# design 1

### src/rtl/amba_pkg.sv
// Shared APB types: FSM state encoding, phase constants, LFSR tap helper.
// Latency: n/a (declarations only).
// Backpressure: n/a.
package amba_pkg;

  typedef enum logic [2:0] {
    ST_IDLE   = 3'd0,
    ST_SETUP  = 3'd1,
    ST_ACCESS = 3'd2,
    ST_NEXT   = 3'd3,
    ST_DONE   = 3'd4
  } apb_state_t;

  // Value of pwrite during each half of the self-test.
  localparam logic PHASE_WRITE = 1'b1;
  localparam logic PHASE_READ  = 1'b0;

  // Right-shifting Galois feedback masks for maximal-length sequences.
  function automatic logic [31:0] lfsr_taps(input int width);
    case (width)
      8:       return 32'h0000_00B8;  // x^8+x^6+x^5+x^4+1
      16:      return 32'h0000_B400;  // x^16+x^14+x^13+x^11+1
      default: return 32'h8020_0003;  // x^32+x^22+x^2+x+1
    endcase
  endfunction

endpackage

### src/rtl/apb_selftest_master_if.sv
// APB bus bundle between the self-test master and the muxed slave fabric.
// Latency: n/a (wires only).
// Backpressure: slave stretches ACCESS by holding pready low.
interface apb_selftest_master_if #(
  parameter int NUM_SLAVES = 2,
  parameter int DATA_W     = 32,
  parameter int ADDR_W     = 12
);
  logic [NUM_SLAVES-1:0] psel;
  logic                  penable;
  logic                  pwrite;
  logic [ADDR_W-1:0]     paddr;
  logic [DATA_W-1:0]     pwdata;
  logic [DATA_W-1:0]     prdata;
  logic                  pready;
  logic                  pslverr;

  modport master (
    output psel, penable, pwrite, paddr, pwdata,
    input  prdata, pready, pslverr
  );

  modport slave (
    input  psel, penable, pwrite, paddr, pwdata,
    output prdata, pready, pslverr
  );
endinterface

### src/rtl/lfsr_gen.sv
// Galois LFSR pattern source; load restores SEED, step advances one state.
// Latency: new value visible the cycle after load/step.
// Backpressure: holds its value whenever step is low.
module lfsr_gen
  import amba_pkg::*;
#(
  parameter int               WIDTH = 32,
  parameter logic [WIDTH-1:0] SEED  = '1
) (
  input  logic             clk,
  input  logic             reset,
  input  logic             load,
  input  logic             step,
  output logic [WIDTH-1:0] value
);
  localparam logic [WIDTH-1:0] TAPS = WIDTH'(lfsr_taps(WIDTH));

  // Reseed on reset/load, otherwise shift right and fold in taps when the LSB falls out as 1.
  always_ff @(posedge clk) begin
    if (reset || load) begin
      value <= SEED;
    end else if (step) begin
      value <= {1'b0, value[WIDTH-1:1]} ^ (value[0] ? TAPS : '0);
    end
  end
endmodule

### src/rtl/apb_selftest_master.sv
// APB self-test: writes an LFSR pattern to every word of every slave, reads it back, counts errors.
// Latency: 3 cycles per zero-wait transfer, 6*NUM_SLAVES*NUM_WORDS cycles busy in total.
// Backpressure: ACCESS waits on pready, abandoning the transfer after TIMEOUT low cycles.
module apb_selftest_master
  import amba_pkg::*;
#(
  parameter int                NUM_SLAVES = 2,
  parameter int                NUM_WORDS  = 4,
  parameter int                DATA_W     = 32,
  parameter int                ADDR_W     = 12,
  parameter int                TIMEOUT    = 16,
  parameter logic [DATA_W-1:0] SEED       = '1
) (
  input  logic                 clk,
  input  logic                 reset,
  input  logic                 start,
  apb_selftest_master_if.master apb,
  output logic                 busy,
  output logic                 done,
  output logic                 pass,
  output logic [7:0]           err_count
);
  localparam int SI_W  = (NUM_SLAVES > 1) ? $clog2(NUM_SLAVES) : 1;
  localparam int WI_W  = (NUM_WORDS > 1) ? $clog2(NUM_WORDS) : 1;
  localparam int WC_W  = $clog2(TIMEOUT) + 1;
  localparam int BYTES = DATA_W / 8;

  apb_state_t        state, state_nxt;
  logic [SI_W-1:0]   slave_idx;
  logic [WI_W-1:0]   word_idx;
  logic [WC_W-1:0]   wait_cnt;
  logic              write_phase;
  logic [DATA_W-1:0] pattern;
  logic              start_ok, timeout_hit, last_word, last_slave, last_xfer;
  logic              lfsr_load, lfsr_step;
  logic [1:0]        err_inc;
  logic [8:0]        err_sum;
  logic [7:0]        err_nxt;

  assign start_ok    = start && (state == ST_IDLE || state == ST_DONE);
  assign timeout_hit = (state == ST_ACCESS) && !apb.pready && (wait_cnt == WC_W'(TIMEOUT - 1));
  assign last_word   = (word_idx == WI_W'(NUM_WORDS - 1));
  assign last_slave  = (slave_idx == SI_W'(NUM_SLAVES - 1));
  assign last_xfer   = last_word && last_slave;

  // Write and read phases both start from SEED so the read side sees the same sequence.
  assign lfsr_load = start_ok || (state == ST_NEXT && last_xfer && write_phase == PHASE_WRITE);
  assign lfsr_step = (state == ST_NEXT) && !lfsr_load;

  lfsr_gen #(.WIDTH(DATA_W), .SEED(SEED)) u_lfsr (
    .clk   (clk),
    .reset (reset),
    .load  (lfsr_load),
    .step  (lfsr_step),
    .value (pattern)
  );

  // Error contributions of the current ACCESS cycle, then a saturating add.
  always_comb begin
    err_inc = 2'd0;
    if (state == ST_ACCESS) begin
      if (apb.pready) begin
        err_inc = {1'b0, apb.pslverr}
                + {1'b0, (write_phase == PHASE_READ) && (apb.prdata != pattern)};
      end else if (timeout_hit) begin
        err_inc = 2'd1;
      end
    end
    err_sum = {1'b0, err_count} + {7'd0, err_inc};
    err_nxt = err_sum[8] ? 8'hFF : err_sum[7:0];
  end

  // State register.
  always_ff @(posedge clk) begin
    if (reset) state <= ST_IDLE;
    else       state <= state_nxt;
  end

  // Next-state decode.
  always_comb begin
    state_nxt = state;
    case (state)
      ST_IDLE, ST_DONE: if (start) state_nxt = ST_SETUP;
      ST_SETUP:         state_nxt = ST_ACCESS;
      ST_ACCESS:        if (apb.pready || timeout_hit) state_nxt = ST_NEXT;
      ST_NEXT:          state_nxt = (last_xfer && write_phase == PHASE_READ) ? ST_DONE : ST_SETUP;
      default:          state_nxt = ST_IDLE;
    endcase
  end

  // APB outputs: select only in SETUP/ACCESS, address and data only while a test is running.
  always_comb begin
    apb.psel    = '0;
    apb.penable = 1'b0;
    apb.paddr   = '0;
    apb.pwdata  = '0;
    apb.pwrite  = write_phase;
    if (state == ST_SETUP || state == ST_ACCESS) begin
      apb.psel    = NUM_SLAVES'(1) << slave_idx;
      apb.penable = (state == ST_ACCESS);
    end
    if (state != ST_IDLE && state != ST_DONE) begin
      apb.paddr  = ADDR_W'(32'(word_idx) * 32'(BYTES));
      apb.pwdata = pattern;
    end
  end

  // Indices, wait counter, error count and status flags.
  always_ff @(posedge clk) begin
    if (reset) begin
      slave_idx   <= '0;
      word_idx    <= '0;
      wait_cnt    <= '0;
      write_phase <= 1'b0;
      err_count   <= 8'd0;
      busy        <= 1'b0;
      done        <= 1'b0;
      pass        <= 1'b0;
    end else begin
      if (start_ok) begin
        slave_idx   <= '0;
        word_idx    <= '0;
        write_phase <= PHASE_WRITE;
        err_count   <= 8'd0;
        busy        <= 1'b1;
        done        <= 1'b0;
        pass        <= 1'b0;
      end
      if (state == ST_SETUP) wait_cnt <= '0;
      if (state == ST_ACCESS) begin
        if (!apb.pready) wait_cnt <= wait_cnt + 1'b1;
        err_count <= err_nxt;
      end
      if (state == ST_NEXT) begin
        if (last_word) begin
          word_idx <= '0;
          if (last_slave) begin
            slave_idx <= '0;
            if (write_phase == PHASE_WRITE) begin
              write_phase <= PHASE_READ;
            end else begin
              busy <= 1'b0;
              done <= 1'b1;
              pass <= (err_count == 8'd0);
            end
          end else begin
            slave_idx <= slave_idx + 1'b1;
          end
        end else begin
          word_idx <= word_idx + 1'b1;
        end
      end
    end
  end
endmodule

### src/flat_wrapper.sv
// flat-port wrapper written by rule: the top's interface ports become plain ports
module apb_selftest_master_flat import amba_pkg::*;
#(
  parameter int                NUM_SLAVES = 2,
  parameter int                NUM_WORDS  = 4,
  parameter int                DATA_W     = 32,
  parameter int                ADDR_W     = 12,
  parameter int                TIMEOUT    = 16,
  parameter logic [DATA_W-1:0] SEED       = '1
)
  (clk, reset, start, busy, done, pass, err_count, apb_psel, apb_penable, apb_pwrite, apb_paddr, apb_pwdata, apb_prdata, apb_pready, apb_pslverr);
  apb_selftest_master_if #(.NUM_SLAVES(NUM_SLAVES), .DATA_W(DATA_W), .ADDR_W(ADDR_W)) apb_i ();
  input  logic clk;
  input  logic reset;
  input  logic start;
  output logic busy;
  output logic done;
  output logic pass;
  output logic [7:0] err_count;
  output wire logic [$bits(apb_i.psel)-1:0] apb_psel;
  output wire logic [$bits(apb_i.penable)-1:0] apb_penable;
  output wire logic [$bits(apb_i.pwrite)-1:0] apb_pwrite;
  output wire logic [$bits(apb_i.paddr)-1:0] apb_paddr;
  output wire logic [$bits(apb_i.pwdata)-1:0] apb_pwdata;
  input wire logic [$bits(apb_i.prdata)-1:0] apb_prdata;
  input wire logic [$bits(apb_i.pready)-1:0] apb_pready;
  input wire logic [$bits(apb_i.pslverr)-1:0] apb_pslverr;
  assign apb_psel = apb_i.psel;
  assign apb_penable = apb_i.penable;
  assign apb_pwrite = apb_i.pwrite;
  assign apb_paddr = apb_i.paddr;
  assign apb_pwdata = apb_i.pwdata;
  assign apb_i.prdata = apb_prdata;
  assign apb_i.pready = apb_pready;
  assign apb_i.pslverr = apb_pslverr;
  apb_selftest_master #(.NUM_SLAVES(NUM_SLAVES), .NUM_WORDS(NUM_WORDS), .DATA_W(DATA_W), .ADDR_W(ADDR_W), .TIMEOUT(TIMEOUT), .SEED(SEED)) u_core (.clk(clk), .reset(reset), .start(start), .apb(apb_i), .busy(busy), .done(done), .pass(pass), .err_count(err_count));
endmodule
### config.mk
export PLATFORM = sky130hd
export DESIGN_NAME = apb_selftest_master_flat
export DESIGN_NICKNAME = d
export VERILOG_FILES = /design/src/rtl/amba_pkg.sv /design/src/rtl/apb_selftest_master_if.sv /design/src/rtl/lfsr_gen.sv /design/src/rtl/apb_selftest_master.sv /design/src/flat_wrapper.sv
export SDC_FILE = /design/constraint.sdc
export NUM_CORES = 1
export LEC_CHECK = 0
export CAP_MARGIN = 20
export CORE_UTILIZATION = 34
export CTS_CLUSTER_SIZE = 16
export DETAILED_ROUTE_END_ITERATION = 16
export HOLD_SLACK_MARGIN = 0.06
export PLACE_DENSITY = 0.68
export SKIP_LAST_GASP = 1
export SYNTH_ARGS = -nofsm -noshare
export SYNTH_HDL_FRONTEND = slang
export SYNTH_HIERARCHICAL = 1
export SYNTH_SLANG_ARGS = --single-unit
### constraint.sdc
create_clock -name clk -period 9.4 [get_ports clk]
set_input_delay 1.88 -clock clk [delete_from_list [all_inputs] [get_ports clk]]
set_output_delay 1.88 -clock clk [all_outputs]
set_load 0.03 [all_outputs]
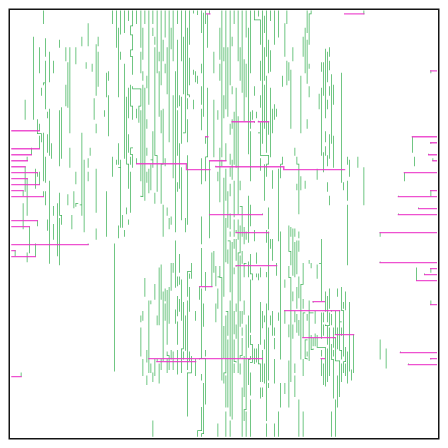
*Wiring by layer, design 1*
Only two layers are drawn.
legend:
  met3:
    colour: magenta
    wire_length: 331 um
  met2:
    colour: green
    wire_length: 3670 um
routed via count: 2652
DRT Wirelength: 7.58 mm
Avg WL per Cell: 14.0 um

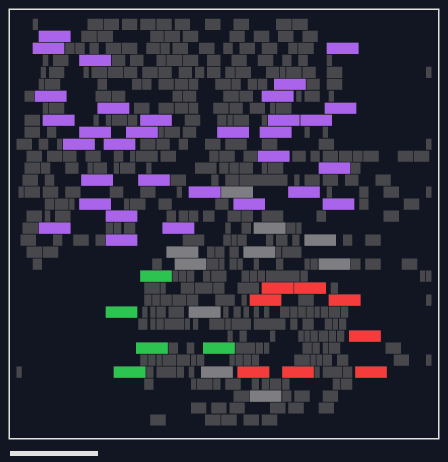
*Sequential cells coloured by netlist name, design 1*
Scale bar: 20 um. Other sequential cells in the stronger grey, the rest of the logic in the fainter grey.
legend:
  u_core/wait_cnt:
    colour: green
    flops: 5
  u_core/err_count:
    colour: red
    flops: 8
  u_core/u_lfsr/value:
    colour: purple
    flops: 32
not coloured: 10
register area: 0.00110 mm^2
Seq group: 245 uW

-- metal layers --
metal  up-vias  GRT usage  part of all wire  wire length (um)
li1       1346          -                 -                 -
met1      1230      0.211              0.46              3510
met2        70      0.275              0.48              3670
met3         6     0.0309             0.044               331
met4         0     0.0344             0.010                76
met5         -          0                 0                 0
-- flip-flops by register name, summed over array words and instances, names as in the netlist --
| name | cells |
|---|---|
| u_core/busy | 1 |
| u_core/word_idx | 2 |
| u_core/wait_cnt | 5 |
| u_core/last_slave | 1 |
| u_core/u_lfsr/value | 32 |
| u_core/state | 3 |
| u_core/err_count | 8 |
| u_core/apb.pwrite | 1 |
| u_core/done | 1 |
| u_core/pass | 1 |
-- tightest hold or removal path, delay by kind of cell (launching register included) --
family	cells	cell delay, ns
DFF	1	0.32
and+or+nand+nor	1	0.07
AOI/OAI and AO/OA	1	0.06
-- cell families after synthesis --
group                    Yosys count  share of synthesized area
buffers and inverters             35                     0.0741
AND/OR/NAND/NOR                  150                      0.258
AND-OR/OR-AND                     41                     0.0769
multiplexers                      31                      0.101
flip-flops                        55                      0.358
other                              1                    0.00122
adder cells (fa/ha/maj)            7                     0.0309
XOR/XNOR                          35                     0.0997
==> out/results.ini <==
[place]
dp_hpwl_mm = 5.61
port_buffers = 85

[yosys]
synth_stat.cells = 355
ys.flop_type = dfxtp_1
edf_count = 0

[power_and_ir_drop]
switchingPower_uw = 227
seqPwrFrac = 0.377

[clocking]
clockBufferDepth = 2
cts_tree = yes
root_buffer = clkbuf_8

[cells_and_area]
fin_nets = 476
comb_share = 0.443
comb.multi_input.count = 274
inverters = 8
fin_area_mm2 = 0.00406
clockNetworkAreaShare = 0.0299

[sta]
relSlewSlack = 0.337

[worst_setup_path]
r2r-end = u_core/err_count[5]
crit_buf_inv = 2

[floorplan]
die_h_um = 97.1

[status]
outcome = finished, final reports clean

[hold_path]
hp-start = u_core/pass


# design 2

### Nets reached from selected ports, design 2

Scale bar: 10 um.
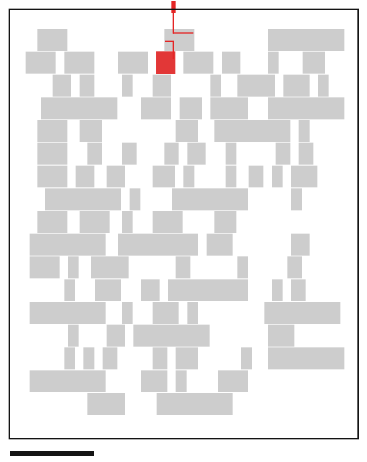
### Sequential cells coloured by netlist name, design 2

Scale bar: 10 um. Other sequential cells in the stronger grey, the rest of the logic in the fainter grey.
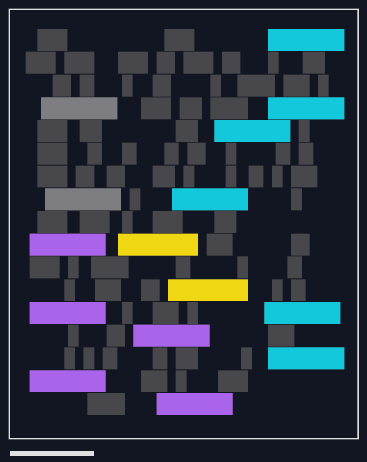
### M1 wires, design 2

Scale bar: 10 um. Supply wires on this layer in grey. Cells faint in the background.
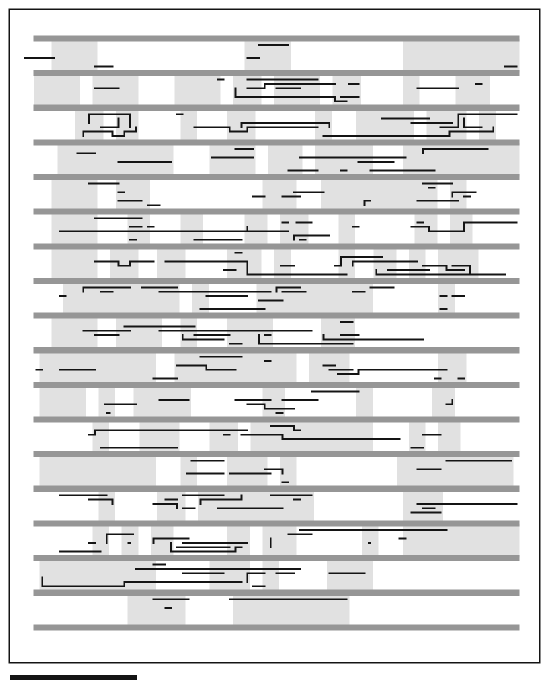
`src/rtl/pr_freeze_if.sv`:
```
// pr_freeze_if: PR request/done, dual TX stream handshakes and freeze/reset status of pr_freeze_seq.
interface pr_freeze_if;
    logic pr_start_req;
    logic pr_done;
    logic tx_a_tvalid;
    logic tx_a_tready;
    logic tx_a_tlast;
    logic tx_b_tvalid;
    logic tx_b_tready;
    logic tx_b_tlast;
    logic pr_freeze;
    logic softreset;
    logic pr_ready;
    logic busy;
    logic drain_timeout;
    modport master (
        output pr_start_req, pr_done, tx_a_tvalid, tx_a_tready, tx_a_tlast,
               tx_b_tvalid, tx_b_tready, tx_b_tlast,
        input  pr_freeze, softreset, pr_ready, busy, drain_timeout
    );
    modport slave (
        input  pr_start_req, pr_done, tx_a_tvalid, tx_a_tready, tx_a_tlast,
               tx_b_tvalid, tx_b_tready, tx_b_tlast,
        output pr_freeze, softreset, pr_ready, busy, drain_timeout
    );
endinterface

```
`src/rtl/pr_freeze_seq.sv`:
```
// pr_freeze_seq: drains TX traffic, freezes for partial reconfiguration, then holds softreset.
// Optional forced-freeze drain timeout compiled in with PR_FREEZE_TIMEOUT_EN.
module pr_freeze_seq #(
    parameter int DRAIN_IDLE_CYCLES    = 16,
    parameter int DRAIN_TIMEOUT_CYCLES = 4096,
    parameter int RESET_HOLD_CYCLES    = 32
) (
    input logic        clk,
    input logic        rst,
    pr_freeze_if.slave bus
);
    localparam int IW = $clog2(DRAIN_IDLE_CYCLES) + 1;
    localparam int HW = $clog2(RESET_HOLD_CYCLES) + 1;
    typedef enum logic [1:0] {IDLE, DRAIN, FREEZE, RST_HOLD} state_t;
    state_t        state, next_state;
    logic [IW-1:0] idle_cnt;
    logic [HW-1:0] hold_cnt;
    logic          in_pkt_a, in_pkt_b, quiet, idle_done, tout_done, hold_done, dt_q;
    assign quiet     = !bus.tx_a_tvalid && !bus.tx_b_tvalid && !in_pkt_a && !in_pkt_b;
    assign idle_done = quiet && idle_cnt == IW'(DRAIN_IDLE_CYCLES - 1);
    assign hold_done = hold_cnt == HW'(RESET_HOLD_CYCLES - 1);
    always_ff @(posedge clk or posedge rst) begin
        if (rst) begin
            state    <= RST_HOLD;
            in_pkt_a <= 1'b0;
            in_pkt_b <= 1'b0;
            idle_cnt <= '0;
            hold_cnt <= '0;
        end else begin
            state    <= next_state;
            in_pkt_a <= (bus.tx_a_tvalid && bus.tx_a_tready) ? !bus.tx_a_tlast : in_pkt_a;
            in_pkt_b <= (bus.tx_b_tvalid && bus.tx_b_tready) ? !bus.tx_b_tlast : in_pkt_b;
            idle_cnt <= (state == DRAIN && quiet) ? idle_cnt + IW'(idle_cnt != '1) : '0;
            hold_cnt <= (state == RST_HOLD) ? hold_cnt + HW'(hold_cnt != '1) : '0;
        end
    end
`ifdef PR_FREEZE_TIMEOUT_EN
    localparam int TW = $clog2(DRAIN_TIMEOUT_CYCLES) + 1;
    logic [TW-1:0] tout_cnt;
    assign tout_done = tout_cnt == TW'(DRAIN_TIMEOUT_CYCLES - 1);
    always_ff @(posedge clk or posedge rst) begin
        if (rst) begin
            tout_cnt <= '0;
            dt_q     <= 1'b0;
        end else begin
            tout_cnt <= (state == DRAIN) ? tout_cnt + TW'(tout_cnt != '1) : '0;
            if (state == IDLE && bus.pr_start_req)
                dt_q <= 1'b0;
            else if (state == DRAIN && tout_done && !idle_done)
                dt_q <= 1'b1;
        end
    end
`else
    // constant false; the comparison only keeps the parameter referenced
    assign tout_done = DRAIN_TIMEOUT_CYCLES < 0;
    assign dt_q      = 1'b0;
`endif
    always_comb begin
        next_state = state;
        case (state)
            IDLE:     next_state = bus.pr_start_req ? DRAIN : IDLE;
            DRAIN:    next_state = (idle_done || tout_done) ? FREEZE : DRAIN;
            FREEZE:   next_state = bus.pr_done ? RST_HOLD : FREEZE;
            RST_HOLD: next_state = hold_done ? IDLE : RST_HOLD;
            default:  next_state = IDLE;
        endcase
    end
    always_comb begin
        bus.pr_freeze     = state == FREEZE;
        bus.softreset     = state == FREEZE || state == RST_HOLD;
        bus.pr_ready      = state == FREEZE;
        bus.busy          = state != IDLE;
        bus.drain_timeout = dt_q;
    end
endmodule

```
`src/flat_wrapper.sv`:
```
// flat-port wrapper written by rule: the top's interface ports become plain ports
module pr_freeze_seq_flat 
#(
    parameter int DRAIN_IDLE_CYCLES    = 16,
    parameter int DRAIN_TIMEOUT_CYCLES = 4096,
    parameter int RESET_HOLD_CYCLES    = 32
)
  (clk, rst, bus_pr_start_req, bus_pr_done, bus_tx_a_tvalid, bus_tx_a_tready, bus_tx_a_tlast, bus_tx_b_tvalid, bus_tx_b_tready, bus_tx_b_tlast, bus_pr_freeze, bus_softreset, bus_pr_ready, bus_busy, bus_drain_timeout);
  pr_freeze_if bus_i ();
  input logic clk;
  input logic rst;
  input wire logic [$bits(bus_i.pr_start_req)-1:0] bus_pr_start_req;
  input wire logic [$bits(bus_i.pr_done)-1:0] bus_pr_done;
  input wire logic [$bits(bus_i.tx_a_tvalid)-1:0] bus_tx_a_tvalid;
  input wire logic [$bits(bus_i.tx_a_tready)-1:0] bus_tx_a_tready;
  input wire logic [$bits(bus_i.tx_a_tlast)-1:0] bus_tx_a_tlast;
  input wire logic [$bits(bus_i.tx_b_tvalid)-1:0] bus_tx_b_tvalid;
  input wire logic [$bits(bus_i.tx_b_tready)-1:0] bus_tx_b_tready;
  input wire logic [$bits(bus_i.tx_b_tlast)-1:0] bus_tx_b_tlast;
  output wire logic [$bits(bus_i.pr_freeze)-1:0] bus_pr_freeze;
  output wire logic [$bits(bus_i.softreset)-1:0] bus_softreset;
  output wire logic [$bits(bus_i.pr_ready)-1:0] bus_pr_ready;
  output wire logic [$bits(bus_i.busy)-1:0] bus_busy;
  output wire logic [$bits(bus_i.drain_timeout)-1:0] bus_drain_timeout;
  assign bus_i.pr_start_req = bus_pr_start_req;
  assign bus_i.pr_done = bus_pr_done;
  assign bus_i.tx_a_tvalid = bus_tx_a_tvalid;
  assign bus_i.tx_a_tready = bus_tx_a_tready;
  assign bus_i.tx_a_tlast = bus_tx_a_tlast;
  assign bus_i.tx_b_tvalid = bus_tx_b_tvalid;
  assign bus_i.tx_b_tready = bus_tx_b_tready;
  assign bus_i.tx_b_tlast = bus_tx_b_tlast;
  assign bus_pr_freeze = bus_i.pr_freeze;
  assign bus_softreset = bus_i.softreset;
  assign bus_pr_ready = bus_i.pr_ready;
  assign bus_busy = bus_i.busy;
  assign bus_drain_timeout = bus_i.drain_timeout;
  pr_freeze_seq #(.DRAIN_IDLE_CYCLES(DRAIN_IDLE_CYCLES), .DRAIN_TIMEOUT_CYCLES(DRAIN_TIMEOUT_CYCLES), .RESET_HOLD_CYCLES(RESET_HOLD_CYCLES)) u_core (.clk(clk), .rst(rst), .bus(bus_i));
endmodule
```
`config.mk`:
```
export PLATFORM = sky130hd
export DESIGN_NAME = pr_freeze_seq_flat
export DESIGN_NICKNAME = d
export VERILOG_FILES = /design/src/rtl/pr_freeze_if.sv /design/src/rtl/pr_freeze_seq.sv /design/src/flat_wrapper.sv
export SDC_FILE = /design/constraint.sdc
export NUM_CORES = 1
export LEC_CHECK = 0
export CAP_MARGIN = 20
export CELL_PAD_IN_SITES_DETAIL_PLACEMENT = 1
export CELL_PAD_IN_SITES_GLOBAL_PLACEMENT = 1
export CORE_ASPECT_RATIO = 1.25
export CORE_MARGIN = 1.5
export CORE_UTILIZATION = 40
export DETAILED_ROUTE_END_ITERATION = 16
export GPL_TIMING_DRIVEN = 0
export HOLD_SLACK_MARGIN = 0.1
export PLACE_DENSITY_LB_ADDON = 0.12
export SLEW_MARGIN = 20
export SYNTH_ARGS = -nofsm -noshare
export SYNTH_HDL_FRONTEND = slang
export SYNTH_SLANG_ARGS = --single-unit
export TNS_END_PERCENT = 5
```
`constraint.sdc`:
```
create_clock -name clk -period 4.19 [get_ports clk]
set_clock_uncertainty 0.05 [all_clocks]
set_input_delay 0.838 -clock clk [delete_from_list [all_inputs] [get_ports clk]]
set_output_delay 0.838 -clock clk [all_outputs]
set_load 0.01 [all_outputs]
```
==> out/results.ini <==
[status]
outcome = finished, final reports clean

[detailed_routing]
vias = 589
drtPass1Iterations = 2

[floorplan]
fp.dieW_um = 41.6
die-area_mm2 = 0.00213

[yosys]
synth_chip_area_um2 = 743
synth-async-reset-ratio = 1.00

[clocking]
insertion_delay_ns = 0.29
cts_resized = 0

[place]
dp.cells = 108
placed_area_um2 = 897

[cells_and_area]
final_cells = 112
n_antenna_cell = 0
area_growth_syn_to_layout_pct = 24.4

[hold_path]
hold_depth = 2
hp-class = register to register

[global_routing]
grt_util_all_layers = 0.171

[sta]
drv_slew = 0
fin_tns_setup_ns = 0

[worst_setup_path]
required_ns = 3.30
slowest_delay_ns = 0.53

Notes on 'Nets reached from selected ports' of design 2 above:
legend:
  bus_busy:
    colour: red
    direction: output
    edge: top
    end_cells: 1
    buffers: 1
    wire: 7.80 um

Notes on 'Sequential cells coloured by netlist name' of design 2 above:
legend:
  u_core.hold_cnt:
    colour: cyan
    flops: 6
  u_core.state:
    colour: yellow
    flops: 2
  u_core.idle_cnt:
    colour: purple
    flops: 5
    where: bottom left

Notes on 'M1 wires' of design 2 above:
main direction: horizontal
share of all routed wire: 38%
DRT Wirelength: 1.47 mm
GR Layer Usage met1: 0.167

[metal layers]
layer | routed length [um] | GRT usage
met1 | 565 | 0.167
met2 | 814 | 0.307
met3 | 43 | 0.0318
met4 | 50 | 0.145
met5 | 0 | 0
[Yosys cell counts, types with 3 or more instances]
library cell	number	area (um^2)
dfrtp_1	13	325
nor2_1	9	33.8
nand2_1	6	22.5
inv_1	5	18.8
nand3_1	5	25.0
ha_1	4	50.1
xor2_1	4	35.0
a21oi_1	3	15.0
[flip-flops by register name, summed over array words and instances (netlist names)]
signal,flops
u_core.state,2
u_core.in_pkt_a,1
u_core.idle_cnt,5
u_core.in_pkt_b,1
u_core.hold_cnt,6
[area by class of cell]
type,instances,area share
Sequential cell,15,0.409
Multi-Input combinational cell,51,0.345
Timing Repair Buffer,13,0.141
Buffer,5,0.0298
Tap cell,19,0.0257
Clock buffer,3,0.0244
Inverter,5,0.0203
Clock inverter,1,0.00541
[where the power goes]
group | internal, mW | switching (mW)
Combinational | 0.0613 | 0.0598
Sequential | 0.180 | 0.0265
Clock | 0.0355 | 0.0500
Total | 0.277 | 0.136

# design 3

### Sequential cells coloured by netlist name, design 3

Scale bar: 20 um. Other sequential cells in the stronger grey, the rest of the logic in the fainter grey.
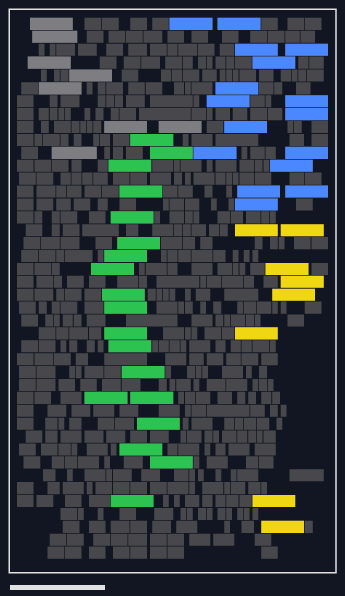
### Wiring by layer, design 3

Only two layers are drawn.
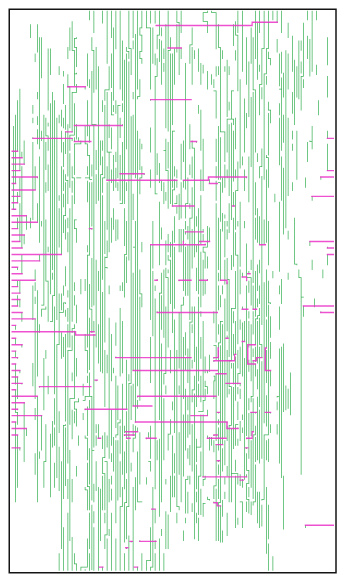
**config.mk**
```make
export PLATFORM = sky130hd
export DESIGN_NAME = bitop_unit_arbiter_flat
export DESIGN_NICKNAME = d
export VERILOG_FILES = /design/src/rtl/bitop_unit_arbiter_pkg.sv /design/src/rtl/bitop_unit_arbiter_if.sv /design/src/rtl/bitop_unit_arbiter_alu.sv /design/src/rtl/bitop_unit_arbiter.sv /design/src/flat_wrapper.sv
export SDC_FILE = /design/constraint.sdc
export NUM_CORES = 1
export LEC_CHECK = 0
export CORE_ASPECT_RATIO = 1.75
export CORE_UTILIZATION = 53
export CTS_CLUSTER_DIAMETER = 120
export DETAILED_ROUTE_END_ITERATION = 6
export GPL_TIMING_DRIVEN = 0
export PLACE_DENSITY = 0.87
export SYNTH_ARGS = -nofsm -noshare
export SYNTH_HDL_FRONTEND = slang
export SYNTH_SLANG_ARGS = --single-unit
```
**constraint.sdc**
```tcl
create_clock -name clk -period 8.2 [get_ports clk]
set_input_delay 0.82 -clock clk [delete_from_list [all_inputs] [get_ports clk]]
set_output_delay 0.82 -clock clk [all_outputs]
set_load 0.01 [all_outputs]
```
**src/rtl/bitop_unit_arbiter_pkg.sv**
```systemverilog
// Purpose : shared op encodings for the bitop unit arbiter slice.
// Latency : n/a (types only).
// Backpressure: n/a.
package bitop_pkg;

   localparam int OP_W = 3;

   // Encoding is fixed; requesters drive these 3-bit codes directly.
   typedef enum logic [OP_W-1:0] {
      PASS = 3'd0,
      REV  = 3'd1,
      AND  = 3'd2,
      OR   = 3'd3,
      XOR  = 3'd4,
      IMPL = 3'd5,
      ADD  = 3'd6,
      SUB  = 3'd7
   } bitop_e;

endpackage

```
**src/rtl/bitop_unit_arbiter_if.sv**
```systemverilog
// Purpose : request/response bus between lane-op requesters and the shared unit.
// Latency : n/a (wiring only).
// Backpressure: req_* valid/ready per requester, rsp_* valid/ready single channel.
// Ports   : req_valid/req_ready/req_op/req_a/req_b packed per requester;
//           rsp_valid/rsp_ready/rsp_id/rsp_data tagged response.
interface bitop_unit_arbiter_if #(
   parameter int NUM_REQ = 4,
   parameter int WIDTH   = 8
);
   localparam int ID_W = (NUM_REQ > 1) ? $clog2(NUM_REQ) : 1;

   logic [NUM_REQ-1:0]       req_valid;
   logic [NUM_REQ-1:0]       req_ready;
   logic [NUM_REQ*3-1:0]     req_op;
   logic [NUM_REQ*WIDTH-1:0] req_a;
   logic [NUM_REQ*WIDTH-1:0] req_b;
   logic                     rsp_valid;
   logic                     rsp_ready;
   logic [ID_W-1:0]          rsp_id;
   logic [WIDTH-1:0]         rsp_data;

   // Requester/consumer side.
   modport master (
      output req_valid, req_op, req_a, req_b, rsp_ready,
      input  req_ready, rsp_valid, rsp_id, rsp_data
   );

   // Shared unit side.
   modport slave (
      input  req_valid, req_op, req_a, req_b, rsp_ready,
      output req_ready, rsp_valid, rsp_id, rsp_data
   );
endinterface

```
**src/rtl/bitop_unit_arbiter_alu.sv**
```systemverilog
// Purpose : combinational lane-wise / arithmetic op on two WIDTH-bit operands.
// Latency : 0 cycles (pure combinational).
// Backpressure: none; sits between the S1 and S2 registers.
// Ports   : i_op op code, i_a/i_b operands, o_y result (carries/borrows dropped).
module bitop_alu
   import bitop_pkg::*;
#(
   parameter int WIDTH = 8
) (
   input  bitop_e           i_op,
   input  logic [WIDTH-1:0] i_a,
   input  logic [WIDTH-1:0] i_b,
   output logic [WIDTH-1:0] o_y
);

   always_comb begin
      o_y = '0;
      case (i_op)
         PASS: o_y = i_a;
         REV: begin
            for (int i = 0; i < WIDTH; i++) o_y[i] = i_a[WIDTH-1-i];
         end
         AND:  o_y = i_a & i_b;
         OR:   o_y = i_a | i_b;
         XOR:  o_y = i_a ^ i_b;
         // Gated implication: a -> b per lane.
         IMPL: o_y = (i_a & i_b) | ~i_a;
         ADD:  o_y = i_a + i_b;
         SUB:  o_y = i_a - i_b;
         default: o_y = '0;
      endcase
   end

endmodule

```
**src/rtl/bitop_unit_arbiter.sv**
```systemverilog
// Purpose : round-robin shares one registered bitop ALU among NUM_REQ requesters.
// Latency : 2 cycles accept-to-rsp_valid; 1 op/cycle with rsp_ready high.
// Backpressure: rsp_ready low stalls S2, then S1, then all req_ready drop; rsp held stable.
// Ports   : clk, rst_n (async, active low), bus (slave modport), busy, done_cnt.
module bitop_unit_arbiter
   import bitop_pkg::*;
#(
   parameter int NUM_REQ = 4,
   parameter int WIDTH   = 8,
   parameter int CNT_W   = 16
) (
   input  logic                 clk,
   input  logic                 rst_n,
   bitop_unit_arbiter_if.slave  bus,
   output logic                 busy,
   output logic [CNT_W-1:0]     done_cnt
);

   localparam int ID_W = (NUM_REQ > 1) ? $clog2(NUM_REQ) : 1;

   typedef struct packed {
      bitop_e           op;
      logic [WIDTH-1:0] a;
      logic [WIDTH-1:0] b;
   } op_t;

   logic [ID_W-1:0]  r_ptr;
   op_t              r_s1;
   logic [ID_W-1:0]  r_id1;
   logic             r_v1;
   logic [WIDTH-1:0] r_data2;
   logic [ID_W-1:0]  r_id2;
   logic             r_v2;
   logic [CNT_W-1:0] r_cnt;

   logic [ID_W-1:0]  w_cand;
   logic             w_found;
   logic             w_adv1;
   logic             w_adv2;
   logic             w_accept;
   op_t              w_sel;
   logic [WIDTH-1:0] w_y;

   // First valid requester after the last grant, wrapping around.
   always_comb begin
      w_cand  = r_ptr;
      w_found = 1'b0;
      for (int k = 1; k <= NUM_REQ; k++) begin
         if (!w_found && bus.req_valid[(int'(r_ptr) + k) % NUM_REQ]) begin
            w_cand  = ID_W'((int'(r_ptr) + k) % NUM_REQ);
            w_found = 1'b1;
         end
      end
   end

   assign w_adv2   = !r_v2 || bus.rsp_ready;
   assign w_adv1   = !r_v1 || w_adv2;
   assign w_accept = w_adv1 && w_found;

   // Ready depends only on valids and pipe state, never on payload.
   always_comb begin
      bus.req_ready = '0;
      if (w_accept) bus.req_ready[w_cand] = 1'b1;
   end

   always_comb begin
      w_sel.op = bitop_e'(bus.req_op[int'(w_cand)*3 +: 3]);
      w_sel.a  = bus.req_a[int'(w_cand)*WIDTH +: WIDTH];
      w_sel.b  = bus.req_b[int'(w_cand)*WIDTH +: WIDTH];
   end

   bitop_alu #(.WIDTH(WIDTH)) u_alu (
      .i_op (r_s1.op),
      .i_a  (r_s1.a),
      .i_b  (r_s1.b),
      .o_y  (w_y)
   );

   always_ff @(posedge clk or negedge rst_n) begin
      if (!rst_n) begin
         r_ptr   <= ID_W'(NUM_REQ - 1);
         r_s1    <= '0;
         r_id1   <= '0;
         r_v1    <= 1'b0;
         r_data2 <= '0;
         r_id2   <= '0;
         r_v2    <= 1'b0;
         r_cnt   <= '0;
      end else begin
         if (w_accept) begin
            r_ptr <= w_cand;
            r_s1  <= w_sel;
            r_id1 <= w_cand;
            r_v1  <= 1'b1;
         end else if (w_adv1) begin
            r_v1 <= 1'b0;
         end

         // S2 only reloads when a new op arrives, so data/id hold while stalled.
         if (w_adv2) begin
            r_v2 <= r_v1;
            if (r_v1) begin
               r_data2 <= w_y;
               r_id2   <= r_id1;
            end
         end

         if (r_v2 && bus.rsp_ready) r_cnt <= r_cnt + 1'b1;
      end
   end

   assign bus.rsp_valid = r_v2;
   assign bus.rsp_id    = r_id2;
   assign bus.rsp_data  = r_data2;
   assign busy          = r_v1 | r_v2;
   assign done_cnt      = r_cnt;

endmodule

```
**src/flat_wrapper.sv**
```systemverilog
// flat-port wrapper written by rule: the top's interface ports become plain ports
module bitop_unit_arbiter_flat import bitop_pkg::*;
#(
   parameter int NUM_REQ = 4,
   parameter int WIDTH   = 8,
   parameter int CNT_W   = 16
)
  (clk, rst_n, busy, done_cnt, bus_req_valid, bus_req_op, bus_req_a, bus_req_b, bus_rsp_ready, bus_req_ready, bus_rsp_valid, bus_rsp_id, bus_rsp_data);
  bitop_unit_arbiter_if #(.NUM_REQ(NUM_REQ), .WIDTH(WIDTH)) bus_i ();
  input  logic clk;
  input  logic rst_n;
  output logic busy;
  output logic [CNT_W-1:0] done_cnt;
  input wire logic [$bits(bus_i.req_valid)-1:0] bus_req_valid;
  input wire logic [$bits(bus_i.req_op)-1:0] bus_req_op;
  input wire logic [$bits(bus_i.req_a)-1:0] bus_req_a;
  input wire logic [$bits(bus_i.req_b)-1:0] bus_req_b;
  input wire logic [$bits(bus_i.rsp_ready)-1:0] bus_rsp_ready;
  output wire logic [$bits(bus_i.req_ready)-1:0] bus_req_ready;
  output wire logic [$bits(bus_i.rsp_valid)-1:0] bus_rsp_valid;
  output wire logic [$bits(bus_i.rsp_id)-1:0] bus_rsp_id;
  output wire logic [$bits(bus_i.rsp_data)-1:0] bus_rsp_data;
  assign bus_i.req_valid = bus_req_valid;
  assign bus_i.req_op = bus_req_op;
  assign bus_i.req_a = bus_req_a;
  assign bus_i.req_b = bus_req_b;
  assign bus_i.rsp_ready = bus_rsp_ready;
  assign bus_req_ready = bus_i.req_ready;
  assign bus_rsp_valid = bus_i.rsp_valid;
  assign bus_rsp_id = bus_i.rsp_id;
  assign bus_rsp_data = bus_i.rsp_data;
  bitop_unit_arbiter #(.NUM_REQ(NUM_REQ), .WIDTH(WIDTH), .CNT_W(CNT_W)) u_core (.clk(clk), .rst_n(rst_n), .bus(bus_i), .busy(busy), .done_cnt(done_cnt));
endmodule
```
==> out/results.ini <==
[status]
outcome = finished, final reports clean

[worst_setup_path]
crit_path_max_fanout = 10
start_kind = primary input
crit_chain = clkdlybuf4s50_1 -> and3b_1 -> nor2_1 -> buf_2 -> buf_1 -> nand2b_1 -> nor2_1 -> clkdlybuf4s50_1
critPathArrivalTime_ns = 3.22

[yosys]
syn_area_per_cell_um2 = 9.24
yosys.area.top_type = dfrtp_1
topCellsByArea = dfrtp_1 30%, ha_1 10%, xnor2_1 4.5%
synth_stat.cells = 445

[cells_and_area]
clockNetworkAreaShare = 0.0352
seq_share = 0.229
n_antenna_cell = 0
layout_top_cell = clkdlybuf4s50_1

[clocking]
cts_tree = yes
insertion_delay_ns = 0.30

[detailed_routing]
met2_length_mm = 6.74
vias = 3915
wl_met1_mm = 4.12
drc = 0
detail-route-antenna-nets = 0
routedWlPerCell_um = 18.1

[power_and_ir_drop]
ir_worst_vdd_mv = 0.158

[sta]
hold_viol = 0
relSlewSlack = 0.629

[global_routing]
use_met1 = 0.324

## Picture notes: 'Sequential cells coloured by netlist name' of design 3
legend:
  u_core.done_cnt:
    colour: blue
    flops: 16
    where: top right
  u_core.r_s1:
    colour: green
    flops: 19
  u_core.bus.rsp_data:
    colour: yellow
    flops: 8
not coloured: 8
final core utilization: 0.742
Seq group: 447 uW

## Picture notes: 'Wiring by layer' of design 3
legend:
  met3:
    colour: magenta
    wire_length: 473 um
  met2:
    colour: green
    wire_length: 6740 um

-- flip-flops by register name, indices dropped and copies added, names as in the netlist --
signal and cells:
u_core.r_id1 2, u_core.done_cnt 16, u_core.r_ptr 2, u_core.bus.rsp_valid 1, u_core.bus.rsp_id 2, u_core.bus.rsp_data 8
u_core.r_s1 19, u_core.r_v1 1
-- kinds of logic after synthesis --
kind of cell	synth area share
simple gates	0.166
compound gates	0.203
buf+inv	0.0648
flops	0.311
mux	0.0992
fa+ha+maj	0.105
xor+xnor	0.0511
-- worst paths after layout --
kind | startpoint | to | slack (ns) | depth (start not counted)
worst min-delay path | u_core.done_cnt[15] | u_core.done_cnt[15] | 0.47 | 1
worst max-delay path | bus_rsp_ready | bus_req_ready[2] | 4.16 | 8
max in group asynchronous | rst_n | u_core.r_ptr[1] | 7.11 | 2
min in group asynchronous | rst_n | u_core.bus.rsp_data[4] | 0.48 | 1
worst min register to register | u_core.done_cnt[15] | u_core.done_cnt[15] | 0.47 | 1
worst max register to register | u_core.r_s1[17] | u_core.bus.rsp_data[5] | 4.59 | 11

# design 4

File: src/rtl/tdm_demux_if.sv
// rtl/tdm_demux_if.sv - framed sample stream in, published frame out
// Purpose: groups the tdm_demux data path into one bundle.
//   master: drives din/din_valid/fsync (and din_par), observes the frame outputs
//   slave : the demux side, consumes the stream and drives the frame outputs
// Optional feature macro: TDM_DEMUX_PARITY_EN adds din_par and par_err.
interface tdm_demux_if #(
  parameter int NCH = 4,
  parameter int W   = 8
);
  localparam int SW = $clog2(NCH);

  logic [W-1:0]     din;
  logic             din_valid;
  logic             fsync;
  logic [NCH*W-1:0] ch_data;
  logic             frame_valid;
  logic [SW-1:0]    slot;
  logic             locked;
  logic             sync_err;
`ifdef TDM_DEMUX_PARITY_EN
  logic             din_par;
  logic             par_err;

  modport master (
    output din, din_valid, fsync, din_par,
    input  ch_data, frame_valid, slot, locked, sync_err, par_err
  );
  modport slave (
    input  din, din_valid, fsync, din_par,
    output ch_data, frame_valid, slot, locked, sync_err, par_err
  );
`else
  modport master (
    output din, din_valid, fsync,
    input  ch_data, frame_valid, slot, locked, sync_err
  );
  modport slave (
    input  din, din_valid, fsync,
    output ch_data, frame_valid, slot, locked, sync_err
  );
`endif
endinterface

File: src/rtl/tdm_demux.sv
// rtl/tdm_demux.sv - time-division demultiplexer with frame-sync lock
// Purpose: locks onto fsync, gathers NCH slots into shadow registers and
// publishes the whole frame at once with a one-cycle frame_valid strobe.
// Ports:
//   clk         rising-edge clock
//   rst         asynchronous active-high reset
//   bus (slave) din/din_valid/fsync[/din_par] in;
//               ch_data/frame_valid/slot/locked/sync_err[/par_err] out
// Optional feature macro: TDM_DEMUX_PARITY_EN (per-word even parity check,
// frames containing a bad word are dropped and flagged on par_err).
module tdm_demux #(
  parameter int NCH = 4,
  parameter int W   = 8
) (
  input  logic        clk,
  input  logic        rst,
  tdm_demux_if.slave  bus
);
  localparam int            SW   = $clog2(NCH);
  localparam logic [SW-1:0] LAST = SW'(NCH - 1);

  typedef enum logic {HUNT, LOCK} state_t;

  state_t           state_q, state_d;
  logic [SW-1:0]    slot_q, slot_d;
  // Last slot goes straight to ch_data, so only NCH-1 shadow words are kept.
  logic [W-1:0]     shadow_q [NCH-1];
  logic [W-1:0]     shadow_d [NCH-1];
  logic [NCH*W-1:0] ch_data_q, ch_data_d;
  logic             frame_valid_q, frame_valid_d;
  logic             sync_err_q, sync_err_d;
  logic             publish;
`ifdef TDM_DEMUX_PARITY_EN
  logic             par_err_q, par_err_d;
  logic             bad_q, bad_d;
  logic             word_bad;

  assign word_bad = ^{bus.din, bus.din_par};
`endif

  always_comb begin
    state_d       = state_q;
    slot_d        = slot_q;
    shadow_d      = shadow_q;
    ch_data_d     = ch_data_q;
    frame_valid_d = 1'b0;
    sync_err_d    = 1'b0;
    publish       = 1'b0;
`ifdef TDM_DEMUX_PARITY_EN
    par_err_d     = 1'b0;
    bad_d         = bad_q;
`endif

    if (bus.din_valid) begin
      case (state_q)
        HUNT: begin
          if (bus.fsync) begin
            shadow_d[0] = bus.din;
            slot_d      = SW'(1);
            state_d     = LOCK;
`ifdef TDM_DEMUX_PARITY_EN
            bad_d       = word_bad;
`endif
          end
        end
        LOCK: begin
          if (bus.fsync) begin
            // Normal frame start at slot 0, early sync elsewhere: either way
            // this word opens a fresh frame and any partial frame is dropped.
            sync_err_d  = (slot_q != '0);
            shadow_d[0] = bus.din;
            slot_d      = SW'(1);
`ifdef TDM_DEMUX_PARITY_EN
            bad_d       = word_bad;
`endif
          end else if (slot_q == '0) begin
            sync_err_d = 1'b1;
            state_d    = HUNT;
          end else if (slot_q == LAST) begin
            slot_d = '0;
`ifdef TDM_DEMUX_PARITY_EN
            if (bad_q || word_bad) begin
              par_err_d = 1'b1;
            end else begin
              publish = 1'b1;
            end
            bad_d = 1'b0;
`else
            publish = 1'b1;
`endif
          end else begin
            for (int k = 1; k < NCH - 1; k++) begin
              if (slot_q == SW'(k)) shadow_d[k] = bus.din;
            end
            slot_d = slot_q + SW'(1);
`ifdef TDM_DEMUX_PARITY_EN
            bad_d  = bad_q | word_bad;
`endif
          end
        end
        default: state_d = HUNT;
      endcase
    end

    if (publish) begin
      for (int k = 0; k < NCH - 1; k++) begin
        ch_data_d[k*W +: W] = shadow_q[k];
      end
      ch_data_d[(NCH-1)*W +: W] = bus.din;
      frame_valid_d             = 1'b1;
    end
  end

  always_ff @(posedge clk or posedge rst) begin
    if (rst) begin
      state_q       <= HUNT;
      slot_q        <= '0;
      ch_data_q     <= '0;
      frame_valid_q <= 1'b0;
      sync_err_q    <= 1'b0;
      for (int k = 0; k < NCH - 1; k++) shadow_q[k] <= '0;
`ifdef TDM_DEMUX_PARITY_EN
      par_err_q     <= 1'b0;
      bad_q         <= 1'b0;
`endif
    end else begin
      state_q       <= state_d;
      slot_q        <= slot_d;
      ch_data_q     <= ch_data_d;
      frame_valid_q <= frame_valid_d;
      sync_err_q    <= sync_err_d;
      for (int k = 0; k < NCH - 1; k++) shadow_q[k] <= shadow_d[k];
`ifdef TDM_DEMUX_PARITY_EN
      par_err_q     <= par_err_d;
      bad_q         <= bad_d;
`endif
    end
  end

  assign bus.ch_data     = ch_data_q;
  assign bus.frame_valid = frame_valid_q;
  assign bus.slot        = slot_q;
  assign bus.locked      = (state_q == LOCK);
  assign bus.sync_err    = sync_err_q;
`ifdef TDM_DEMUX_PARITY_EN
  assign bus.par_err     = par_err_q;
`endif
endmodule

File: src/flat_wrapper.sv
// flat-port wrapper written by rule: the top's interface ports become plain ports
module tdm_demux_flat 
#(
  parameter int NCH = 4,
  parameter int W   = 8
)
  (clk, rst, bus_din, bus_din_valid, bus_fsync, bus_ch_data, bus_frame_valid, bus_slot, bus_locked, bus_sync_err);
  tdm_demux_if #(.NCH(NCH), .W(W)) bus_i ();
  input  logic clk;
  input  logic rst;
  input wire logic [$bits(bus_i.din)-1:0] bus_din;
  input wire logic [$bits(bus_i.din_valid)-1:0] bus_din_valid;
  input wire logic [$bits(bus_i.fsync)-1:0] bus_fsync;
  output wire logic [$bits(bus_i.ch_data)-1:0] bus_ch_data;
  output wire logic [$bits(bus_i.frame_valid)-1:0] bus_frame_valid;
  output wire logic [$bits(bus_i.slot)-1:0] bus_slot;
  output wire logic [$bits(bus_i.locked)-1:0] bus_locked;
  output wire logic [$bits(bus_i.sync_err)-1:0] bus_sync_err;
  assign bus_i.din = bus_din;
  assign bus_i.din_valid = bus_din_valid;
  assign bus_i.fsync = bus_fsync;
  assign bus_ch_data = bus_i.ch_data;
  assign bus_frame_valid = bus_i.frame_valid;
  assign bus_slot = bus_i.slot;
  assign bus_locked = bus_i.locked;
  assign bus_sync_err = bus_i.sync_err;
  tdm_demux #(.NCH(NCH), .W(W)) u_core (.clk(clk), .rst(rst), .bus(bus_i));
endmodule
File: config.mk
export PLATFORM = sky130hd
export DESIGN_NAME = tdm_demux_flat
export DESIGN_NICKNAME = d
export VERILOG_FILES = /design/src/rtl/tdm_demux_if.sv /design/src/rtl/tdm_demux.sv /design/src/flat_wrapper.sv
export SDC_FILE = /design/constraint.sdc
export NUM_CORES = 1
export LEC_CHECK = 0
export CORE_MARGIN = 1
export CORE_UTILIZATION = 29
export DETAILED_ROUTE_END_ITERATION = 6
export GPL_TIMING_DRIVEN = 0
export PLACE_DENSITY = 0.47
export SKIP_LAST_GASP = 1
export SYNTH_ARGS = -nofsm -noshare
export SYNTH_HDL_FRONTEND = slang
export SYNTH_SLANG_ARGS = --single-unit
File: constraint.sdc
create_clock -name clk -period 5 [get_ports clk]
set_clock_uncertainty 0.1 [all_clocks]
set_input_delay 1 -clock clk [delete_from_list [all_inputs] [get_ports clk]]
set_output_delay 1 -clock clk [all_outputs]
set_load 0.005 [all_outputs]
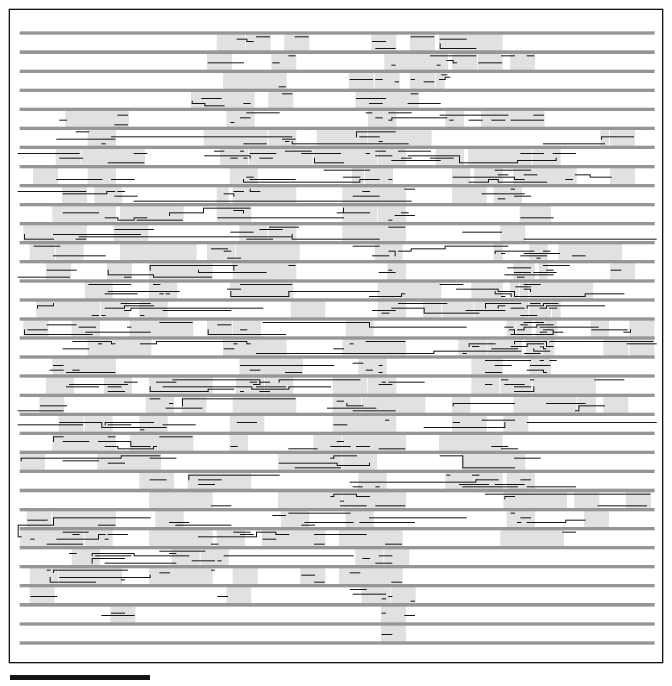
*M1 wires, design 4*
Scale bar: 20 um. Supply wires on this layer in grey. Cells faint in the background.
wire length on this layer: 2040 um
longest straight run: 39.6 um

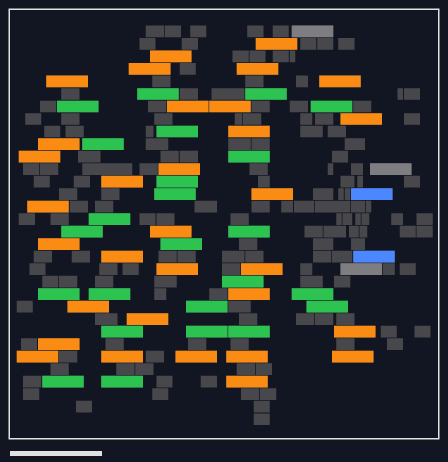
*Sequential cells coloured by netlist name, design 4*
Scale bar: 20 um. Other sequential cells in the stronger grey, the rest of the logic in the fainter grey.
legend:
  u_core.shadow_q:
    colour: green
    flops: 24
  u_core.bus.slot:
    colour: blue
    flops: 2
  u_core.bus.ch_data:
    colour: orange
    flops: 32
    where: spread over the die
not coloured: 3

==> out/results.ini <==
[yosys]
adder_share = 0.0260
yosys-top-cells-count = 61 x dfrtp_1, 53 x mux2_2, 5 x buf_4, 5 x ha_1, 5 x inv_1
ys_top_logic_family = multiplexers
mux_area_frac = 0.262
yosys_warnings = 0

[floorplan]
core_area_mm2 = 0.00789
rows = 32

[worst_setup_path]
cp.depth = 1
r2r_slack_ns = 3.14
critPathTopFamily = buffers and inverters

[power_and_ir_drop]
power.share.clock = 0.230
switchingPower_uw = 498
power_mw = 1.87

[sta]
final.setup.worst_slack_ns = 2.57

[hold_path]
hold_end = u_core.bus.ch_data[0]

[global_routing]
grt_pass1_vias = 1578
grt_max_degree = 38

[cells_and_area]
seq_share = 0.474
final_cells = 314
comb.multi_input.count = 77

[detailed_routing]
detail-route-antenna-nets = 0

[place]
post-place-ws_ns = 2.30

[status]
outcome = finished, final reports clean

[clocking]
numCtsBuffers = 9

[cell usage in the layout, fill, tap and decap left out]
cell type | netlist | final
a2bb2oi_1 | 1 | 1
inv_2 | 0 | 1
a31oi_1 | 1 | 1
and4b_4 | 1 | 1
bufinv_16 | 0 | 1
inv_1 | 5 | 4
nand4_4 | 1 | 1
nor2_1 | 2 | 2
clkinv_2 | 0 | 2
mux2_2 | 53 | 53
a21boi_0 | 1 | 1
nand2_1 | 2 | 2
ha_1 | 5 | 5
buf_4 | 5 | 5
mux2_1 | 3 | 3
o22a_1 | 1 | 1
clkinvlp_4 | 0 | 3
clkbuf_8 | 0 | 10
o22ai_1 | 1 | 1
nand2_4 | 2 | 2
dfrtp_1 | 61 | 61
and3b_1 | 1 | 1
clkdlybuf4s50_1 | 0 | 47
buf_12 | 0 | 1
a21oi_1 | 2 | 2
[layer usage]
metal  global-route usage  up-vias
met2                0.213       40
li1                     -      633
met1                0.145      726
met5                    0        -
met4               0.0423        0
met3               0.0545        2
[flip-flops by register name (all words and copies together) (netlist names)]
name                    flops
u_core.bus.ch_data         32
u_core.shadow_q            24
u_core.bus.slot             2
u_core.bus.frame_valid      1
u_core.bus.locked           1
u_core.bus.sync_err         1

# design 5

### Wiring by layer, design 5

Only two layers are drawn.
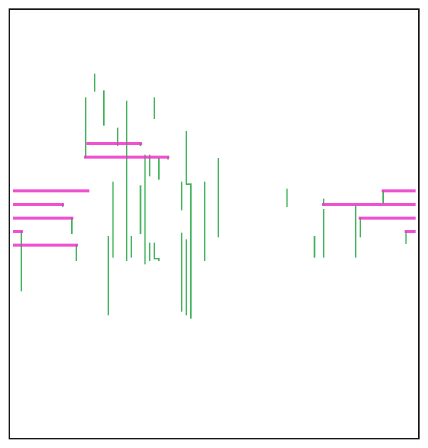
**config.mk**
```make
export PLATFORM = sky130hd
export DESIGN_NAME = reg_slice_backward
export DESIGN_NICKNAME = d
export VERILOG_FILES = /design/src/rtl/reg_slice_backward.sv
export SDC_FILE = /design/constraint.sdc
export NUM_CORES = 1
export LEC_CHECK = 0
export CORE_AREA = 2 2 39 41
export DETAILED_ROUTE_END_ITERATION = 6
export DIE_AREA = 0 0 41 43
export GPL_TIMING_DRIVEN = 0
export PLACE_DENSITY = 0.39
export SYNTH_ARGS = -nofsm -noshare
export SYNTH_HDL_FRONTEND = slang
export SYNTH_SLANG_ARGS = --single-unit
```
**constraint.sdc**
```tcl
create_clock -name clk -period 1 [get_ports clk]
set_input_delay 0.1 -clock clk [delete_from_list [all_inputs] [get_ports clk]]
set_output_delay 0.1 -clock clk [all_outputs]
set_load 0.05 [all_outputs]
```
**src/rtl/reg_slice_backward.sv**
```systemverilog
// Ready-path register slice: s_rdy comes from a flop, while vld/pld bypass
// combinationally whenever the in-order skid buffer is empty.
module reg_slice_backward #(
  parameter type PLD_TYPE = logic,
  parameter int SKID_DEPTH = 1,
  localparam int CW = $clog2(SKID_DEPTH + 1),
  localparam int PW = (SKID_DEPTH > 1) ? $clog2(SKID_DEPTH) : 1
) (
  input  logic          clk,
  input  logic          rst_n,
  input  logic          s_vld,
  output logic          s_rdy,
  input  PLD_TYPE       s_pld,
  output logic          m_vld,
  input  logic          m_rdy,
  output PLD_TYPE       m_pld,
  output logic [CW-1:0] occupancy
);

  PLD_TYPE       mem_q [SKID_DEPTH];
  PLD_TYPE       mem_d [SKID_DEPTH];
  logic [PW-1:0] wr_ptr_q, wr_ptr_d;
  logic [PW-1:0] rd_ptr_q, rd_ptr_d;
  logic [CW-1:0] count_q, count_d;
  logic          rdy_q, rdy_d;
  logic          empty, acc, push, pop;

  function automatic logic [PW-1:0] adv(input logic [PW-1:0] p);
    return (p == PW'(SKID_DEPTH - 1)) ? '0 : p + PW'(1);
  endfunction

  always_comb begin
    empty = (count_q == '0);
    acc   = s_vld & rdy_q;
    // Once anything is queued, new beats must queue behind it to keep order.
    push  = acc & (~empty | ~m_rdy);
    pop   = ~empty & m_rdy;
    m_vld = empty ? s_vld : 1'b1;
    m_pld = empty ? s_pld : mem_q[rd_ptr_q];

    mem_d    = mem_q;
    wr_ptr_d = wr_ptr_q;
    rd_ptr_d = rd_ptr_q;
    count_d  = count_q;
    if (push) begin
      mem_d[wr_ptr_q] = s_pld;
      wr_ptr_d        = adv(wr_ptr_q);
    end
    if (pop) begin
      rd_ptr_d = adv(rd_ptr_q);
    end
    if (push && !pop) begin
      count_d = count_q + CW'(1);
    end else if (pop && !push) begin
      count_d = count_q - CW'(1);
    end
    rdy_d = (int'(count_d) < SKID_DEPTH);
  end

  always_ff @(posedge clk) begin
    if (!rst_n) begin
      wr_ptr_q <= '0;
      rd_ptr_q <= '0;
      count_q  <= '0;
      rdy_q    <= 1'b1;
      for (int i = 0; i < SKID_DEPTH; i++) begin
        mem_q[i] <= '0;
      end
    end else begin
      wr_ptr_q <= wr_ptr_d;
      rd_ptr_q <= rd_ptr_d;
      count_q  <= count_d;
      rdy_q    <= rdy_d;
      for (int i = 0; i < SKID_DEPTH; i++) begin
        mem_q[i] <= mem_d[i];
      end
    end
  end

  assign s_rdy     = rdy_q;
  assign occupancy = count_q;

endmodule

```
==> out/results.ini <==
[yosys]
yosys_warnings = 0
synth.most_common_cell = dfxtp_1
ys_types = 12
synth_stat.cells = 14

[sta]
drv_slew = 0
fin_crit_sh = 1.16
final.setup.worst_slack_ns = -0.160
setup_viol = 3
holdWs_ns = 0.472

[global_routing]
grt_util_all_layers = 0.0631

[place]
port_buffers = 8

[worst_setup_path]
slowest_delay_ns = 0.36

[floorplan]
core_area_mm2 = 0.00138

[status]
outcome = finished with violations
failed_checks = setup timing

[cells_and_area]
area_growth_syn_to_layout_pct = 112

[detailed_routing]
vias = 163
dr_wl_met3_um = 56

About 'Wiring by layer' of design 5:
legend:
  met3:
    colour: magenta
    wire_length: 56.8 um
  met2:
    colour: green
    wire_length: 152 um

==> logic make-up (layout without fill, tap and decap cells) <==
kind of cell,after synthesis,after routing,synth area share
multiplexers,1,1,0.0796
AND/OR/NAND/NOR,5,5,0.239
XOR/XNOR,1,1,0.0620
flip-flops,3,3,0.425
AND-OR/OR-AND,4,4,0.195
buffers and inverters,0,13,0
==> power by group <==
group / internal (mW) / switching (mW)
logic: 0.0584 / 0.0754
registers: 0.127 / 0.00704
clock network: 0.149 / 0.0620
total: 0.335 / 0.144
==> state kept, by name, indices dropped and copies added (netlist names) <==
name and count:
s_rdy 1, occupancy 1, mem_q 1
==> repair_timing <==
item | 4_1_cts | 5_1_grt
endpoints found under the setup margin | 5 | 5
pin swaps | 0 | 2
setup buffers | 1 | 0
resized | 26 | 1
==> path summary, 6_finish.rpt <==
kind	end	depth (start not counted)	start	slack (ns)
max	m_pld	2	occupancy	-0.16
max reg2reg	mem_q	4	occupancy	-0.09
min	s_rdy	1	occupancy	0.47
min reg2reg	s_rdy	1	occupancy	0.47
==> metrics by stage <==
step,instances,util,cell area (um^2)
after floorplan,14,-,158
after global placement,38,0.186,258
after global routing,43,0.217,300
after detailed placement,38,0.186,258
final,43,0.217,300
after CTS,43,0.211,292

# design 6

[src/rtl/gate2_tester_pkg.sv]
// Shared types and constants for the 2-input gate self-test block.
package gate2_tester_pkg;

  typedef enum logic [1:0] {
    IDLE = 2'd0,
    RUN  = 2'd1,
    FIN  = 2'd2
  } state_t;

  localparam int NVEC = 4;

  localparam logic [3:0] TT_NOR  = 4'b0001;
  localparam logic [3:0] TT_OR   = 4'b1110;
  localparam logic [3:0] TT_AND  = 4'b1000;
  localparam logic [3:0] TT_NAND = 4'b0111;
  localparam logic [3:0] TT_XOR  = 4'b0110;

  function automatic int cnt_width(input int h);
    return (h <= 1) ? 1 : $clog2(h);
  endfunction

endpackage

[src/rtl/gate2_tester_bit_sync.sv]
// N-flop synchronizer for an asynchronous single-bit input, synchronous reset to 0.
module bit_sync #(
  parameter int STAGES = 2
) (
  input  logic i_clk,
  input  logic i_rst,
  input  logic i_d,
  output logic o_q
);

  logic [STAGES-1:0] r_sync;

  // shift chain; the shift-and-or form also covers STAGES == 1
  always_ff @(posedge i_clk) begin
    if (i_rst) begin
      r_sync <= '0;
    end else begin
      r_sync <= (r_sync << 1) | STAGES'(i_d);
    end
  end

  assign o_q = r_sync[STAGES-1];

endmodule

[src/rtl/gate2_tester.sv]
// Walks all four input vectors through an external 2-input gate and checks
// each synchronized output sample against the TRUTH table.
module gate2_tester
  import gate2_tester_pkg::*;
#(
  parameter logic [3:0] TRUTH       = TT_NOR,
  parameter int         SETTLE      = 1,
  parameter int         SYNC_STAGES = 2
) (
  input  logic       i_clk,
  input  logic       i_rst,
  input  logic       i_start,
  output logic       o_a_out,
  output logic       o_b_out,
  input  logic       i_y_in,
  output logic       o_busy,
  output logic       o_done,
  output logic       o_pass,
  output logic [3:0] o_fail_mask,
  output logic [1:0] o_vec_idx
);

  localparam int H  = SETTLE + SYNC_STAGES + 1;
  localparam int CW = cnt_width(H);

  state_t        r_state, w_state_nxt;
  logic [CW-1:0] r_cnt, w_cnt_nxt;
  logic [1:0]    r_vec, w_vec_nxt;
  logic          r_busy, w_busy_nxt;
  logic          r_done, w_done_nxt;
  logic          r_pass, w_pass_nxt;
  logic [3:0]    r_mask, w_mask_nxt;
  logic [3:0]    w_mask_upd;
  logic          w_last;
  logic          w_y_sync;

  bit_sync #(.STAGES(SYNC_STAGES)) u_sync (
    .i_clk (i_clk),
    .i_rst (i_rst),
    .i_d   (i_y_in),
    .o_q   (w_y_sync)
  );

  // state and output registers
  always_ff @(posedge i_clk) begin
    if (i_rst) begin
      r_state <= IDLE;
      r_cnt   <= '0;
      r_vec   <= 2'd0;
      r_busy  <= 1'b0;
      r_done  <= 1'b0;
      r_pass  <= 1'b0;
      r_mask  <= 4'b0000;
    end else begin
      r_state <= w_state_nxt;
      r_cnt   <= w_cnt_nxt;
      r_vec   <= w_vec_nxt;
      r_busy  <= w_busy_nxt;
      r_done  <= w_done_nxt;
      r_pass  <= w_pass_nxt;
      r_mask  <= w_mask_nxt;
    end
  end

  // next-state logic; FIN accepts start just like IDLE so runs chain back-to-back
  always_comb begin
    w_state_nxt       = r_state;
    w_cnt_nxt         = r_cnt;
    w_vec_nxt         = r_vec;
    w_busy_nxt        = r_busy;
    w_done_nxt        = 1'b0;
    w_pass_nxt        = r_pass;
    w_mask_nxt        = r_mask;
    w_last            = (r_cnt == CW'(H - 1));
    w_mask_upd        = r_mask;
    w_mask_upd[r_vec] = (w_y_sync != TRUTH[r_vec]);

    case (r_state)
      IDLE, FIN: begin
        if (i_start) begin
          w_state_nxt = RUN;
          w_cnt_nxt   = '0;
          w_vec_nxt   = 2'd0;
          w_busy_nxt  = 1'b1;
          w_mask_nxt  = 4'b0000;
          w_pass_nxt  = 1'b0;
        end else begin
          w_state_nxt = IDLE;
          w_vec_nxt   = 2'd0;
          w_busy_nxt  = 1'b0;
        end
      end
      RUN: begin
        if (w_last) begin
          w_mask_nxt = w_mask_upd;
          if (r_vec == 2'(NVEC - 1)) begin
            w_state_nxt = FIN;
            w_vec_nxt   = 2'd0;
            w_busy_nxt  = 1'b0;
            w_done_nxt  = 1'b1;
            w_pass_nxt  = ~|w_mask_upd;
          end else begin
            w_vec_nxt = r_vec + 2'd1;
            w_cnt_nxt = '0;
          end
        end else begin
          w_cnt_nxt = r_cnt + CW'(1);
        end
      end
      default: begin
        w_state_nxt = IDLE;
        w_vec_nxt   = 2'd0;
        w_busy_nxt  = 1'b0;
      end
    endcase
  end

  assign o_a_out     = r_vec[1];
  assign o_b_out     = r_vec[0];
  assign o_vec_idx   = r_vec;
  assign o_busy      = r_busy;
  assign o_done      = r_done;
  assign o_pass      = r_pass;
  assign o_fail_mask = r_mask;

endmodule
[config.mk]
export PLATFORM = sky130hd
export DESIGN_NAME = gate2_tester
export DESIGN_NICKNAME = d
export VERILOG_FILES = /design/src/rtl/gate2_tester_pkg.sv /design/src/rtl/gate2_tester_bit_sync.sv /design/src/rtl/gate2_tester.sv
export SDC_FILE = /design/constraint.sdc
export NUM_CORES = 1
export LEC_CHECK = 0
export ABC_AREA = 1
export CORE_MARGIN = 5
export CORE_UTILIZATION = 48
export DETAILED_ROUTE_END_ITERATION = 10
export PLACE_DENSITY_LB_ADDON = 0.12
export SLEW_MARGIN = 5
export SYNTH_ARGS = -nofsm -noshare
export SYNTH_HDL_FRONTEND = slang
export SYNTH_SLANG_ARGS = --single-unit
[constraint.sdc]
create_clock -name i_clk -period 2 [get_ports i_clk]
set_clock_uncertainty 0.2 [all_clocks]
set_input_delay 0.4 -clock i_clk [delete_from_list [all_inputs] [get_ports i_clk]]
set_output_delay 0.4 -clock i_clk [all_outputs]
set_load 0.03 [all_outputs]
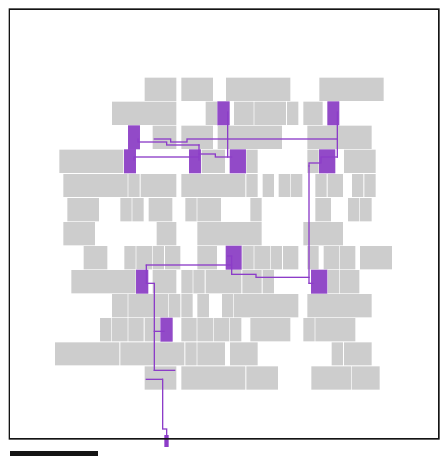
*Nets reached from selected ports, design 6*
Scale bar: 10 um.
legend:
  i_rst:
    colour: purple
    direction: input
    edge: bottom
    end_cells: 11
    buffers: 2
    wire: 117 um

==> out/results.ini <==
[sta]
worstMarginPinSlew_ns = 0.311
drv_slew = 0
holdWs_ns = 0.207
hold_viol = 0
fmax_mhz = 523

[floorplan]
io_pins = 15
die_h_um = 48.4

[power_and_ir_drop]
switchingPower_uw = 132
power_uw = 535
p_int_uw = 403

[yosys]
synth_chip_area_um2 = 708

[cells_and_area]
drive_gt1_frac = 0.145
n_antenna_cell = 0

[status]
outcome = finished, final reports clean

[detailed_routing]
drt_iter0_drc = 8

[place]
post-place-ws_ns = 0.261
dp.cells = 121
dp_hpwl_mm = 1.01

[worst_setup_path]
crit_path_max_fanout = 3
slowest_delay_ns = 0.68

[clocking]
root_buffer = clkbuf_4

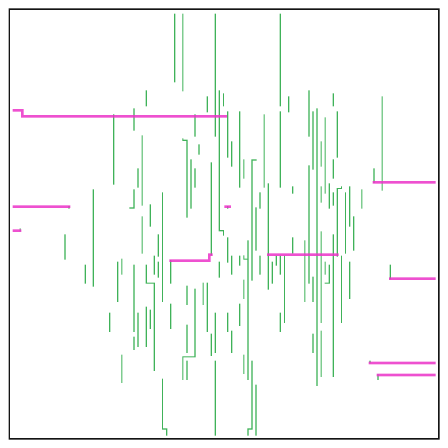
*Wiring by layer, design 6*
Only two layers are drawn.
legend:
  met2:
    colour: green
    wire_length: 570 um
  met3:
    colour: magenta
    wire_length: 70.3 um
routed via count: 592
DRT Wirelength: 1.27 mm
GRT Resource Usage Total: 0.119
Avg WL per Cell: 10.2 um

[path summary, 6_finish.rpt]
path / from / end / slack, ns / cells past startpoint
max: o_fail_mask[1] / o_fail_mask[1] / 0.09 / 1
min: u_sync.r_sync[0] / u_sync.r_sync[1] / 0.21 / 2
max reg2reg: o_vec_idx[1] / o_pass / 0.36 / 8
min reg2reg: u_sync.r_sync[0] / u_sync.r_sync[1] / 0.21 / 2
[state kept, by name, summed over array words and instances, names as in the netlist]
register,count
o_done,1
u_sync.r_sync,2
o_vec_idx,2
r_state,2
r_cnt,2
o_fail_mask,4
o_pass,1
o_busy,1
[timing repair]
item	in CTS	in global routing
endpoints found under the setup margin	4	0
buffers inserted	0	0
resized	4	0
[cells by family after synthesis]
| logic type | count (synthesis) | share of synthesized area |
|---|---|---|
| compound gates | 12 | 0.0883 |
| fa+ha+maj | 5 | 0.0883 |
| buf+inv | 16 | 0.0954 |
| flops | 15 | 0.424 |
| simple gates | 46 | 0.304 |
[area by class of cell]
class	instances	area [um^2]
Clock inverter	1	5.00
Sequential cell	15	300
Clock buffer	3	22.5
Fill cell	123	472
Timing Repair Buffer	15	143
Inverter	13	48.8
Multi-Input combinational cell	63	340
Tap cell	15	18.8

# design 7

`src/rtl/gemm_pkg.sv`:
```
// Shared types and helpers for the GEMM job sequencer and the MAC-array input manager.
package gemm_pkg;

   typedef enum logic [2:0] {
      IDLE,
      CLEAR,
      FEED,
      DRAIN,
      DONE
   } gemm_seq_state_t;

   localparam int unsigned GEMM_OP_WIDTH = 8;
   localparam int unsigned MAX_OP_WIDTH  = 32;
   localparam int unsigned MAX_MAT_BITS  = 16 * 16 * MAX_OP_WIDTH;

   // Element [r][c] of a row-major packed n x n matrix of w-bit elements (low bits valid).
   function automatic logic [MAX_OP_WIDTH-1:0] elem(input logic [MAX_MAT_BITS-1:0] mat,
                                                    input int unsigned r,
                                                    input int unsigned c,
                                                    input int unsigned n,
                                                    input int unsigned w);
      return MAX_OP_WIDTH'(mat >> (w * (r * n + c)));
   endfunction

endpackage

```
`src/rtl/gemm_skew_mux.sv`:
```
// Builds the skewed A-column / B-row wavefront for feed step t from the latched operands.
module gemm_skew_mux
   import gemm_pkg::*;
#(
   parameter int unsigned OP_WIDTH = GEMM_OP_WIDTH,
   parameter int unsigned N        = 2
) (
   input  logic [N*N*OP_WIDTH-1:0]    a,
   input  logic [N*N*OP_WIDTH-1:0]    b,
   input  logic [$clog2(2*N)-1:0]     t,
   output logic [N*OP_WIDTH-1:0]      a_col_c,
   output logic [N*OP_WIDTH-1:0]      b_row_c
);

   localparam int unsigned TW = $clog2(2 * N);
   localparam int unsigned DW = TW + 1;

   // One extra bit so t - lane going negative shows up in the MSB instead of wrapping.
   logic [DW-1:0] d;

   always_comb begin
      a_col_c = '0;
      b_row_c = '0;
      d       = '0;
      for (int unsigned i = 0; i < N; i++) begin
         d = {1'b0, t} - DW'(i);
         if (!d[DW-1] && (d < DW'(N))) begin
            a_col_c[OP_WIDTH*i +: OP_WIDTH] =
               OP_WIDTH'(elem(MAX_MAT_BITS'(a), i, 32'(d), N, OP_WIDTH));
            b_row_c[OP_WIDTH*i +: OP_WIDTH] =
               OP_WIDTH'(elem(MAX_MAT_BITS'(b), 32'(d), i, N, OP_WIDTH));
         end
      end
   end

endmodule

```
`src/rtl/gemm_sequencer.sv`:
```
// Job-level controller: latches one operand pair, clears the array, feeds skewed
// wavefronts, waits for the array to drain, then pulses done.
module gemm_sequencer
   import gemm_pkg::*;
#(
   parameter int unsigned OP_WIDTH = GEMM_OP_WIDTH,
   parameter int unsigned N        = 2
) (
   input  logic                    clk,
   input  logic                    reset,
   input  logic                    start_valid,
   output logic                    start_ready,
   input  logic [N*N*OP_WIDTH-1:0] A,
   input  logic [N*N*OP_WIDTH-1:0] B,
   output logic [N*OP_WIDTH-1:0]   new_a_column,
   output logic [N*OP_WIDTH-1:0]   new_b_row,
   output logic                    feed_valid,
   output logic                    clear_acc,
   output logic                    busy,
   output logic                    done
);

   localparam int unsigned TW = $clog2(2 * N);
   localparam int unsigned MW = N * N * OP_WIDTH;
   localparam int unsigned LW = N * OP_WIDTH;

   gemm_seq_state_t state, state_nxt;
   logic [TW-1:0]   step, step_nxt;
   logic [MW-1:0]   a_lat, b_lat;
   logic            accept_c;
   logic [LW-1:0]   a_col_c, b_row_c;
   logic [LW-1:0]   a_col_nxt, b_row_nxt;
   logic            ready_nxt, feed_nxt, clear_nxt, done_nxt;

   assign accept_c = start_valid && start_ready;

   // State register and step counter
   always_ff @(posedge clk) begin
      if (reset) begin
         state <= IDLE;
         step  <= '0;
      end else begin
         state <= state_nxt;
         step  <= step_nxt;
      end
   end

   // Next state; the counter restarts on entry to FEED and DRAIN
   always_comb begin
      state_nxt = state;
      step_nxt  = step;
      case (state)
         IDLE:  if (accept_c) state_nxt = CLEAR;
         CLEAR: begin
            state_nxt = FEED;
            step_nxt  = '0;
         end
         FEED: begin
            if (step == TW'(2 * N - 2)) begin
               state_nxt = DRAIN;
               step_nxt  = '0;
            end else begin
               step_nxt = step + TW'(1);
            end
         end
         DRAIN: begin
            step_nxt = step + TW'(1);
            if (step == TW'(N - 1)) state_nxt = DONE;
         end
         DONE:    state_nxt = IDLE;
         default: state_nxt = IDLE;
      endcase
   end

   gemm_skew_mux #(.OP_WIDTH(OP_WIDTH), .N(N)) u_skew (
      .a       (a_lat),
      .b       (b_lat),
      .t       (step_nxt),
      .a_col_c (a_col_c),
      .b_row_c (b_row_c)
   );

   // Output decode from the upcoming state so every output comes straight off a flop
   always_comb begin
      ready_nxt = (state_nxt == IDLE);
      feed_nxt  = (state_nxt == FEED);
      clear_nxt = (state_nxt == CLEAR);
      done_nxt  = (state_nxt == DONE);
      a_col_nxt = feed_nxt ? a_col_c : '0;
      b_row_nxt = feed_nxt ? b_row_c : '0;
   end

   // Operand latch and output registers
   always_ff @(posedge clk) begin
      if (reset) begin
         a_lat        <= '0;
         b_lat        <= '0;
         start_ready  <= 1'b1;
         busy         <= 1'b0;
         feed_valid   <= 1'b0;
         clear_acc    <= 1'b0;
         done         <= 1'b0;
         new_a_column <= '0;
         new_b_row    <= '0;
      end else begin
         if (accept_c) begin
            a_lat <= A;
            b_lat <= B;
         end
         start_ready  <= ready_nxt;
         busy         <= !ready_nxt;
         feed_valid   <= feed_nxt;
         clear_acc    <= clear_nxt;
         done         <= done_nxt;
         new_a_column <= a_col_nxt;
         new_b_row    <= b_row_nxt;
      end
   end

endmodule

```
`config.mk`:
```
export PLATFORM = sky130hd
export DESIGN_NAME = gemm_sequencer
export DESIGN_NICKNAME = d
export VERILOG_FILES = /design/src/rtl/gemm_pkg.sv /design/src/rtl/gemm_skew_mux.sv /design/src/rtl/gemm_sequencer.sv
export SDC_FILE = /design/constraint.sdc
export NUM_CORES = 1
export LEC_CHECK = 0
export CAP_MARGIN = 15
export CELL_PAD_IN_SITES_DETAIL_PLACEMENT = 2
export CELL_PAD_IN_SITES_GLOBAL_PLACEMENT = 2
export CORE_MARGIN = 2
export CORE_UTILIZATION = 31
export CTS_BUF_LIST = sky130_fd_sc_hd__clkbuf_8
export DETAILED_ROUTE_END_ITERATION = 7
export PLACE_DENSITY_LB_ADDON = 0.1
export SLEW_MARGIN = 20
export SYNTH_ARGS = -nofsm -noshare
export SYNTH_HDL_FRONTEND = slang
export SYNTH_SLANG_ARGS = --single-unit
```
`constraint.sdc`:
```
create_clock -name clk -period 4.76 [get_ports clk]
set_input_delay 1.19 -clock clk [delete_from_list [all_inputs] [get_ports clk]]
set_output_delay 1.19 -clock clk [all_outputs]
set_load 0.005 [all_outputs]
```
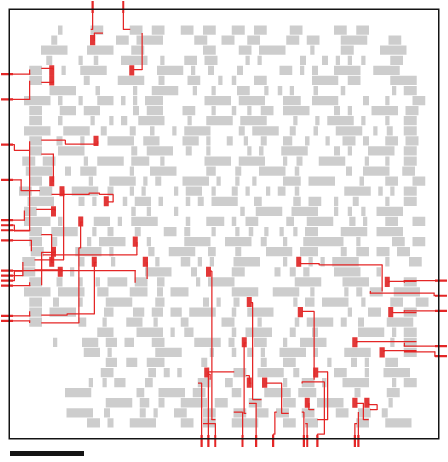
*Nets reached from selected ports, design 7*
Scale bar: 20 um.
legend:
  A:
    colour: red
    direction: input
    edge: 14 left, 11 bottom, 5 right, 2 top
    end_cells: 32
    buffers: 32
    wire: 807 um

==> final timing paths <==
kind / from / end / slack (ns) / cells after the start
hold reg to reg: a_lat[3] / a_lat[3] / 0.47 / 2
setup reg to reg: step[1] / new_a_column[15] / 2.59 / 7
setup / recovery: start_valid / b_lat[12] / 2.09 / 5
hold / removal: a_lat[3] / a_lat[3] / 0.47 / 2
==> where the power goes <==
group	leakage (nW)	internal, mW	switching (mW)	total, mW
Sequential	0.866	0.931	0.0256	0.957
Clock	0.0954	0.243	0.325	0.568
Combinational	0.926	0.115	0.138	0.253
Total	1.89	1.29	0.489	1.78
==> area by class of cell <==
class	count	area (um^2)
clock inverter	7	68.8
fill	1353	6890
clock buffer	9	124
multi-input combinational	306	1570
tap	168	210
inverter	4	15.0
timing repair buffer	108	1060
sequential	106	2120
==> critical path: stages <==
cell and delay [ns]:
clkdlybuf4s50_1 0.48, and2_2 0.56, buf_4 0.47, nand2_1 0.12, a21oi_1 0.15
==> sequential cells by signal, indices dropped and copies added (netlist names) <==
name          cells
a_lat            32
b_lat            32
new_a_column     16
new_b_row        16
state             3
step              2
busy              1
clear_acc         1
done              1
feed_valid        1
start_ready       1
==> out/results.ini <==
[place]
placed_area_mm2 = 0.00498
post-place-ws_ns = 1.64

[clocking]
insertion_delay_ns = 0.38
cts_tree = yes
numCtsBuffers = 9
root_buffer = clkbuf_8

[yosys]
mux_area_frac = 0.0467
yosys.area.top_type = dfxtp_1
synth-async-reset-ratio = 0
syn_nets = 520
syn_area_per_cell_um2 = 8.60

[sta]
fmax_mhz = 374
fin_tns_setup_ns = 0

[status]
outcome = finished, final reports clean

[cells_and_area]
final_cells = 708
drive_gt1_frac = 0.0722

[worst_setup_path]
crit_path_max_fanout = 35

[detailed_routing]
dr.max_layer_used = met4
drtPass1Iterations = 4

[power_and_ir_drop]
power_mw = 1.78

[floorplan]
die_h_um = 116


# design 8

[src/rtl/rand_cell_picker.sv]
// rand_cell_picker: turns the upstream LFSR word into a random grid cell.
// Values outside [0, ROWS*COLS-1] are rejected and redrawn. After MAX_TRIES
// draws the last value is folded back into range instead. The accepted index
// is split into row/column by repeated subtraction of COLS, and the result is
// presented on a valid/ready handshake.
module rand_cell_picker #(
  parameter int NUM_LEN   = 10,
  parameter int ROWS      = 15,
  parameter int COLS      = 40,
  parameter int MAX_TRIES = 16,
  parameter int RW        = 4,
  parameter int CW        = 6
) (
  input  logic               clk,
  input  logic               rst,        // asynchronous, active low
  input  logic               req,
  input  logic [NUM_LEN-1:0] lfsr_in,
  output logic               lfsr_en,
  output logic               out_valid,
  input  logic               out_ready,
  output logic [RW-1:0]      row,
  output logic [CW-1:0]      col,
  output logic [NUM_LEN-1:0] idx,
  output logic               busy,
  output logic               fallback
);

  localparam int RANGE = ROWS * COLS;
  localparam int TW    = (MAX_TRIES > 1) ? $clog2(MAX_TRIES) : 1;

  localparam logic [NUM_LEN-1:0] RANGE_N  = RANGE[NUM_LEN-1:0];
  localparam logic [NUM_LEN-1:0] COLS_N   = COLS[NUM_LEN-1:0];
  localparam logic [TW-1:0]      LAST_TRY = TW'(MAX_TRIES - 1);

  typedef enum logic [1:0] {
    S_IDLE = 2'd0,
    S_DRAW = 2'd1,
    S_DIV  = 2'd2,
    S_DONE = 2'd3
  } state_t;

  state_t             state_q, state_d;
  logic [TW-1:0]      tries_q, tries_d;
  logic [NUM_LEN-1:0] rem_q,   rem_d;
  logic [NUM_LEN-1:0] idx_q,   idx_d;
  logic [RW-1:0]      row_q,   row_d;
  logic [CW-1:0]      col_q,   col_d;
  logic               fb_q,    fb_d;

  // State and datapath registers; reset clears everything so no stale
  // or partial result survives a mid-operation reset.
  always_ff @(posedge clk or negedge rst) begin
    if (!rst) begin
      state_q <= S_IDLE;
      tries_q <= '0;
      rem_q   <= '0;
      idx_q   <= '0;
      row_q   <= '0;
      col_q   <= '0;
      fb_q    <= 1'b0;
    end else begin
      state_q <= state_d;
      tries_q <= tries_d;
      rem_q   <= rem_d;
      idx_q   <= idx_d;
      row_q   <= row_d;
      col_q   <= col_d;
      fb_q    <= fb_d;
    end
  end

  // Next-state, datapath updates and the state-decoded strobes.
  always_comb begin
    state_d   = state_q;
    tries_d   = tries_q;
    rem_d     = rem_q;
    idx_d     = idx_q;
    row_d     = row_q;
    col_d     = col_q;
    fb_d      = fb_q;
    lfsr_en   = 1'b0;
    out_valid = 1'b0;
    busy      = (state_q != S_IDLE);

    case (state_q)
      S_IDLE: begin
        if (req) begin
          tries_d = '0;
          fb_d    = 1'b0;
          state_d = S_DRAW;
        end
      end

      S_DRAW: begin
        // The value is consumed this cycle; the LFSR steps on the same edge.
        lfsr_en = 1'b1;
        if (lfsr_in < RANGE_N) begin
          idx_d   = lfsr_in;
          rem_d   = lfsr_in;
          row_d   = '0;
          state_d = S_DIV;
        end else if (tries_q == LAST_TRY) begin
          // Out of tries: fold the out-of-range value back into range.
          // Since RANGE > 2^(NUM_LEN-1), the difference is always < RANGE.
          idx_d   = lfsr_in - RANGE_N;
          rem_d   = lfsr_in - RANGE_N;
          fb_d    = 1'b1;
          row_d   = '0;
          state_d = S_DIV;
        end else begin
          tries_d = tries_q + 1'b1;
        end
      end

      S_DIV: begin
        // One subtraction per cycle; the remainder ends up as the column.
        if (rem_q >= COLS_N) begin
          rem_d = rem_q - COLS_N;
          row_d = row_q + 1'b1;
        end else begin
          col_d   = rem_q[CW-1:0];
          state_d = S_DONE;
        end
      end

      S_DONE: begin
        // Hold the result until the consumer takes it; req is ignored here.
        out_valid = 1'b1;
        if (out_ready) begin
          state_d = S_IDLE;
        end
      end

      default: begin
        state_d = S_IDLE;
      end
    endcase
  end

  assign row      = row_q;
  assign col      = col_q;
  assign idx      = idx_q;
  assign fallback = fb_q;

endmodule

[config.mk]
export PLATFORM = sky130hd
export DESIGN_NAME = rand_cell_picker
export DESIGN_NICKNAME = d
export VERILOG_FILES = /design/src/rtl/rand_cell_picker.sv
export SDC_FILE = /design/constraint.sdc
export NUM_CORES = 1
export LEC_CHECK = 0
export ABC_AREA = 0
export CORE_MARGIN = 3
export CORE_UTILIZATION = 54
export CTS_BUF_LIST = sky130_fd_sc_hd__clkbuf_4
export DETAILED_ROUTE_END_ITERATION = 16
export HOLD_SLACK_MARGIN = 0.06
export PLACE_DENSITY = 0.78
export SETUP_SLACK_MARGIN = 0.3
export SLEW_MARGIN = 20
export SYNTH_ARGS = -nofsm -noshare
export SYNTH_HDL_FRONTEND = slang
export SYNTH_SLANG_ARGS = --single-unit
[constraint.sdc]
create_clock -name clk -period 2.3 [get_ports clk]
set_input_delay 0.23 -clock clk [delete_from_list [all_inputs] [get_ports clk]]
set_output_delay 0.23 -clock clk [all_outputs]
set_load 0.01 [all_outputs]
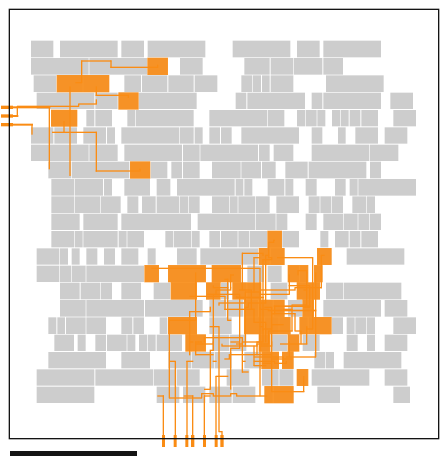
*Nets reached from selected ports, design 8*
Scale bar: 20 um.
legend:
  lfsr_in:
    colour: orange
    direction: input
    edge: 7 bottom, 3 left
    end_cells: 39
    buffers: 17
    wire: 626 um
number of I/O pins: 38
IO buf count: 37

==> out/results.ini <==
[status]
outcome = finished, final reports clean

[place]
place.gp.congestion = 0.867
placed_area_mm2 = 0.00254

[yosys]
synth_stat.cells = 210
syn_area_per_cell_um2 = 9.68
edf_count = 0
yosys_warnings = 0
ys.flop_type = dfrtp_1
ys_types = 43

[cells_and_area]
layout_top_cell = dfrtp_1
final_cell_mix = 37 x dfrtp_1, 36 x clkdlybuf4s50_1, 24 x o21ai_0, 20 x nand2_1, 19 x buf_4
n_antenna_cell = 0

[detailed_routing]
dr_wl_met3_um = 203

[clocking]
path_clk_slew_ns = 0.13
h-tree-depth = 2
clockBufferDepth = 2
cts_tree = yes
root_buffer = clkbuf_4

[floorplan]
core_area_mm2 = 0.00347
die-area_mm2 = 0.00453

[global_routing]
met2_usage = 0.396

[sta]
worstMarginPinSlew_ns = 0.457
fmax_mhz = 518
fin_tns_setup_ns = 0
fin_crit_sh = 0.840

[worst_setup_path]
critPathArrivalTime_ns = 1.70
endpoint = busy

[hold_path]
hp-class = primary input to asynchronous set/reset pin

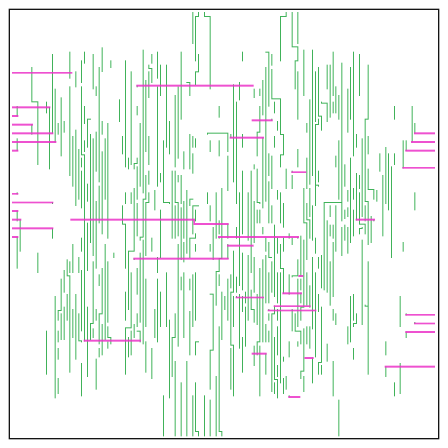
*Wiring by layer, design 8*
Only two layers are drawn.
legend:
  met2:
    colour: green
    wire_length: 2460 um
  met3:
    colour: magenta
    wire_length: 204 um

==> cell families after synthesis <==
kind of cell / after synthesis / synth area share
AND/OR/NAND/NOR: 68 / 0.167
AND-OR/OR-AND: 64 / 0.211
flip-flops: 37 / 0.456
buffers and inverters: 19 / 0.0406
multiplexers: 14 / 0.0757
adder cells (fa/ha/maj): 8 / 0.0493
==> layout make-up <==
class / count / area share
clock inverter: 3 / 0.0155
sequential: 37 / 0.349
inverter: 10 / 0.0141
multi-input combinational: 154 / 0.392
clock buffer: 5 / 0.0141
tap: 46 / 0.0217
timing repair buffer: 56 / 0.194
==> state kept, by name, summed over array words and instances (netlist names) <==
name      cells
state_q       2
tries_q       4
row           4
fallback      1
idx          10
rem_q        10
col           6
==> cell usage after synthesis (4+ instances only) <==
cell type / count
a21oi_1: 10
a22o_1: 9
clkbuf_1: 5
dfrtp_1: 37
ha_1: 8
inv_1: 9
mux2_2: 11
nand2_1: 20
nand3_1: 9
nor2_1: 13
nor2b_1: 6
nor3_1: 4
o21ai_0: 24
==> power breakdown <==
group	internal, mW	total, mW	leakage (nW)	switching, mW
clock	0.225	0.458	0.0389	0.233
sequential	0.931	1.14	0.465	0.214
combinational	0.931	1.85	0.660	0.916

# design 9

### Wiring by layer, design 9

Only two layers are drawn.
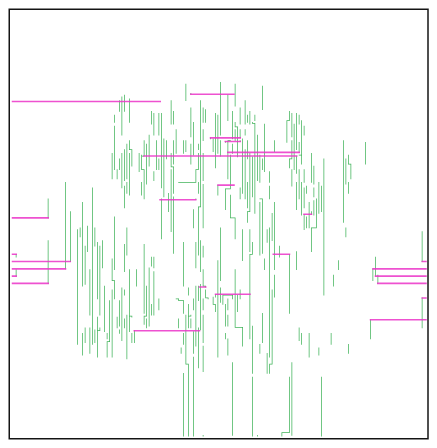
### Nets reached from selected ports, design 9

Scale bar: 20 um.
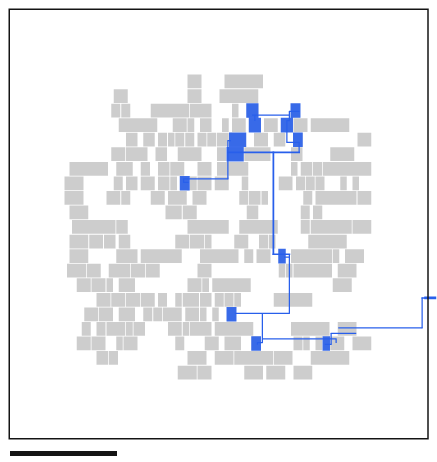
## src/rtl/alu_ctrl_seq.sv

```systemverilog
// ALU control decoder with a registered output stage and a multi-cycle multiply/divide sequencer.
// Define ALU_CTRL_DIV_EN to enable the divide code (funct 0x1A); without it, 0x1A is illegal.
module alu_ctrl_seq #(
    parameter int OP_W      = 3,
    parameter int MD_CYCLES = 32
) (
    input  logic            clk,
    input  logic            rst_n,
    input  logic            in_valid,
    output logic            in_ready,
    input  logic [OP_W-1:0] ALUOp,
    input  logic [5:0]      funct,
    output logic            out_valid,
    output logic [3:0]      ALUCnt,
    output logic            illegal,
    output logic            md_busy,
    output logic            md_done
);

    typedef enum logic [1:0] {
        IDLE = 2'd0,
        BUSY = 2'd1,
        DONE = 2'd2
    } state_t;

    localparam logic [3:0] CODE_MULT = 4'b1000;
    localparam logic [3:0] CODE_DIV  = 4'b1001;
    localparam logic [3:0] CODE_BAD  = 4'b1111;
    localparam logic [7:0] CNT_LOAD  = 8'(MD_CYCLES - 1);

    state_t     state_q, state_d;
    logic [7:0] cnt_q, cnt_d;
    logic       in_ready_q, in_ready_d;
    logic       out_valid_q, out_valid_d;
    logic [3:0] alu_cnt_q, alu_cnt_d;
    logic       illegal_q, illegal_d;
    logic       md_busy_q, md_busy_d;
    logic       md_done_q, md_done_d;

    logic [31:0] op_ext;
    logic [3:0]  dec_code;
    logic        dec_illegal;
    logic        dec_md;
    logic        accept;

    assign op_ext = 32'(ALUOp);
    assign accept = in_valid && in_ready_q;

    always_comb begin
        dec_code    = 4'b0010;
        dec_illegal = 1'b0;
        if (op_ext == 32'd0) begin
            case (funct)
                6'h20:   dec_code = 4'b0010;
                6'h22:   dec_code = 4'b0110;
                6'h24:   dec_code = 4'b0000;
                6'h25:   dec_code = 4'b0001;
                6'h27:   dec_code = 4'b1100;
                6'h2A:   dec_code = 4'b0111;
                6'h00:   dec_code = 4'b0011;
                6'h02:   dec_code = 4'b0100;
                6'h18:   dec_code = CODE_MULT;
`ifdef ALU_CTRL_DIV_EN
                6'h1A:   dec_code = CODE_DIV;
`endif
                default: begin
                    dec_code    = CODE_BAD;
                    dec_illegal = 1'b1;
                end
            endcase
        end else begin
            case (op_ext)
                32'd1:   dec_code = 4'b0010;
                32'd2:   dec_code = 4'b0110;
                32'd3:   dec_code = 4'b0000;
                32'd4:   dec_code = 4'b0001;
                32'd5:   dec_code = 4'b0111;
                default: dec_code = 4'b0010;
            endcase
        end
    end

    // Only the funct path can produce the multi-cycle codes, so no illegal gating is needed here.
    always_comb begin
`ifdef ALU_CTRL_DIV_EN
        dec_md = (dec_code == CODE_MULT) || (dec_code == CODE_DIV);
`else
        dec_md = (dec_code == CODE_MULT);
`endif
    end

    always_comb begin
        state_d     = state_q;
        cnt_d       = cnt_q;
        out_valid_d = accept;
        alu_cnt_d   = alu_cnt_q;
        illegal_d   = illegal_q;
        if (accept) begin
            alu_cnt_d = dec_code;
            illegal_d = dec_illegal;
        end
        case (state_q)
            IDLE: begin
                if (accept && dec_md) begin
                    state_d = BUSY;
                    cnt_d   = CNT_LOAD;
                end
            end
            BUSY: begin
                if (cnt_q == 8'd0) begin
                    state_d = DONE;
                end else begin
                    cnt_d = cnt_q - 8'd1;
                end
            end
            DONE: begin
                state_d = IDLE;
            end
            default: begin
                state_d = IDLE;
                cnt_d   = 8'd0;
            end
        endcase
        // Status outputs follow the next state so they are registered alongside it.
        in_ready_d = (state_d == IDLE);
        md_busy_d  = (state_d == BUSY);
        md_done_d  = (state_d == DONE);
    end

    always_ff @(posedge clk) begin
        if (!rst_n) begin
            state_q     <= IDLE;
            cnt_q       <= 8'd0;
            in_ready_q  <= 1'b1;
            out_valid_q <= 1'b0;
            alu_cnt_q   <= 4'b0000;
            illegal_q   <= 1'b0;
            md_busy_q   <= 1'b0;
            md_done_q   <= 1'b0;
        end else begin
            state_q     <= state_d;
            cnt_q       <= cnt_d;
            in_ready_q  <= in_ready_d;
            out_valid_q <= out_valid_d;
            alu_cnt_q   <= alu_cnt_d;
            illegal_q   <= illegal_d;
            md_busy_q   <= md_busy_d;
            md_done_q   <= md_done_d;
        end
    end

    assign in_ready  = in_ready_q;
    assign out_valid = out_valid_q;
    assign ALUCnt    = alu_cnt_q;
    assign illegal   = illegal_q;
    assign md_busy   = md_busy_q;
    assign md_done   = md_done_q;

endmodule
```

## config.mk

```make
export PLATFORM = sky130hd
export DESIGN_NAME = alu_ctrl_seq
export DESIGN_NICKNAME = d
export VERILOG_FILES = /design/src/rtl/alu_ctrl_seq.sv
export SDC_FILE = /design/constraint.sdc
export NUM_CORES = 1
export LEC_CHECK = 0
export CAP_MARGIN = 20
export CELL_PAD_IN_SITES_DETAIL_PLACEMENT = 0
export CELL_PAD_IN_SITES_GLOBAL_PLACEMENT = 1
export CORE_AREA = 10 10 68 70
export DETAILED_ROUTE_END_ITERATION = 16
export DIE_AREA = 0 0 78 80
export HOLD_SLACK_MARGIN = 0.1
export PLACE_DENSITY_LB_ADDON = 0.1
export SYNTH_ARGS = -nofsm -noshare
export SYNTH_HDL_FRONTEND = slang
export SYNTH_SLANG_ARGS = --single-unit
```

## constraint.sdc

```tcl
create_clock -name clk -period 1.9 [get_ports clk]
set_clock_uncertainty 0.05 [all_clocks]
set_input_delay 0.19 -clock clk [delete_from_list [all_inputs] [get_ports clk]]
set_output_delay 0.19 -clock clk [all_outputs]
set_load 0.05 [all_outputs]
```

==> out/results.ini <==
[clocking]
cts_tree = yes
insertion_delay_ns = 0.32

[worst_setup_path]
critPathArrivalTime_ns = 2.01
endpoint = cnt_q[7]
r2r-end = cnt_q[7]
crit_path_max_fanout = 4
crit_start = cnt_q[0]

[yosys]
yosys_warnings = 0
compound_area_frac = 0.254
synth-async-reset-ratio = 0
synth_chip_area_mm2 = 0.00123
ys_seq_share = 0.309
mux_area_frac = 0
yosys.area.top_type = dfxtp_1
edf_count = 0

[floorplan]
die_h_um = 80
fp.dieW_um = 78
io_pins = 21

[cells_and_area]
flop-count = 19

[status]
outcome = finished, final reports clean

[global_routing]
grt_pass1_vias = 1268
grt_util_all_layers = 0.110

[power_and_ir_drop]
power.share.clock = 0.265
switching_share = 0.318

[hold_path]
hp-class = register to register

[sta]
final.setup.worst_slack_ns = 0.107

## Picture notes: 'Wiring by layer' of design 9
legend:
  met3:
    colour: magenta
    wire_length: 195 um
  met2:
    colour: green
    wire_length: 1490 um

## Picture notes: 'Nets reached from selected ports' of design 9
legend:
  rst_n:
    colour: blue
    direction: input
    edge: right
    end_cells: 12
    buffers: 2
    wire: 146 um

==> state kept, by name, indices dropped and copies added, names as in the netlist <==
signal,flops
in_ready,1
cnt_q,8
out_valid,1
illegal,1
ALUCnt,4
md_done,1
md_busy,1
state_q,2
==> cells in the mapped netlist (2+ instances only) <==
library cell	n
or2b_1	2
ha_1	2
nand3b_1	3
a21o_1	2
o211ai_1	2
o21ai_0	4
buf_6	2
nand4_1	7
inv_1	7
a211oi_1	2
nor2_1	13
or2_2	3
nand2_1	9
a21oi_1	14
o21a_1	2
nor3_1	8
a31oi_1	3
nand2b_1	4
o221ai_1	2
or3_1	4
dfxtp_1	19
or4_4	2
clkbuf_1	3
o21ai_1	2
nand3_1	10
==> layer usage <==
layer / routed length (um) / share of wire
met1: 1560 / 0.47
met2: 1490 / 0.45
met3: 195 / 0.059
met4: 62 / 0.019
met5: 0 / 0
==> worst max-delay path: cells and delay by family (launching register included) <==
| kind | cells | cell delay, ns |
|---|---|---|
| adders and majority gates | 1 | 0.16 |
| and+or+nand+nor | 3 | 0.72 |
| AOI/OAI and AO/OA | 2 | 0.35 |
| buffers and inverters | 1 | 0.11 |
| DFF | 1 | 0.35 |

# design 10

### Nets reached from selected ports, design 10

Scale bar: 100 um.
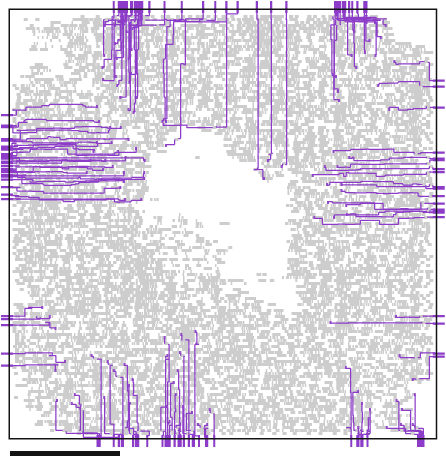
### Sequential cells coloured by netlist name, design 10

Scale bar: 100 um. Other sequential cells in the stronger grey, the rest of the logic in the fainter grey.
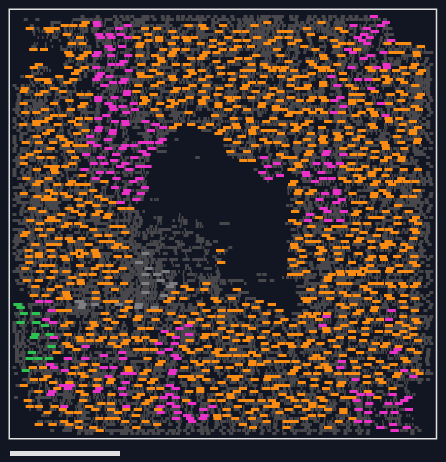
### Routing congestion map, design 10

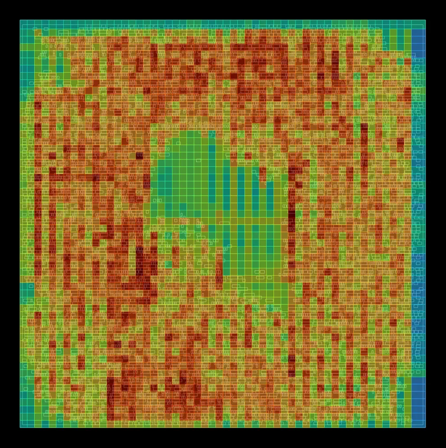
**src/rtl/mimo_pkg.sv**
```systemverilog
// Shared constants and index helpers for the K-best MIMO detector input stage.
//   WL_DEF / N_DEF  : default word length and real dimension
//   tri_size(n)     : number of upper-triangle entries, n(n+1)/2
//   gadd(r, n)      : packed word offset of row r's diagonal element
//   frame_len(n, f) : words per frame for full-R (f=1) or triangle-only (f=0)
package mimo_pkg;

    localparam int WL_DEF = 16;
    localparam int N_DEF  = 8;

    function automatic int tri_size(input int n);
        return n * (n + 1) / 2;
    endfunction

    // Rows 0..r-1 occupy n, n-1, ... words, so row r starts at r*n - r(r-1)/2.
    function automatic int gadd(input int r, input int n);
        return r * n - r * (r - 1) / 2;
    endfunction

    function automatic int frame_len(input int n, input bit full_r);
        return full_r ? (n * n + n) : (tri_size(n) + n);
    endfunction

    localparam int T_DEF      = tri_size(N_DEF);
    localparam int L_FULL_DEF = frame_len(N_DEF, 1'b1);
    localparam int L_TRI_DEF  = frame_len(N_DEF, 1'b0);

endpackage

```
**src/rtl/mimo_frame_bank.sv**
```systemverilog
// One frame buffer: T packed R words followed by N Y words.
//   clk   : clock, rising edge
//   clr   : synchronous clear of all storage
//   we    : write enable for word widx
//   widx  : packed word index, 0..T-1 for R, T..T+N-1 for Y
//   wdata : word to store verbatim
//   rmat  : flat upper triangle, word 0 in the low bits
//   yarr  : flat receive vector, Y[0] in the low bits
module mimo_frame_bank
    import mimo_pkg::*;
#(
    parameter  int WL = WL_DEF,
    parameter  int N  = N_DEF,
    localparam int T  = tri_size(N),
    localparam int D  = T + N,
    localparam int IW = $clog2(D)
) (
    input  logic            clk,
    input  logic            clr,
    input  logic            we,
    input  logic [IW-1:0]   widx,
    input  logic [WL-1:0]   wdata,
    output logic [T*WL-1:0] rmat,
    output logic [N*WL-1:0] yarr
);

    logic [D-1:0][WL-1:0] mem;

    always_ff @(posedge clk) begin
        if (clr)
            mem <= '0;
        else if (we)
            mem[widx] <= wdata;
    end

    assign rmat = mem[T-1:0];
    assign yarr = mem[D-1:T];

endmodule

```
**src/rtl/mimo_frame_loader.sv**
```systemverilog
// Double-buffered frame loader: packs a streamed R (full or triangle) and Y
// into two banks so the detector reads a stable frame while the next loads.
//   clk, rst            : clock, synchronous active-low reset
//   in_valid/in_ready   : input word handshake; in_data word, in_last frame end
//   out_valid/out_ready : frame handshake toward the detector
//   Rmat, Yarr          : packed triangle and receive vector of the read bank
//   frame_err           : one-cycle pulse after a malformed frame ends
//   frame_cnt           : frames consumed, wraps at 2^16
module mimo_frame_loader
    import mimo_pkg::*;
#(
    parameter  int WL     = WL_DEF,
    parameter  int N      = N_DEF,
    parameter  bit FULL_R = 1'b1,
    localparam int T      = tri_size(N),
    localparam int L      = frame_len(N, FULL_R),
    localparam int IW     = $clog2(T + N),
    localparam int RW     = $clog2(N + 1),
    localparam int CW     = $clog2(L + 1)
) (
    input  logic            clk,
    input  logic            rst,
    input  logic            in_valid,
    output logic            in_ready,
    input  logic [WL-1:0]   in_data,
    input  logic            in_last,
    output logic            out_valid,
    input  logic            out_ready,
    output logic [T*WL-1:0] Rmat,
    output logic [N*WL-1:0] Yarr,
    output logic            frame_err,
    output logic [15:0]     frame_cnt
);

    // row == N marks the Y section; col then doubles as the Y index.
    logic [RW-1:0] row, col, nrow;
    logic [CW-1:0] wcnt;
    logic [1:0]    full;
    logic          wr_bank, rd_bank;
    logic          acc, in_y, store, at_end, commit, bad, consume;
    logic [IW-1:0] widx;

    logic [1:0][T*WL-1:0] rmat_b;
    logic [1:0][N*WL-1:0] yarr_b;

    // Gating with rst keeps in_ready low during the reset cycles themselves.
    assign in_ready  = rst && !full[wr_bank];
    assign out_valid = full[rd_bank];
    assign acc       = in_valid && in_ready;
    assign consume   = out_valid && out_ready;

    always_comb begin
        nrow   = row + 1'b1;
        in_y   = (row == RW'(N));
        store  = in_y || (col >= row);
        // Below-diagonal words yield a meaningless index but are never stored.
        widx   = in_y ? IW'(T + int'(col))
                      : IW'(gadd(int'(row), N) + int'(col) - int'(row));
        at_end = (wcnt == CW'(L - 1));
        commit = acc && at_end && in_last;
        bad    = acc && (in_last != at_end);
    end

    always_ff @(posedge clk) begin
        if (!rst) begin
            row       <= '0;
            col       <= '0;
            wcnt      <= '0;
            full      <= '0;
            wr_bank   <= 1'b0;
            rd_bank   <= 1'b0;
            frame_err <= 1'b0;
            frame_cnt <= '0;
        end else begin
            frame_err <= bad;
            if (acc) begin
                if (commit || bad) begin
                    row  <= '0;
                    col  <= '0;
                    wcnt <= '0;
                end else begin
                    wcnt <= wcnt + 1'b1;
                    if (in_y || col != RW'(N - 1)) begin
                        col <= col + 1'b1;
                    end else begin
                        // Triangle rows start on the diagonal; Y starts at 0.
                        row <= nrow;
                        col <= (!FULL_R && nrow != RW'(N)) ? nrow : '0;
                    end
                end
            end
            // Commit and consume always target different banks.
            if (commit) begin
                full[wr_bank] <= 1'b1;
                wr_bank       <= ~wr_bank;
            end
            if (consume) begin
                full[rd_bank] <= 1'b0;
                rd_bank       <= ~rd_bank;
                frame_cnt     <= frame_cnt + 16'd1;
            end
        end
    end

    for (genvar b = 0; b < 2; b++) begin : g_bank
        mimo_frame_bank #(.WL(WL), .N(N)) u_bank (
            .clk   (clk),
            .clr   (!rst),
            .we    (acc && store && (wr_bank == 1'(b))),
            .widx  (widx),
            .wdata (in_data),
            .rmat  (rmat_b[b]),
            .yarr  (yarr_b[b])
        );
    end

    assign Rmat = rmat_b[rd_bank];
    assign Yarr = yarr_b[rd_bank];

endmodule

```
**config.mk**
```make
export PLATFORM = sky130hd
export DESIGN_NAME = mimo_frame_loader
export DESIGN_NICKNAME = d
export VERILOG_FILES = /design/src/rtl/mimo_pkg.sv /design/src/rtl/mimo_frame_bank.sv /design/src/rtl/mimo_frame_loader.sv
export SDC_FILE = /design/constraint.sdc
export NUM_CORES = 2
export LEC_CHECK = 0
export ABC_AREA = 1
export CORE_AREA = 2 2 384 386
export DETAILED_ROUTE_END_ITERATION = 12
export DIE_AREA = 0 0 386 388
export GPL_TIMING_DRIVEN = 0
export PLACE_DENSITY = 0.66
export REMOVE_ABC_BUFFERS = 1
export SLEW_MARGIN = 25
export SYNTH_ARGS = -nofsm -noshare
export SYNTH_HDL_FRONTEND = slang
export SYNTH_HIERARCHICAL = 1
export SYNTH_SLANG_ARGS = --single-unit
```
**constraint.sdc**
```tcl
create_clock -name clk -period 15.6 [get_ports clk]
set_input_delay 2.34 -clock clk [delete_from_list [all_inputs] [get_ports clk]]
set_output_delay 2.34 -clock clk [all_outputs]
set_load 0.03 [all_outputs]
```
==> out/results.ini <==
[floorplan]
die-area_mm2 = 0.150

[power_and_ir_drop]
power.leakage_nw = 34.4

[yosys]
ys.flop_type = dfxtp_1
synth_chip_area_mm2 = 0.0651
synth_stat.cells = 10500

[clocking]
cts_sinks = 1444
clockBufferDepth = 3
insertion_delay_ns = 0.80
ctsHoldBuffers = 0

[flow_run]
warnings = 48
cap_violations = 0

[worst_setup_path]
path_class = register to register
required_ns = 16.29
end_kind = register
start_kind = register
crit_buf_inv = 7
cp_slowest_cell = inv_2
r2r_cells = 25

[sta]
fmax_mhz = 120
hold_viol = 0

[detailed_routing]
vias = 66300
wl_met1_mm = 106
met2_length_mm = 113
dr_wl_met3_mm = 23.8

[hold_path]
hp-start = g_bank[1].u_bank/rmat[49]

[place]
port_buffers = 743

[status]
outcome = finished, final reports clean

[cells_and_area]
n_antenna_cell = 0

## Picture notes: 'Nets reached from selected ports' of design 10
legend:
  Yarr:
    colour: purple
    direction: output
    edge: 40 top, 39 bottom, 29 left, 20 right
    end_cells: 128
    buffers: 128
    wire: 9410 um

## Picture notes: 'Sequential cells coloured by netlist name' of design 10
legend:
  frame_cnt:
    colour: green
    flops: 16
    where: bottom left
  g_bank.u_bank/rmat:
    colour: orange
    flops: 1152
    where: spread over the die
  g_bank.u_bank/yarr:
    colour: magenta
    flops: 256
    where: spread over the die
Seq group: 3.69 mW
Seq area share: 0.359
final core utilization: 0.555

## Picture notes: 'Routing congestion map' of design 10
gr busiest metal: met2
Avg WL per Cell: 20.0 um
GRT Resource Usage Total: 0.331

worst max-delay path by stage:
stage	end	start	cells past startpoint
after detailed placement	g_bank[1].u_bank/rmat[458]	row[0]	25
after global routing	g_bank[1].u_bank/rmat[166]	row[0]	27
after global placement	Rmat[422]	rd_bank	4
after floorplan	Rmat[0]	rd_bank	3
after CTS	g_bank[1].u_bank/rmat[458]	row[0]	25
final	g_bank[1].u_bank/rmat[458]	row[0]	25
cell type report:
cell class,count,area (um^2)
clock inverters,45,532
flip-flops and latches,1444,28900
fillers,14000,64700
repair buffers,863,10300
inverters,134,691
multi-input cells,8213,32900
clock buffers,234,4770
well taps,1917,2400
state kept, by name (all words and copies together) (netlist names):
name	flops
g_bank.u_bank/rmat	1152
g_bank.u_bank/yarr	256
frame_cnt	16
wcnt	7
col	4
row	4
full	2
frame_err	1
rd_bank	1
wr_bank	1
kinds of logic after synthesis:
kind of cell	synth area share
buffers and inverters	0.0579
adders and majority gates	0.0106
AOI/OAI and AO/OA	0.00381
xor gates and xnor gates	0.00121
and+or+nand+nor	0.482
DFF	0.444

# design 11

### Sequential cells coloured by netlist name, design 11

Scale bar: 20 um. Other sequential cells in the stronger grey, the rest of the logic in the fainter grey.
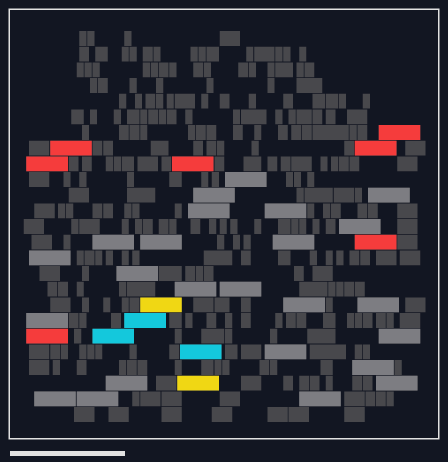
### Nets reached from selected ports, design 11

Scale bar: 20 um.
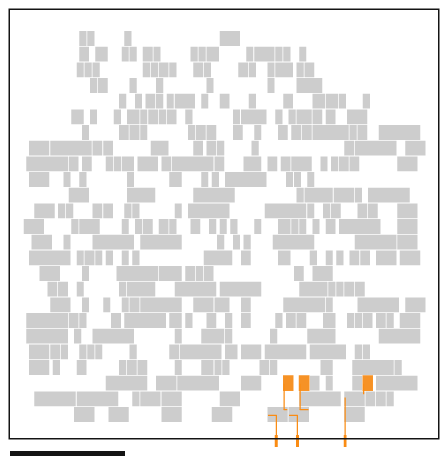
### M1 wires, design 11

Scale bar: 20 um. Supply wires on this layer in grey. Cells faint in the background.
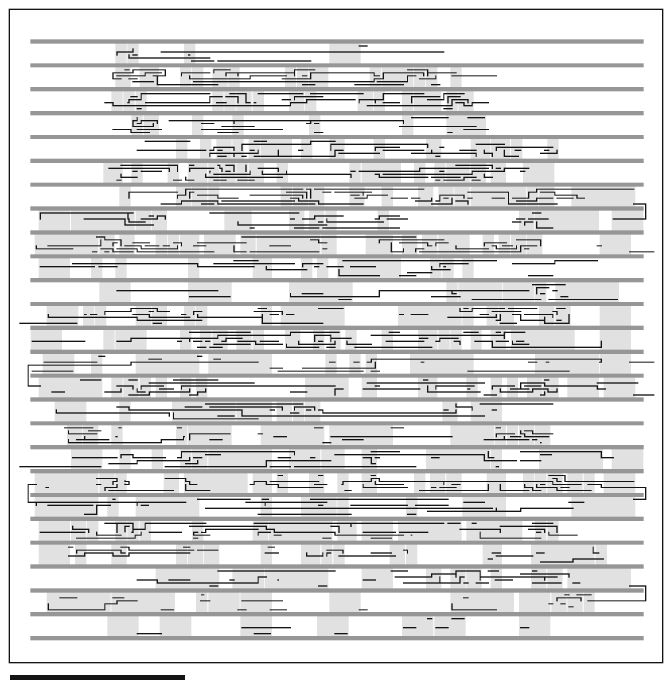
$ cat src/rtl/drive_update_scheduler.sv
// ============================================================================
// drive_update_scheduler
//
// Time-multiplexed update controller for the three drive registers of the
// emotional model (energy, stress, pleasure). A model tick latches the
// regulators' inc/dec/setval requests. The scheduler then walks the three
// drives one per cycle through a single shared saturating add/subtract unit.
//
// Ports
//   clk      in   1  single clock, rising edge
//   rst      in   1  synchronous, active-high reset
//   tick     in   1  model-tick pulse, starts an update sequence
//   inc      in   3  increment requests (bit0 energy, bit1 stress, bit2 pleasure)
//   dec      in   3  decrement requests (same mapping as inc)
//   setval   in   1  load SET_VAL into every drive on this tick
//   energy   out  N  energy register
//   stress   out  N  stress register
//   pleasure out  N  pleasure register
//   busy     out  1  high whenever the sequencer is not idle
//   done     out  1  one-cycle pulse after all three drives are updated
//   slot     out  2  drive being updated (0/1/2), 3 when none
//   overrun  out  1  sticky: a tick arrived mid-sequence
// ============================================================================
module drive_update_scheduler #(
    parameter int N       = 7,
    parameter int STEP    = 1,
    parameter int DEF_EN  = 96,
    parameter int DEF_ST  = 40,
    parameter int DEF_PL  = 64,
    parameter int SET_VAL = 64
) (
    input  logic         clk,
    input  logic         rst,
    input  logic         tick,
    input  logic [2:0]   inc,
    input  logic [2:0]   dec,
    input  logic         setval,
    output logic [N-1:0] energy,
    output logic [N-1:0] stress,
    output logic [N-1:0] pleasure,
    output logic         busy,
    output logic         done,
    output logic [1:0]   slot,
    output logic         overrun
);

    typedef enum logic [2:0] {
        IDLE,
        UPD_EN,
        UPD_ST,
        UPD_PL,
        DONE
    } state_t;

    localparam logic [N:0]   MAX_W    = (N+1)'((1 << N) - 1);
    localparam logic [N:0]   STEP_W   = (N+1)'(STEP);
    localparam logic [N-1:0] STEP_N   = N'(STEP);
    localparam logic [N-1:0] MAX_N    = N'((1 << N) - 1);
    localparam logic [N-1:0] SET_N    = N'(SET_VAL);
    localparam logic [N-1:0] DEF_EN_N = N'(DEF_EN);
    localparam logic [N-1:0] DEF_ST_N = N'(DEF_ST);
    localparam logic [N-1:0] DEF_PL_N = N'(DEF_PL);

    state_t       state;
    state_t       next_state;

    logic [2:0]   inc_q;
    logic [2:0]   dec_q;
    logic         setval_q;

    logic         accept;
    logic         mid_seq;

    logic [N-1:0] operand;
    logic         sel_inc;
    logic         sel_dec;
    logic [N:0]   sum;
    logic [N-1:0] result;

    // A tick is accepted in IDLE and also in the DONE cycle. Accepting it in
    // DONE is what allows back-to-back sequences every four cycles: the done
    // pulse for the old sequence still appears while the new one is latched.
    // Any tick seen while a drive is being updated is an overrun.
    always_comb begin
        mid_seq = (state == UPD_EN) || (state == UPD_ST) || (state == UPD_PL);
        accept  = tick && ((state == IDLE) || (state == DONE));
    end

    // Next-state logic. The three update states advance unconditionally, so
    // a sequence always takes exactly four cycles once started.
    always_comb begin
        next_state = state;
        case (state)
            IDLE:    next_state = tick ? UPD_EN : IDLE;
            UPD_EN:  next_state = UPD_ST;
            UPD_ST:  next_state = UPD_PL;
            UPD_PL:  next_state = DONE;
            DONE:    next_state = tick ? UPD_EN : IDLE;
            default: next_state = IDLE;
        endcase
    end

    // Shared arithmetic unit. The slot multiplexer picks which register and
    // which latched request bits feed the single adder/subtractor. The sum is
    // formed one bit wider so that an overflow past MAX is visible and can
    // be clamped. Subtraction clamps at zero before it can wrap.
    always_comb begin
        operand = energy;
        sel_inc = inc_q[0];
        sel_dec = dec_q[0];
        case (state)
            UPD_ST: begin
                operand = stress;
                sel_inc = inc_q[1];
                sel_dec = dec_q[1];
            end
            UPD_PL: begin
                operand = pleasure;
                sel_inc = inc_q[2];
                sel_dec = dec_q[2];
            end
            default: begin
                operand = energy;
                sel_inc = inc_q[0];
                sel_dec = dec_q[0];
            end
        endcase

        sum    = {1'b0, operand} + STEP_W;
        result = operand;
        if (setval_q) begin
            result = SET_N;
        end else if (sel_inc && !sel_dec) begin
            result = (sum > MAX_W) ? MAX_N : sum[N-1:0];
        end else if (sel_dec && !sel_inc) begin
            result = ({1'b0, operand} < STEP_W) ? '0 : (operand - STEP_N);
        end
    end

    // State, request latches, drive registers and registered status outputs.
    // Reset overrides everything, so a sequence cut short by reset restores
    // every drive to its default, including drives already written. The
    // status outputs are computed from next_state so that they line up with
    // the state register while still being driven from flops.
    always_ff @(posedge clk) begin
        if (rst) begin
            state    <= IDLE;
            inc_q    <= '0;
            dec_q    <= '0;
            setval_q <= 1'b0;
            energy   <= DEF_EN_N;
            stress   <= DEF_ST_N;
            pleasure <= DEF_PL_N;
            busy     <= 1'b0;
            done     <= 1'b0;
            slot     <= 2'd3;
            overrun  <= 1'b0;
        end else begin
            state <= next_state;

            if (accept) begin
                inc_q    <= inc;
                dec_q    <= dec;
                setval_q <= setval;
            end

            if (state == UPD_EN) begin
                energy <= result;
            end
            if (state == UPD_ST) begin
                stress <= result;
            end
            if (state == UPD_PL) begin
                pleasure <= result;
            end

            if (tick && mid_seq) begin
                overrun <= 1'b1;
            end

            busy <= (next_state != IDLE);
            done <= (next_state == DONE);
            case (next_state)
                UPD_EN:  slot <= 2'd0;
                UPD_ST:  slot <= 2'd1;
                UPD_PL:  slot <= 2'd2;
                default: slot <= 2'd3;
            endcase
        end
    end

endmodule

$ cat config.mk
export PLATFORM = sky130hd
export DESIGN_NAME = drive_update_scheduler
export DESIGN_NICKNAME = d
export VERILOG_FILES = /design/src/rtl/drive_update_scheduler.sv
export SDC_FILE = /design/constraint.sdc
export NUM_CORES = 1
export LEC_CHECK = 0
export ABC_AREA = 1
export CELL_PAD_IN_SITES_DETAIL_PLACEMENT = 0
export CELL_PAD_IN_SITES_GLOBAL_PLACEMENT = 1
export CORE_MARGIN = 2
export CORE_UTILIZATION = 39
export DETAILED_ROUTE_END_ITERATION = 8
export PLACE_DENSITY_LB_ADDON = 0.1
export SYNTH_ARGS = -nofsm -noshare
export SYNTH_HDL_FRONTEND = slang
export SYNTH_SLANG_ARGS = --single-unit
$ cat constraint.sdc
create_clock -name clk -period 4.56 [get_ports clk]
set_clock_uncertainty 0.1 [all_clocks]
set_input_delay 0.912 -clock clk [delete_from_list [all_inputs] [get_ports clk]]
set_output_delay 0.912 -clock clk [all_outputs]
set_load 0.005 [all_outputs]
==> out/results.ini <==
[cells_and_area]
fin_nets = 333

[global_routing]
grt_overflow = 0
antenna_found_initial = 0
grt_max_degree = 25
grt_pass1_wl_mm = 8.45

[yosys]
syn-cell-area_mm2 = 0.00193
syn_area_per_cell_um2 = 6.77
ys_ff = 36
synth-async-reset-ratio = 0

[clocking]
root_buffer = clkbuf_8
insertion_delay_ns = 0.29
cts_sinks = 36

[sta]
setup_viol = 0

[worst_setup_path]
path_class = register to register
cp_slowest_cell = dfxtp_1

[detailed_routing]
met2_length_mm = 2.20
vias = 1870
detail-route-antenna-nets = 0
routed_wl_mm = 5.09

[floorplan]
die-area_mm2 = 0.00552
die_h_um = 74.3
rows = 25

[status]
outcome = finished, final reports clean

## Picture notes: 'Sequential cells coloured by netlist name' of design 11
legend:
  slot:
    colour: yellow
    flops: 2
  pleasure:
    colour: red
    flops: 7
  state:
    colour: cyan
    flops: 3
not coloured: 24

## Picture notes: 'Nets reached from selected ports' of design 11
legend:
  inc:
    colour: orange
    direction: input
    edge: bottom
    end_cells: 3
    buffers: 3
    wire: 28.9 um

## Picture notes: 'M1 wires' of design 11
wire length on this layer: 2570 um
nets with wire on the layer: 301
share of all routed wire: 51%
main direction: horizontal
longest straight run: 32.7 um

[cells by family (layout without fill, tap and decap cells)]
logic type | after synthesis | in the layout | share of synthesized area
AOI/OAI and AO/OA | 59 | 59 | 0.154
xor gates and xnor gates | 3 | 3 | 0.0136
adders and majority gates | 2 | 2 | 0.0130
buffers and inverters | 49 | 86 | 0.0993
DFF | 36 | 36 | 0.374
and+or+nand+nor | 136 | 136 | 0.346
[metal layers]
| metal | vias to the layer above | track usage |
|---|---|---|
| li1 | 989 | - |
| met1 | 824 | 0.292 |
| met2 | 52 | 0.308 |
| met3 | 5 | 0.0407 |
| met4 | 0 | 0.0595 |
| met5 | - | 0 |
[worst paths after layout]
check             startpoint     endpoint  depth (start not counted)
setup reg to reg    state[1]  pleasure[6]                         14
hold reg to reg      overrun      overrun                          2
setup / recovery    state[1]  pleasure[6]                         14
hold / removal       overrun      overrun                          2
[final cells by class]
cell class                 instances  area share
multi-input combinational        200       0.419
sequential                        36       0.297
timing repair buffer              36       0.147
inverter                          42      0.0650
clock buffer                       8      0.0371
tap                               67      0.0346
[power breakdown]
| part | switching, mW | internal [mW] |
|---|---|---|
| sequential | 0.0201 | 0.344 |
| clock | 0.111 | 0.123 |
| combinational | 0.187 | 0.115 |


## Gallery

Nets reached from selected ports.
picture 1
Scale bar: 20 um.
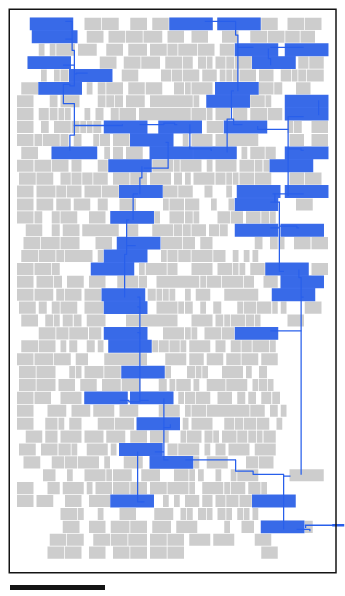
picture 2
Scale bar: 20 um.
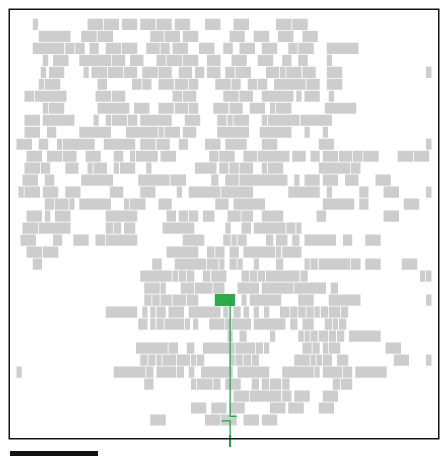
picture 3
Scale bar: 10 um.
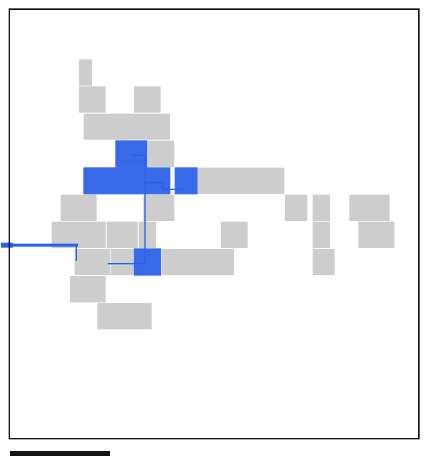
picture 4
Scale bar: 20 um.
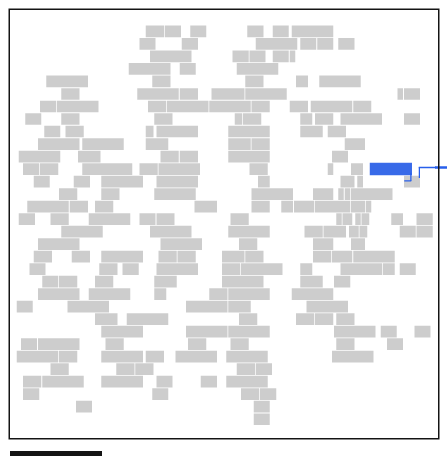
design 4 -> picture 4
design 5 -> picture 3
design 3 -> picture 1
design 1 -> picture 2
The one with the fewest cells is picture 3.
The one with the most cells is picture 1.

Key to picture 4:
legend:
  bus_sync_err:
    colour: blue
    direction: output
    edge: right
    end_cells: 1
    buffers: 1
    wire: 8.70 um


==> notes/layouts.md <==
Pictures saved along the way, in no particular order.

Wiring by layer.
Only two layers are drawn.
image #1
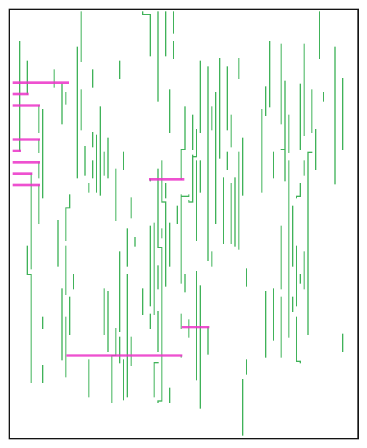
image #2
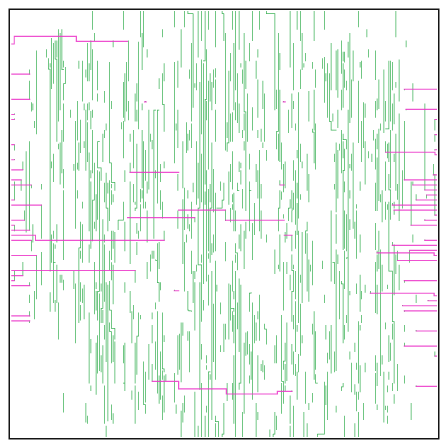
image #3
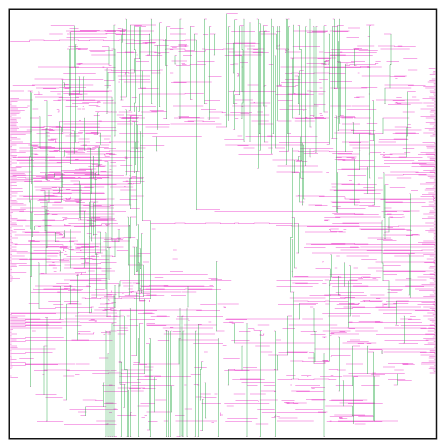
image #4
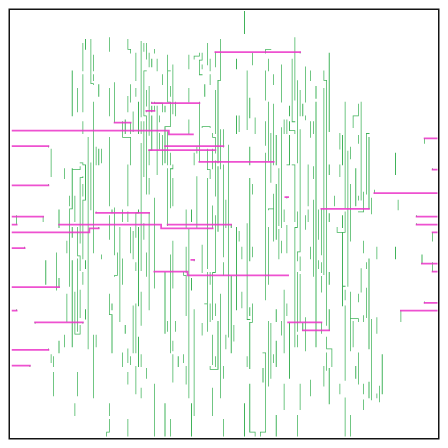
image #5
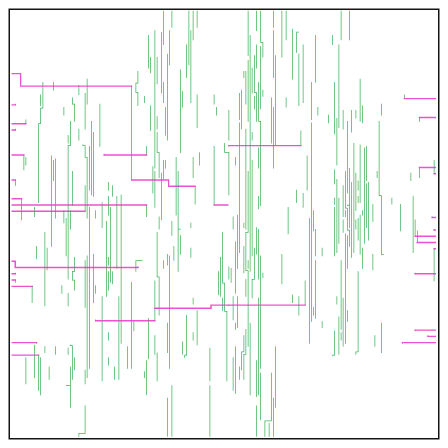
For design 7, see image #2.
For design 11, see image #4.
For design 10, see image #3.
For design 2, see image #1.
For design 4, see image #5.
Of these, least wire: image #1

Key to image #3:
legend:
  met3:
    colour: magenta
    wire_length: 23.8 mm
  met4:
    colour: green
    wire_length: 14000 um

Power figures rest on the tool's default switching activity, not on a simulated workload.
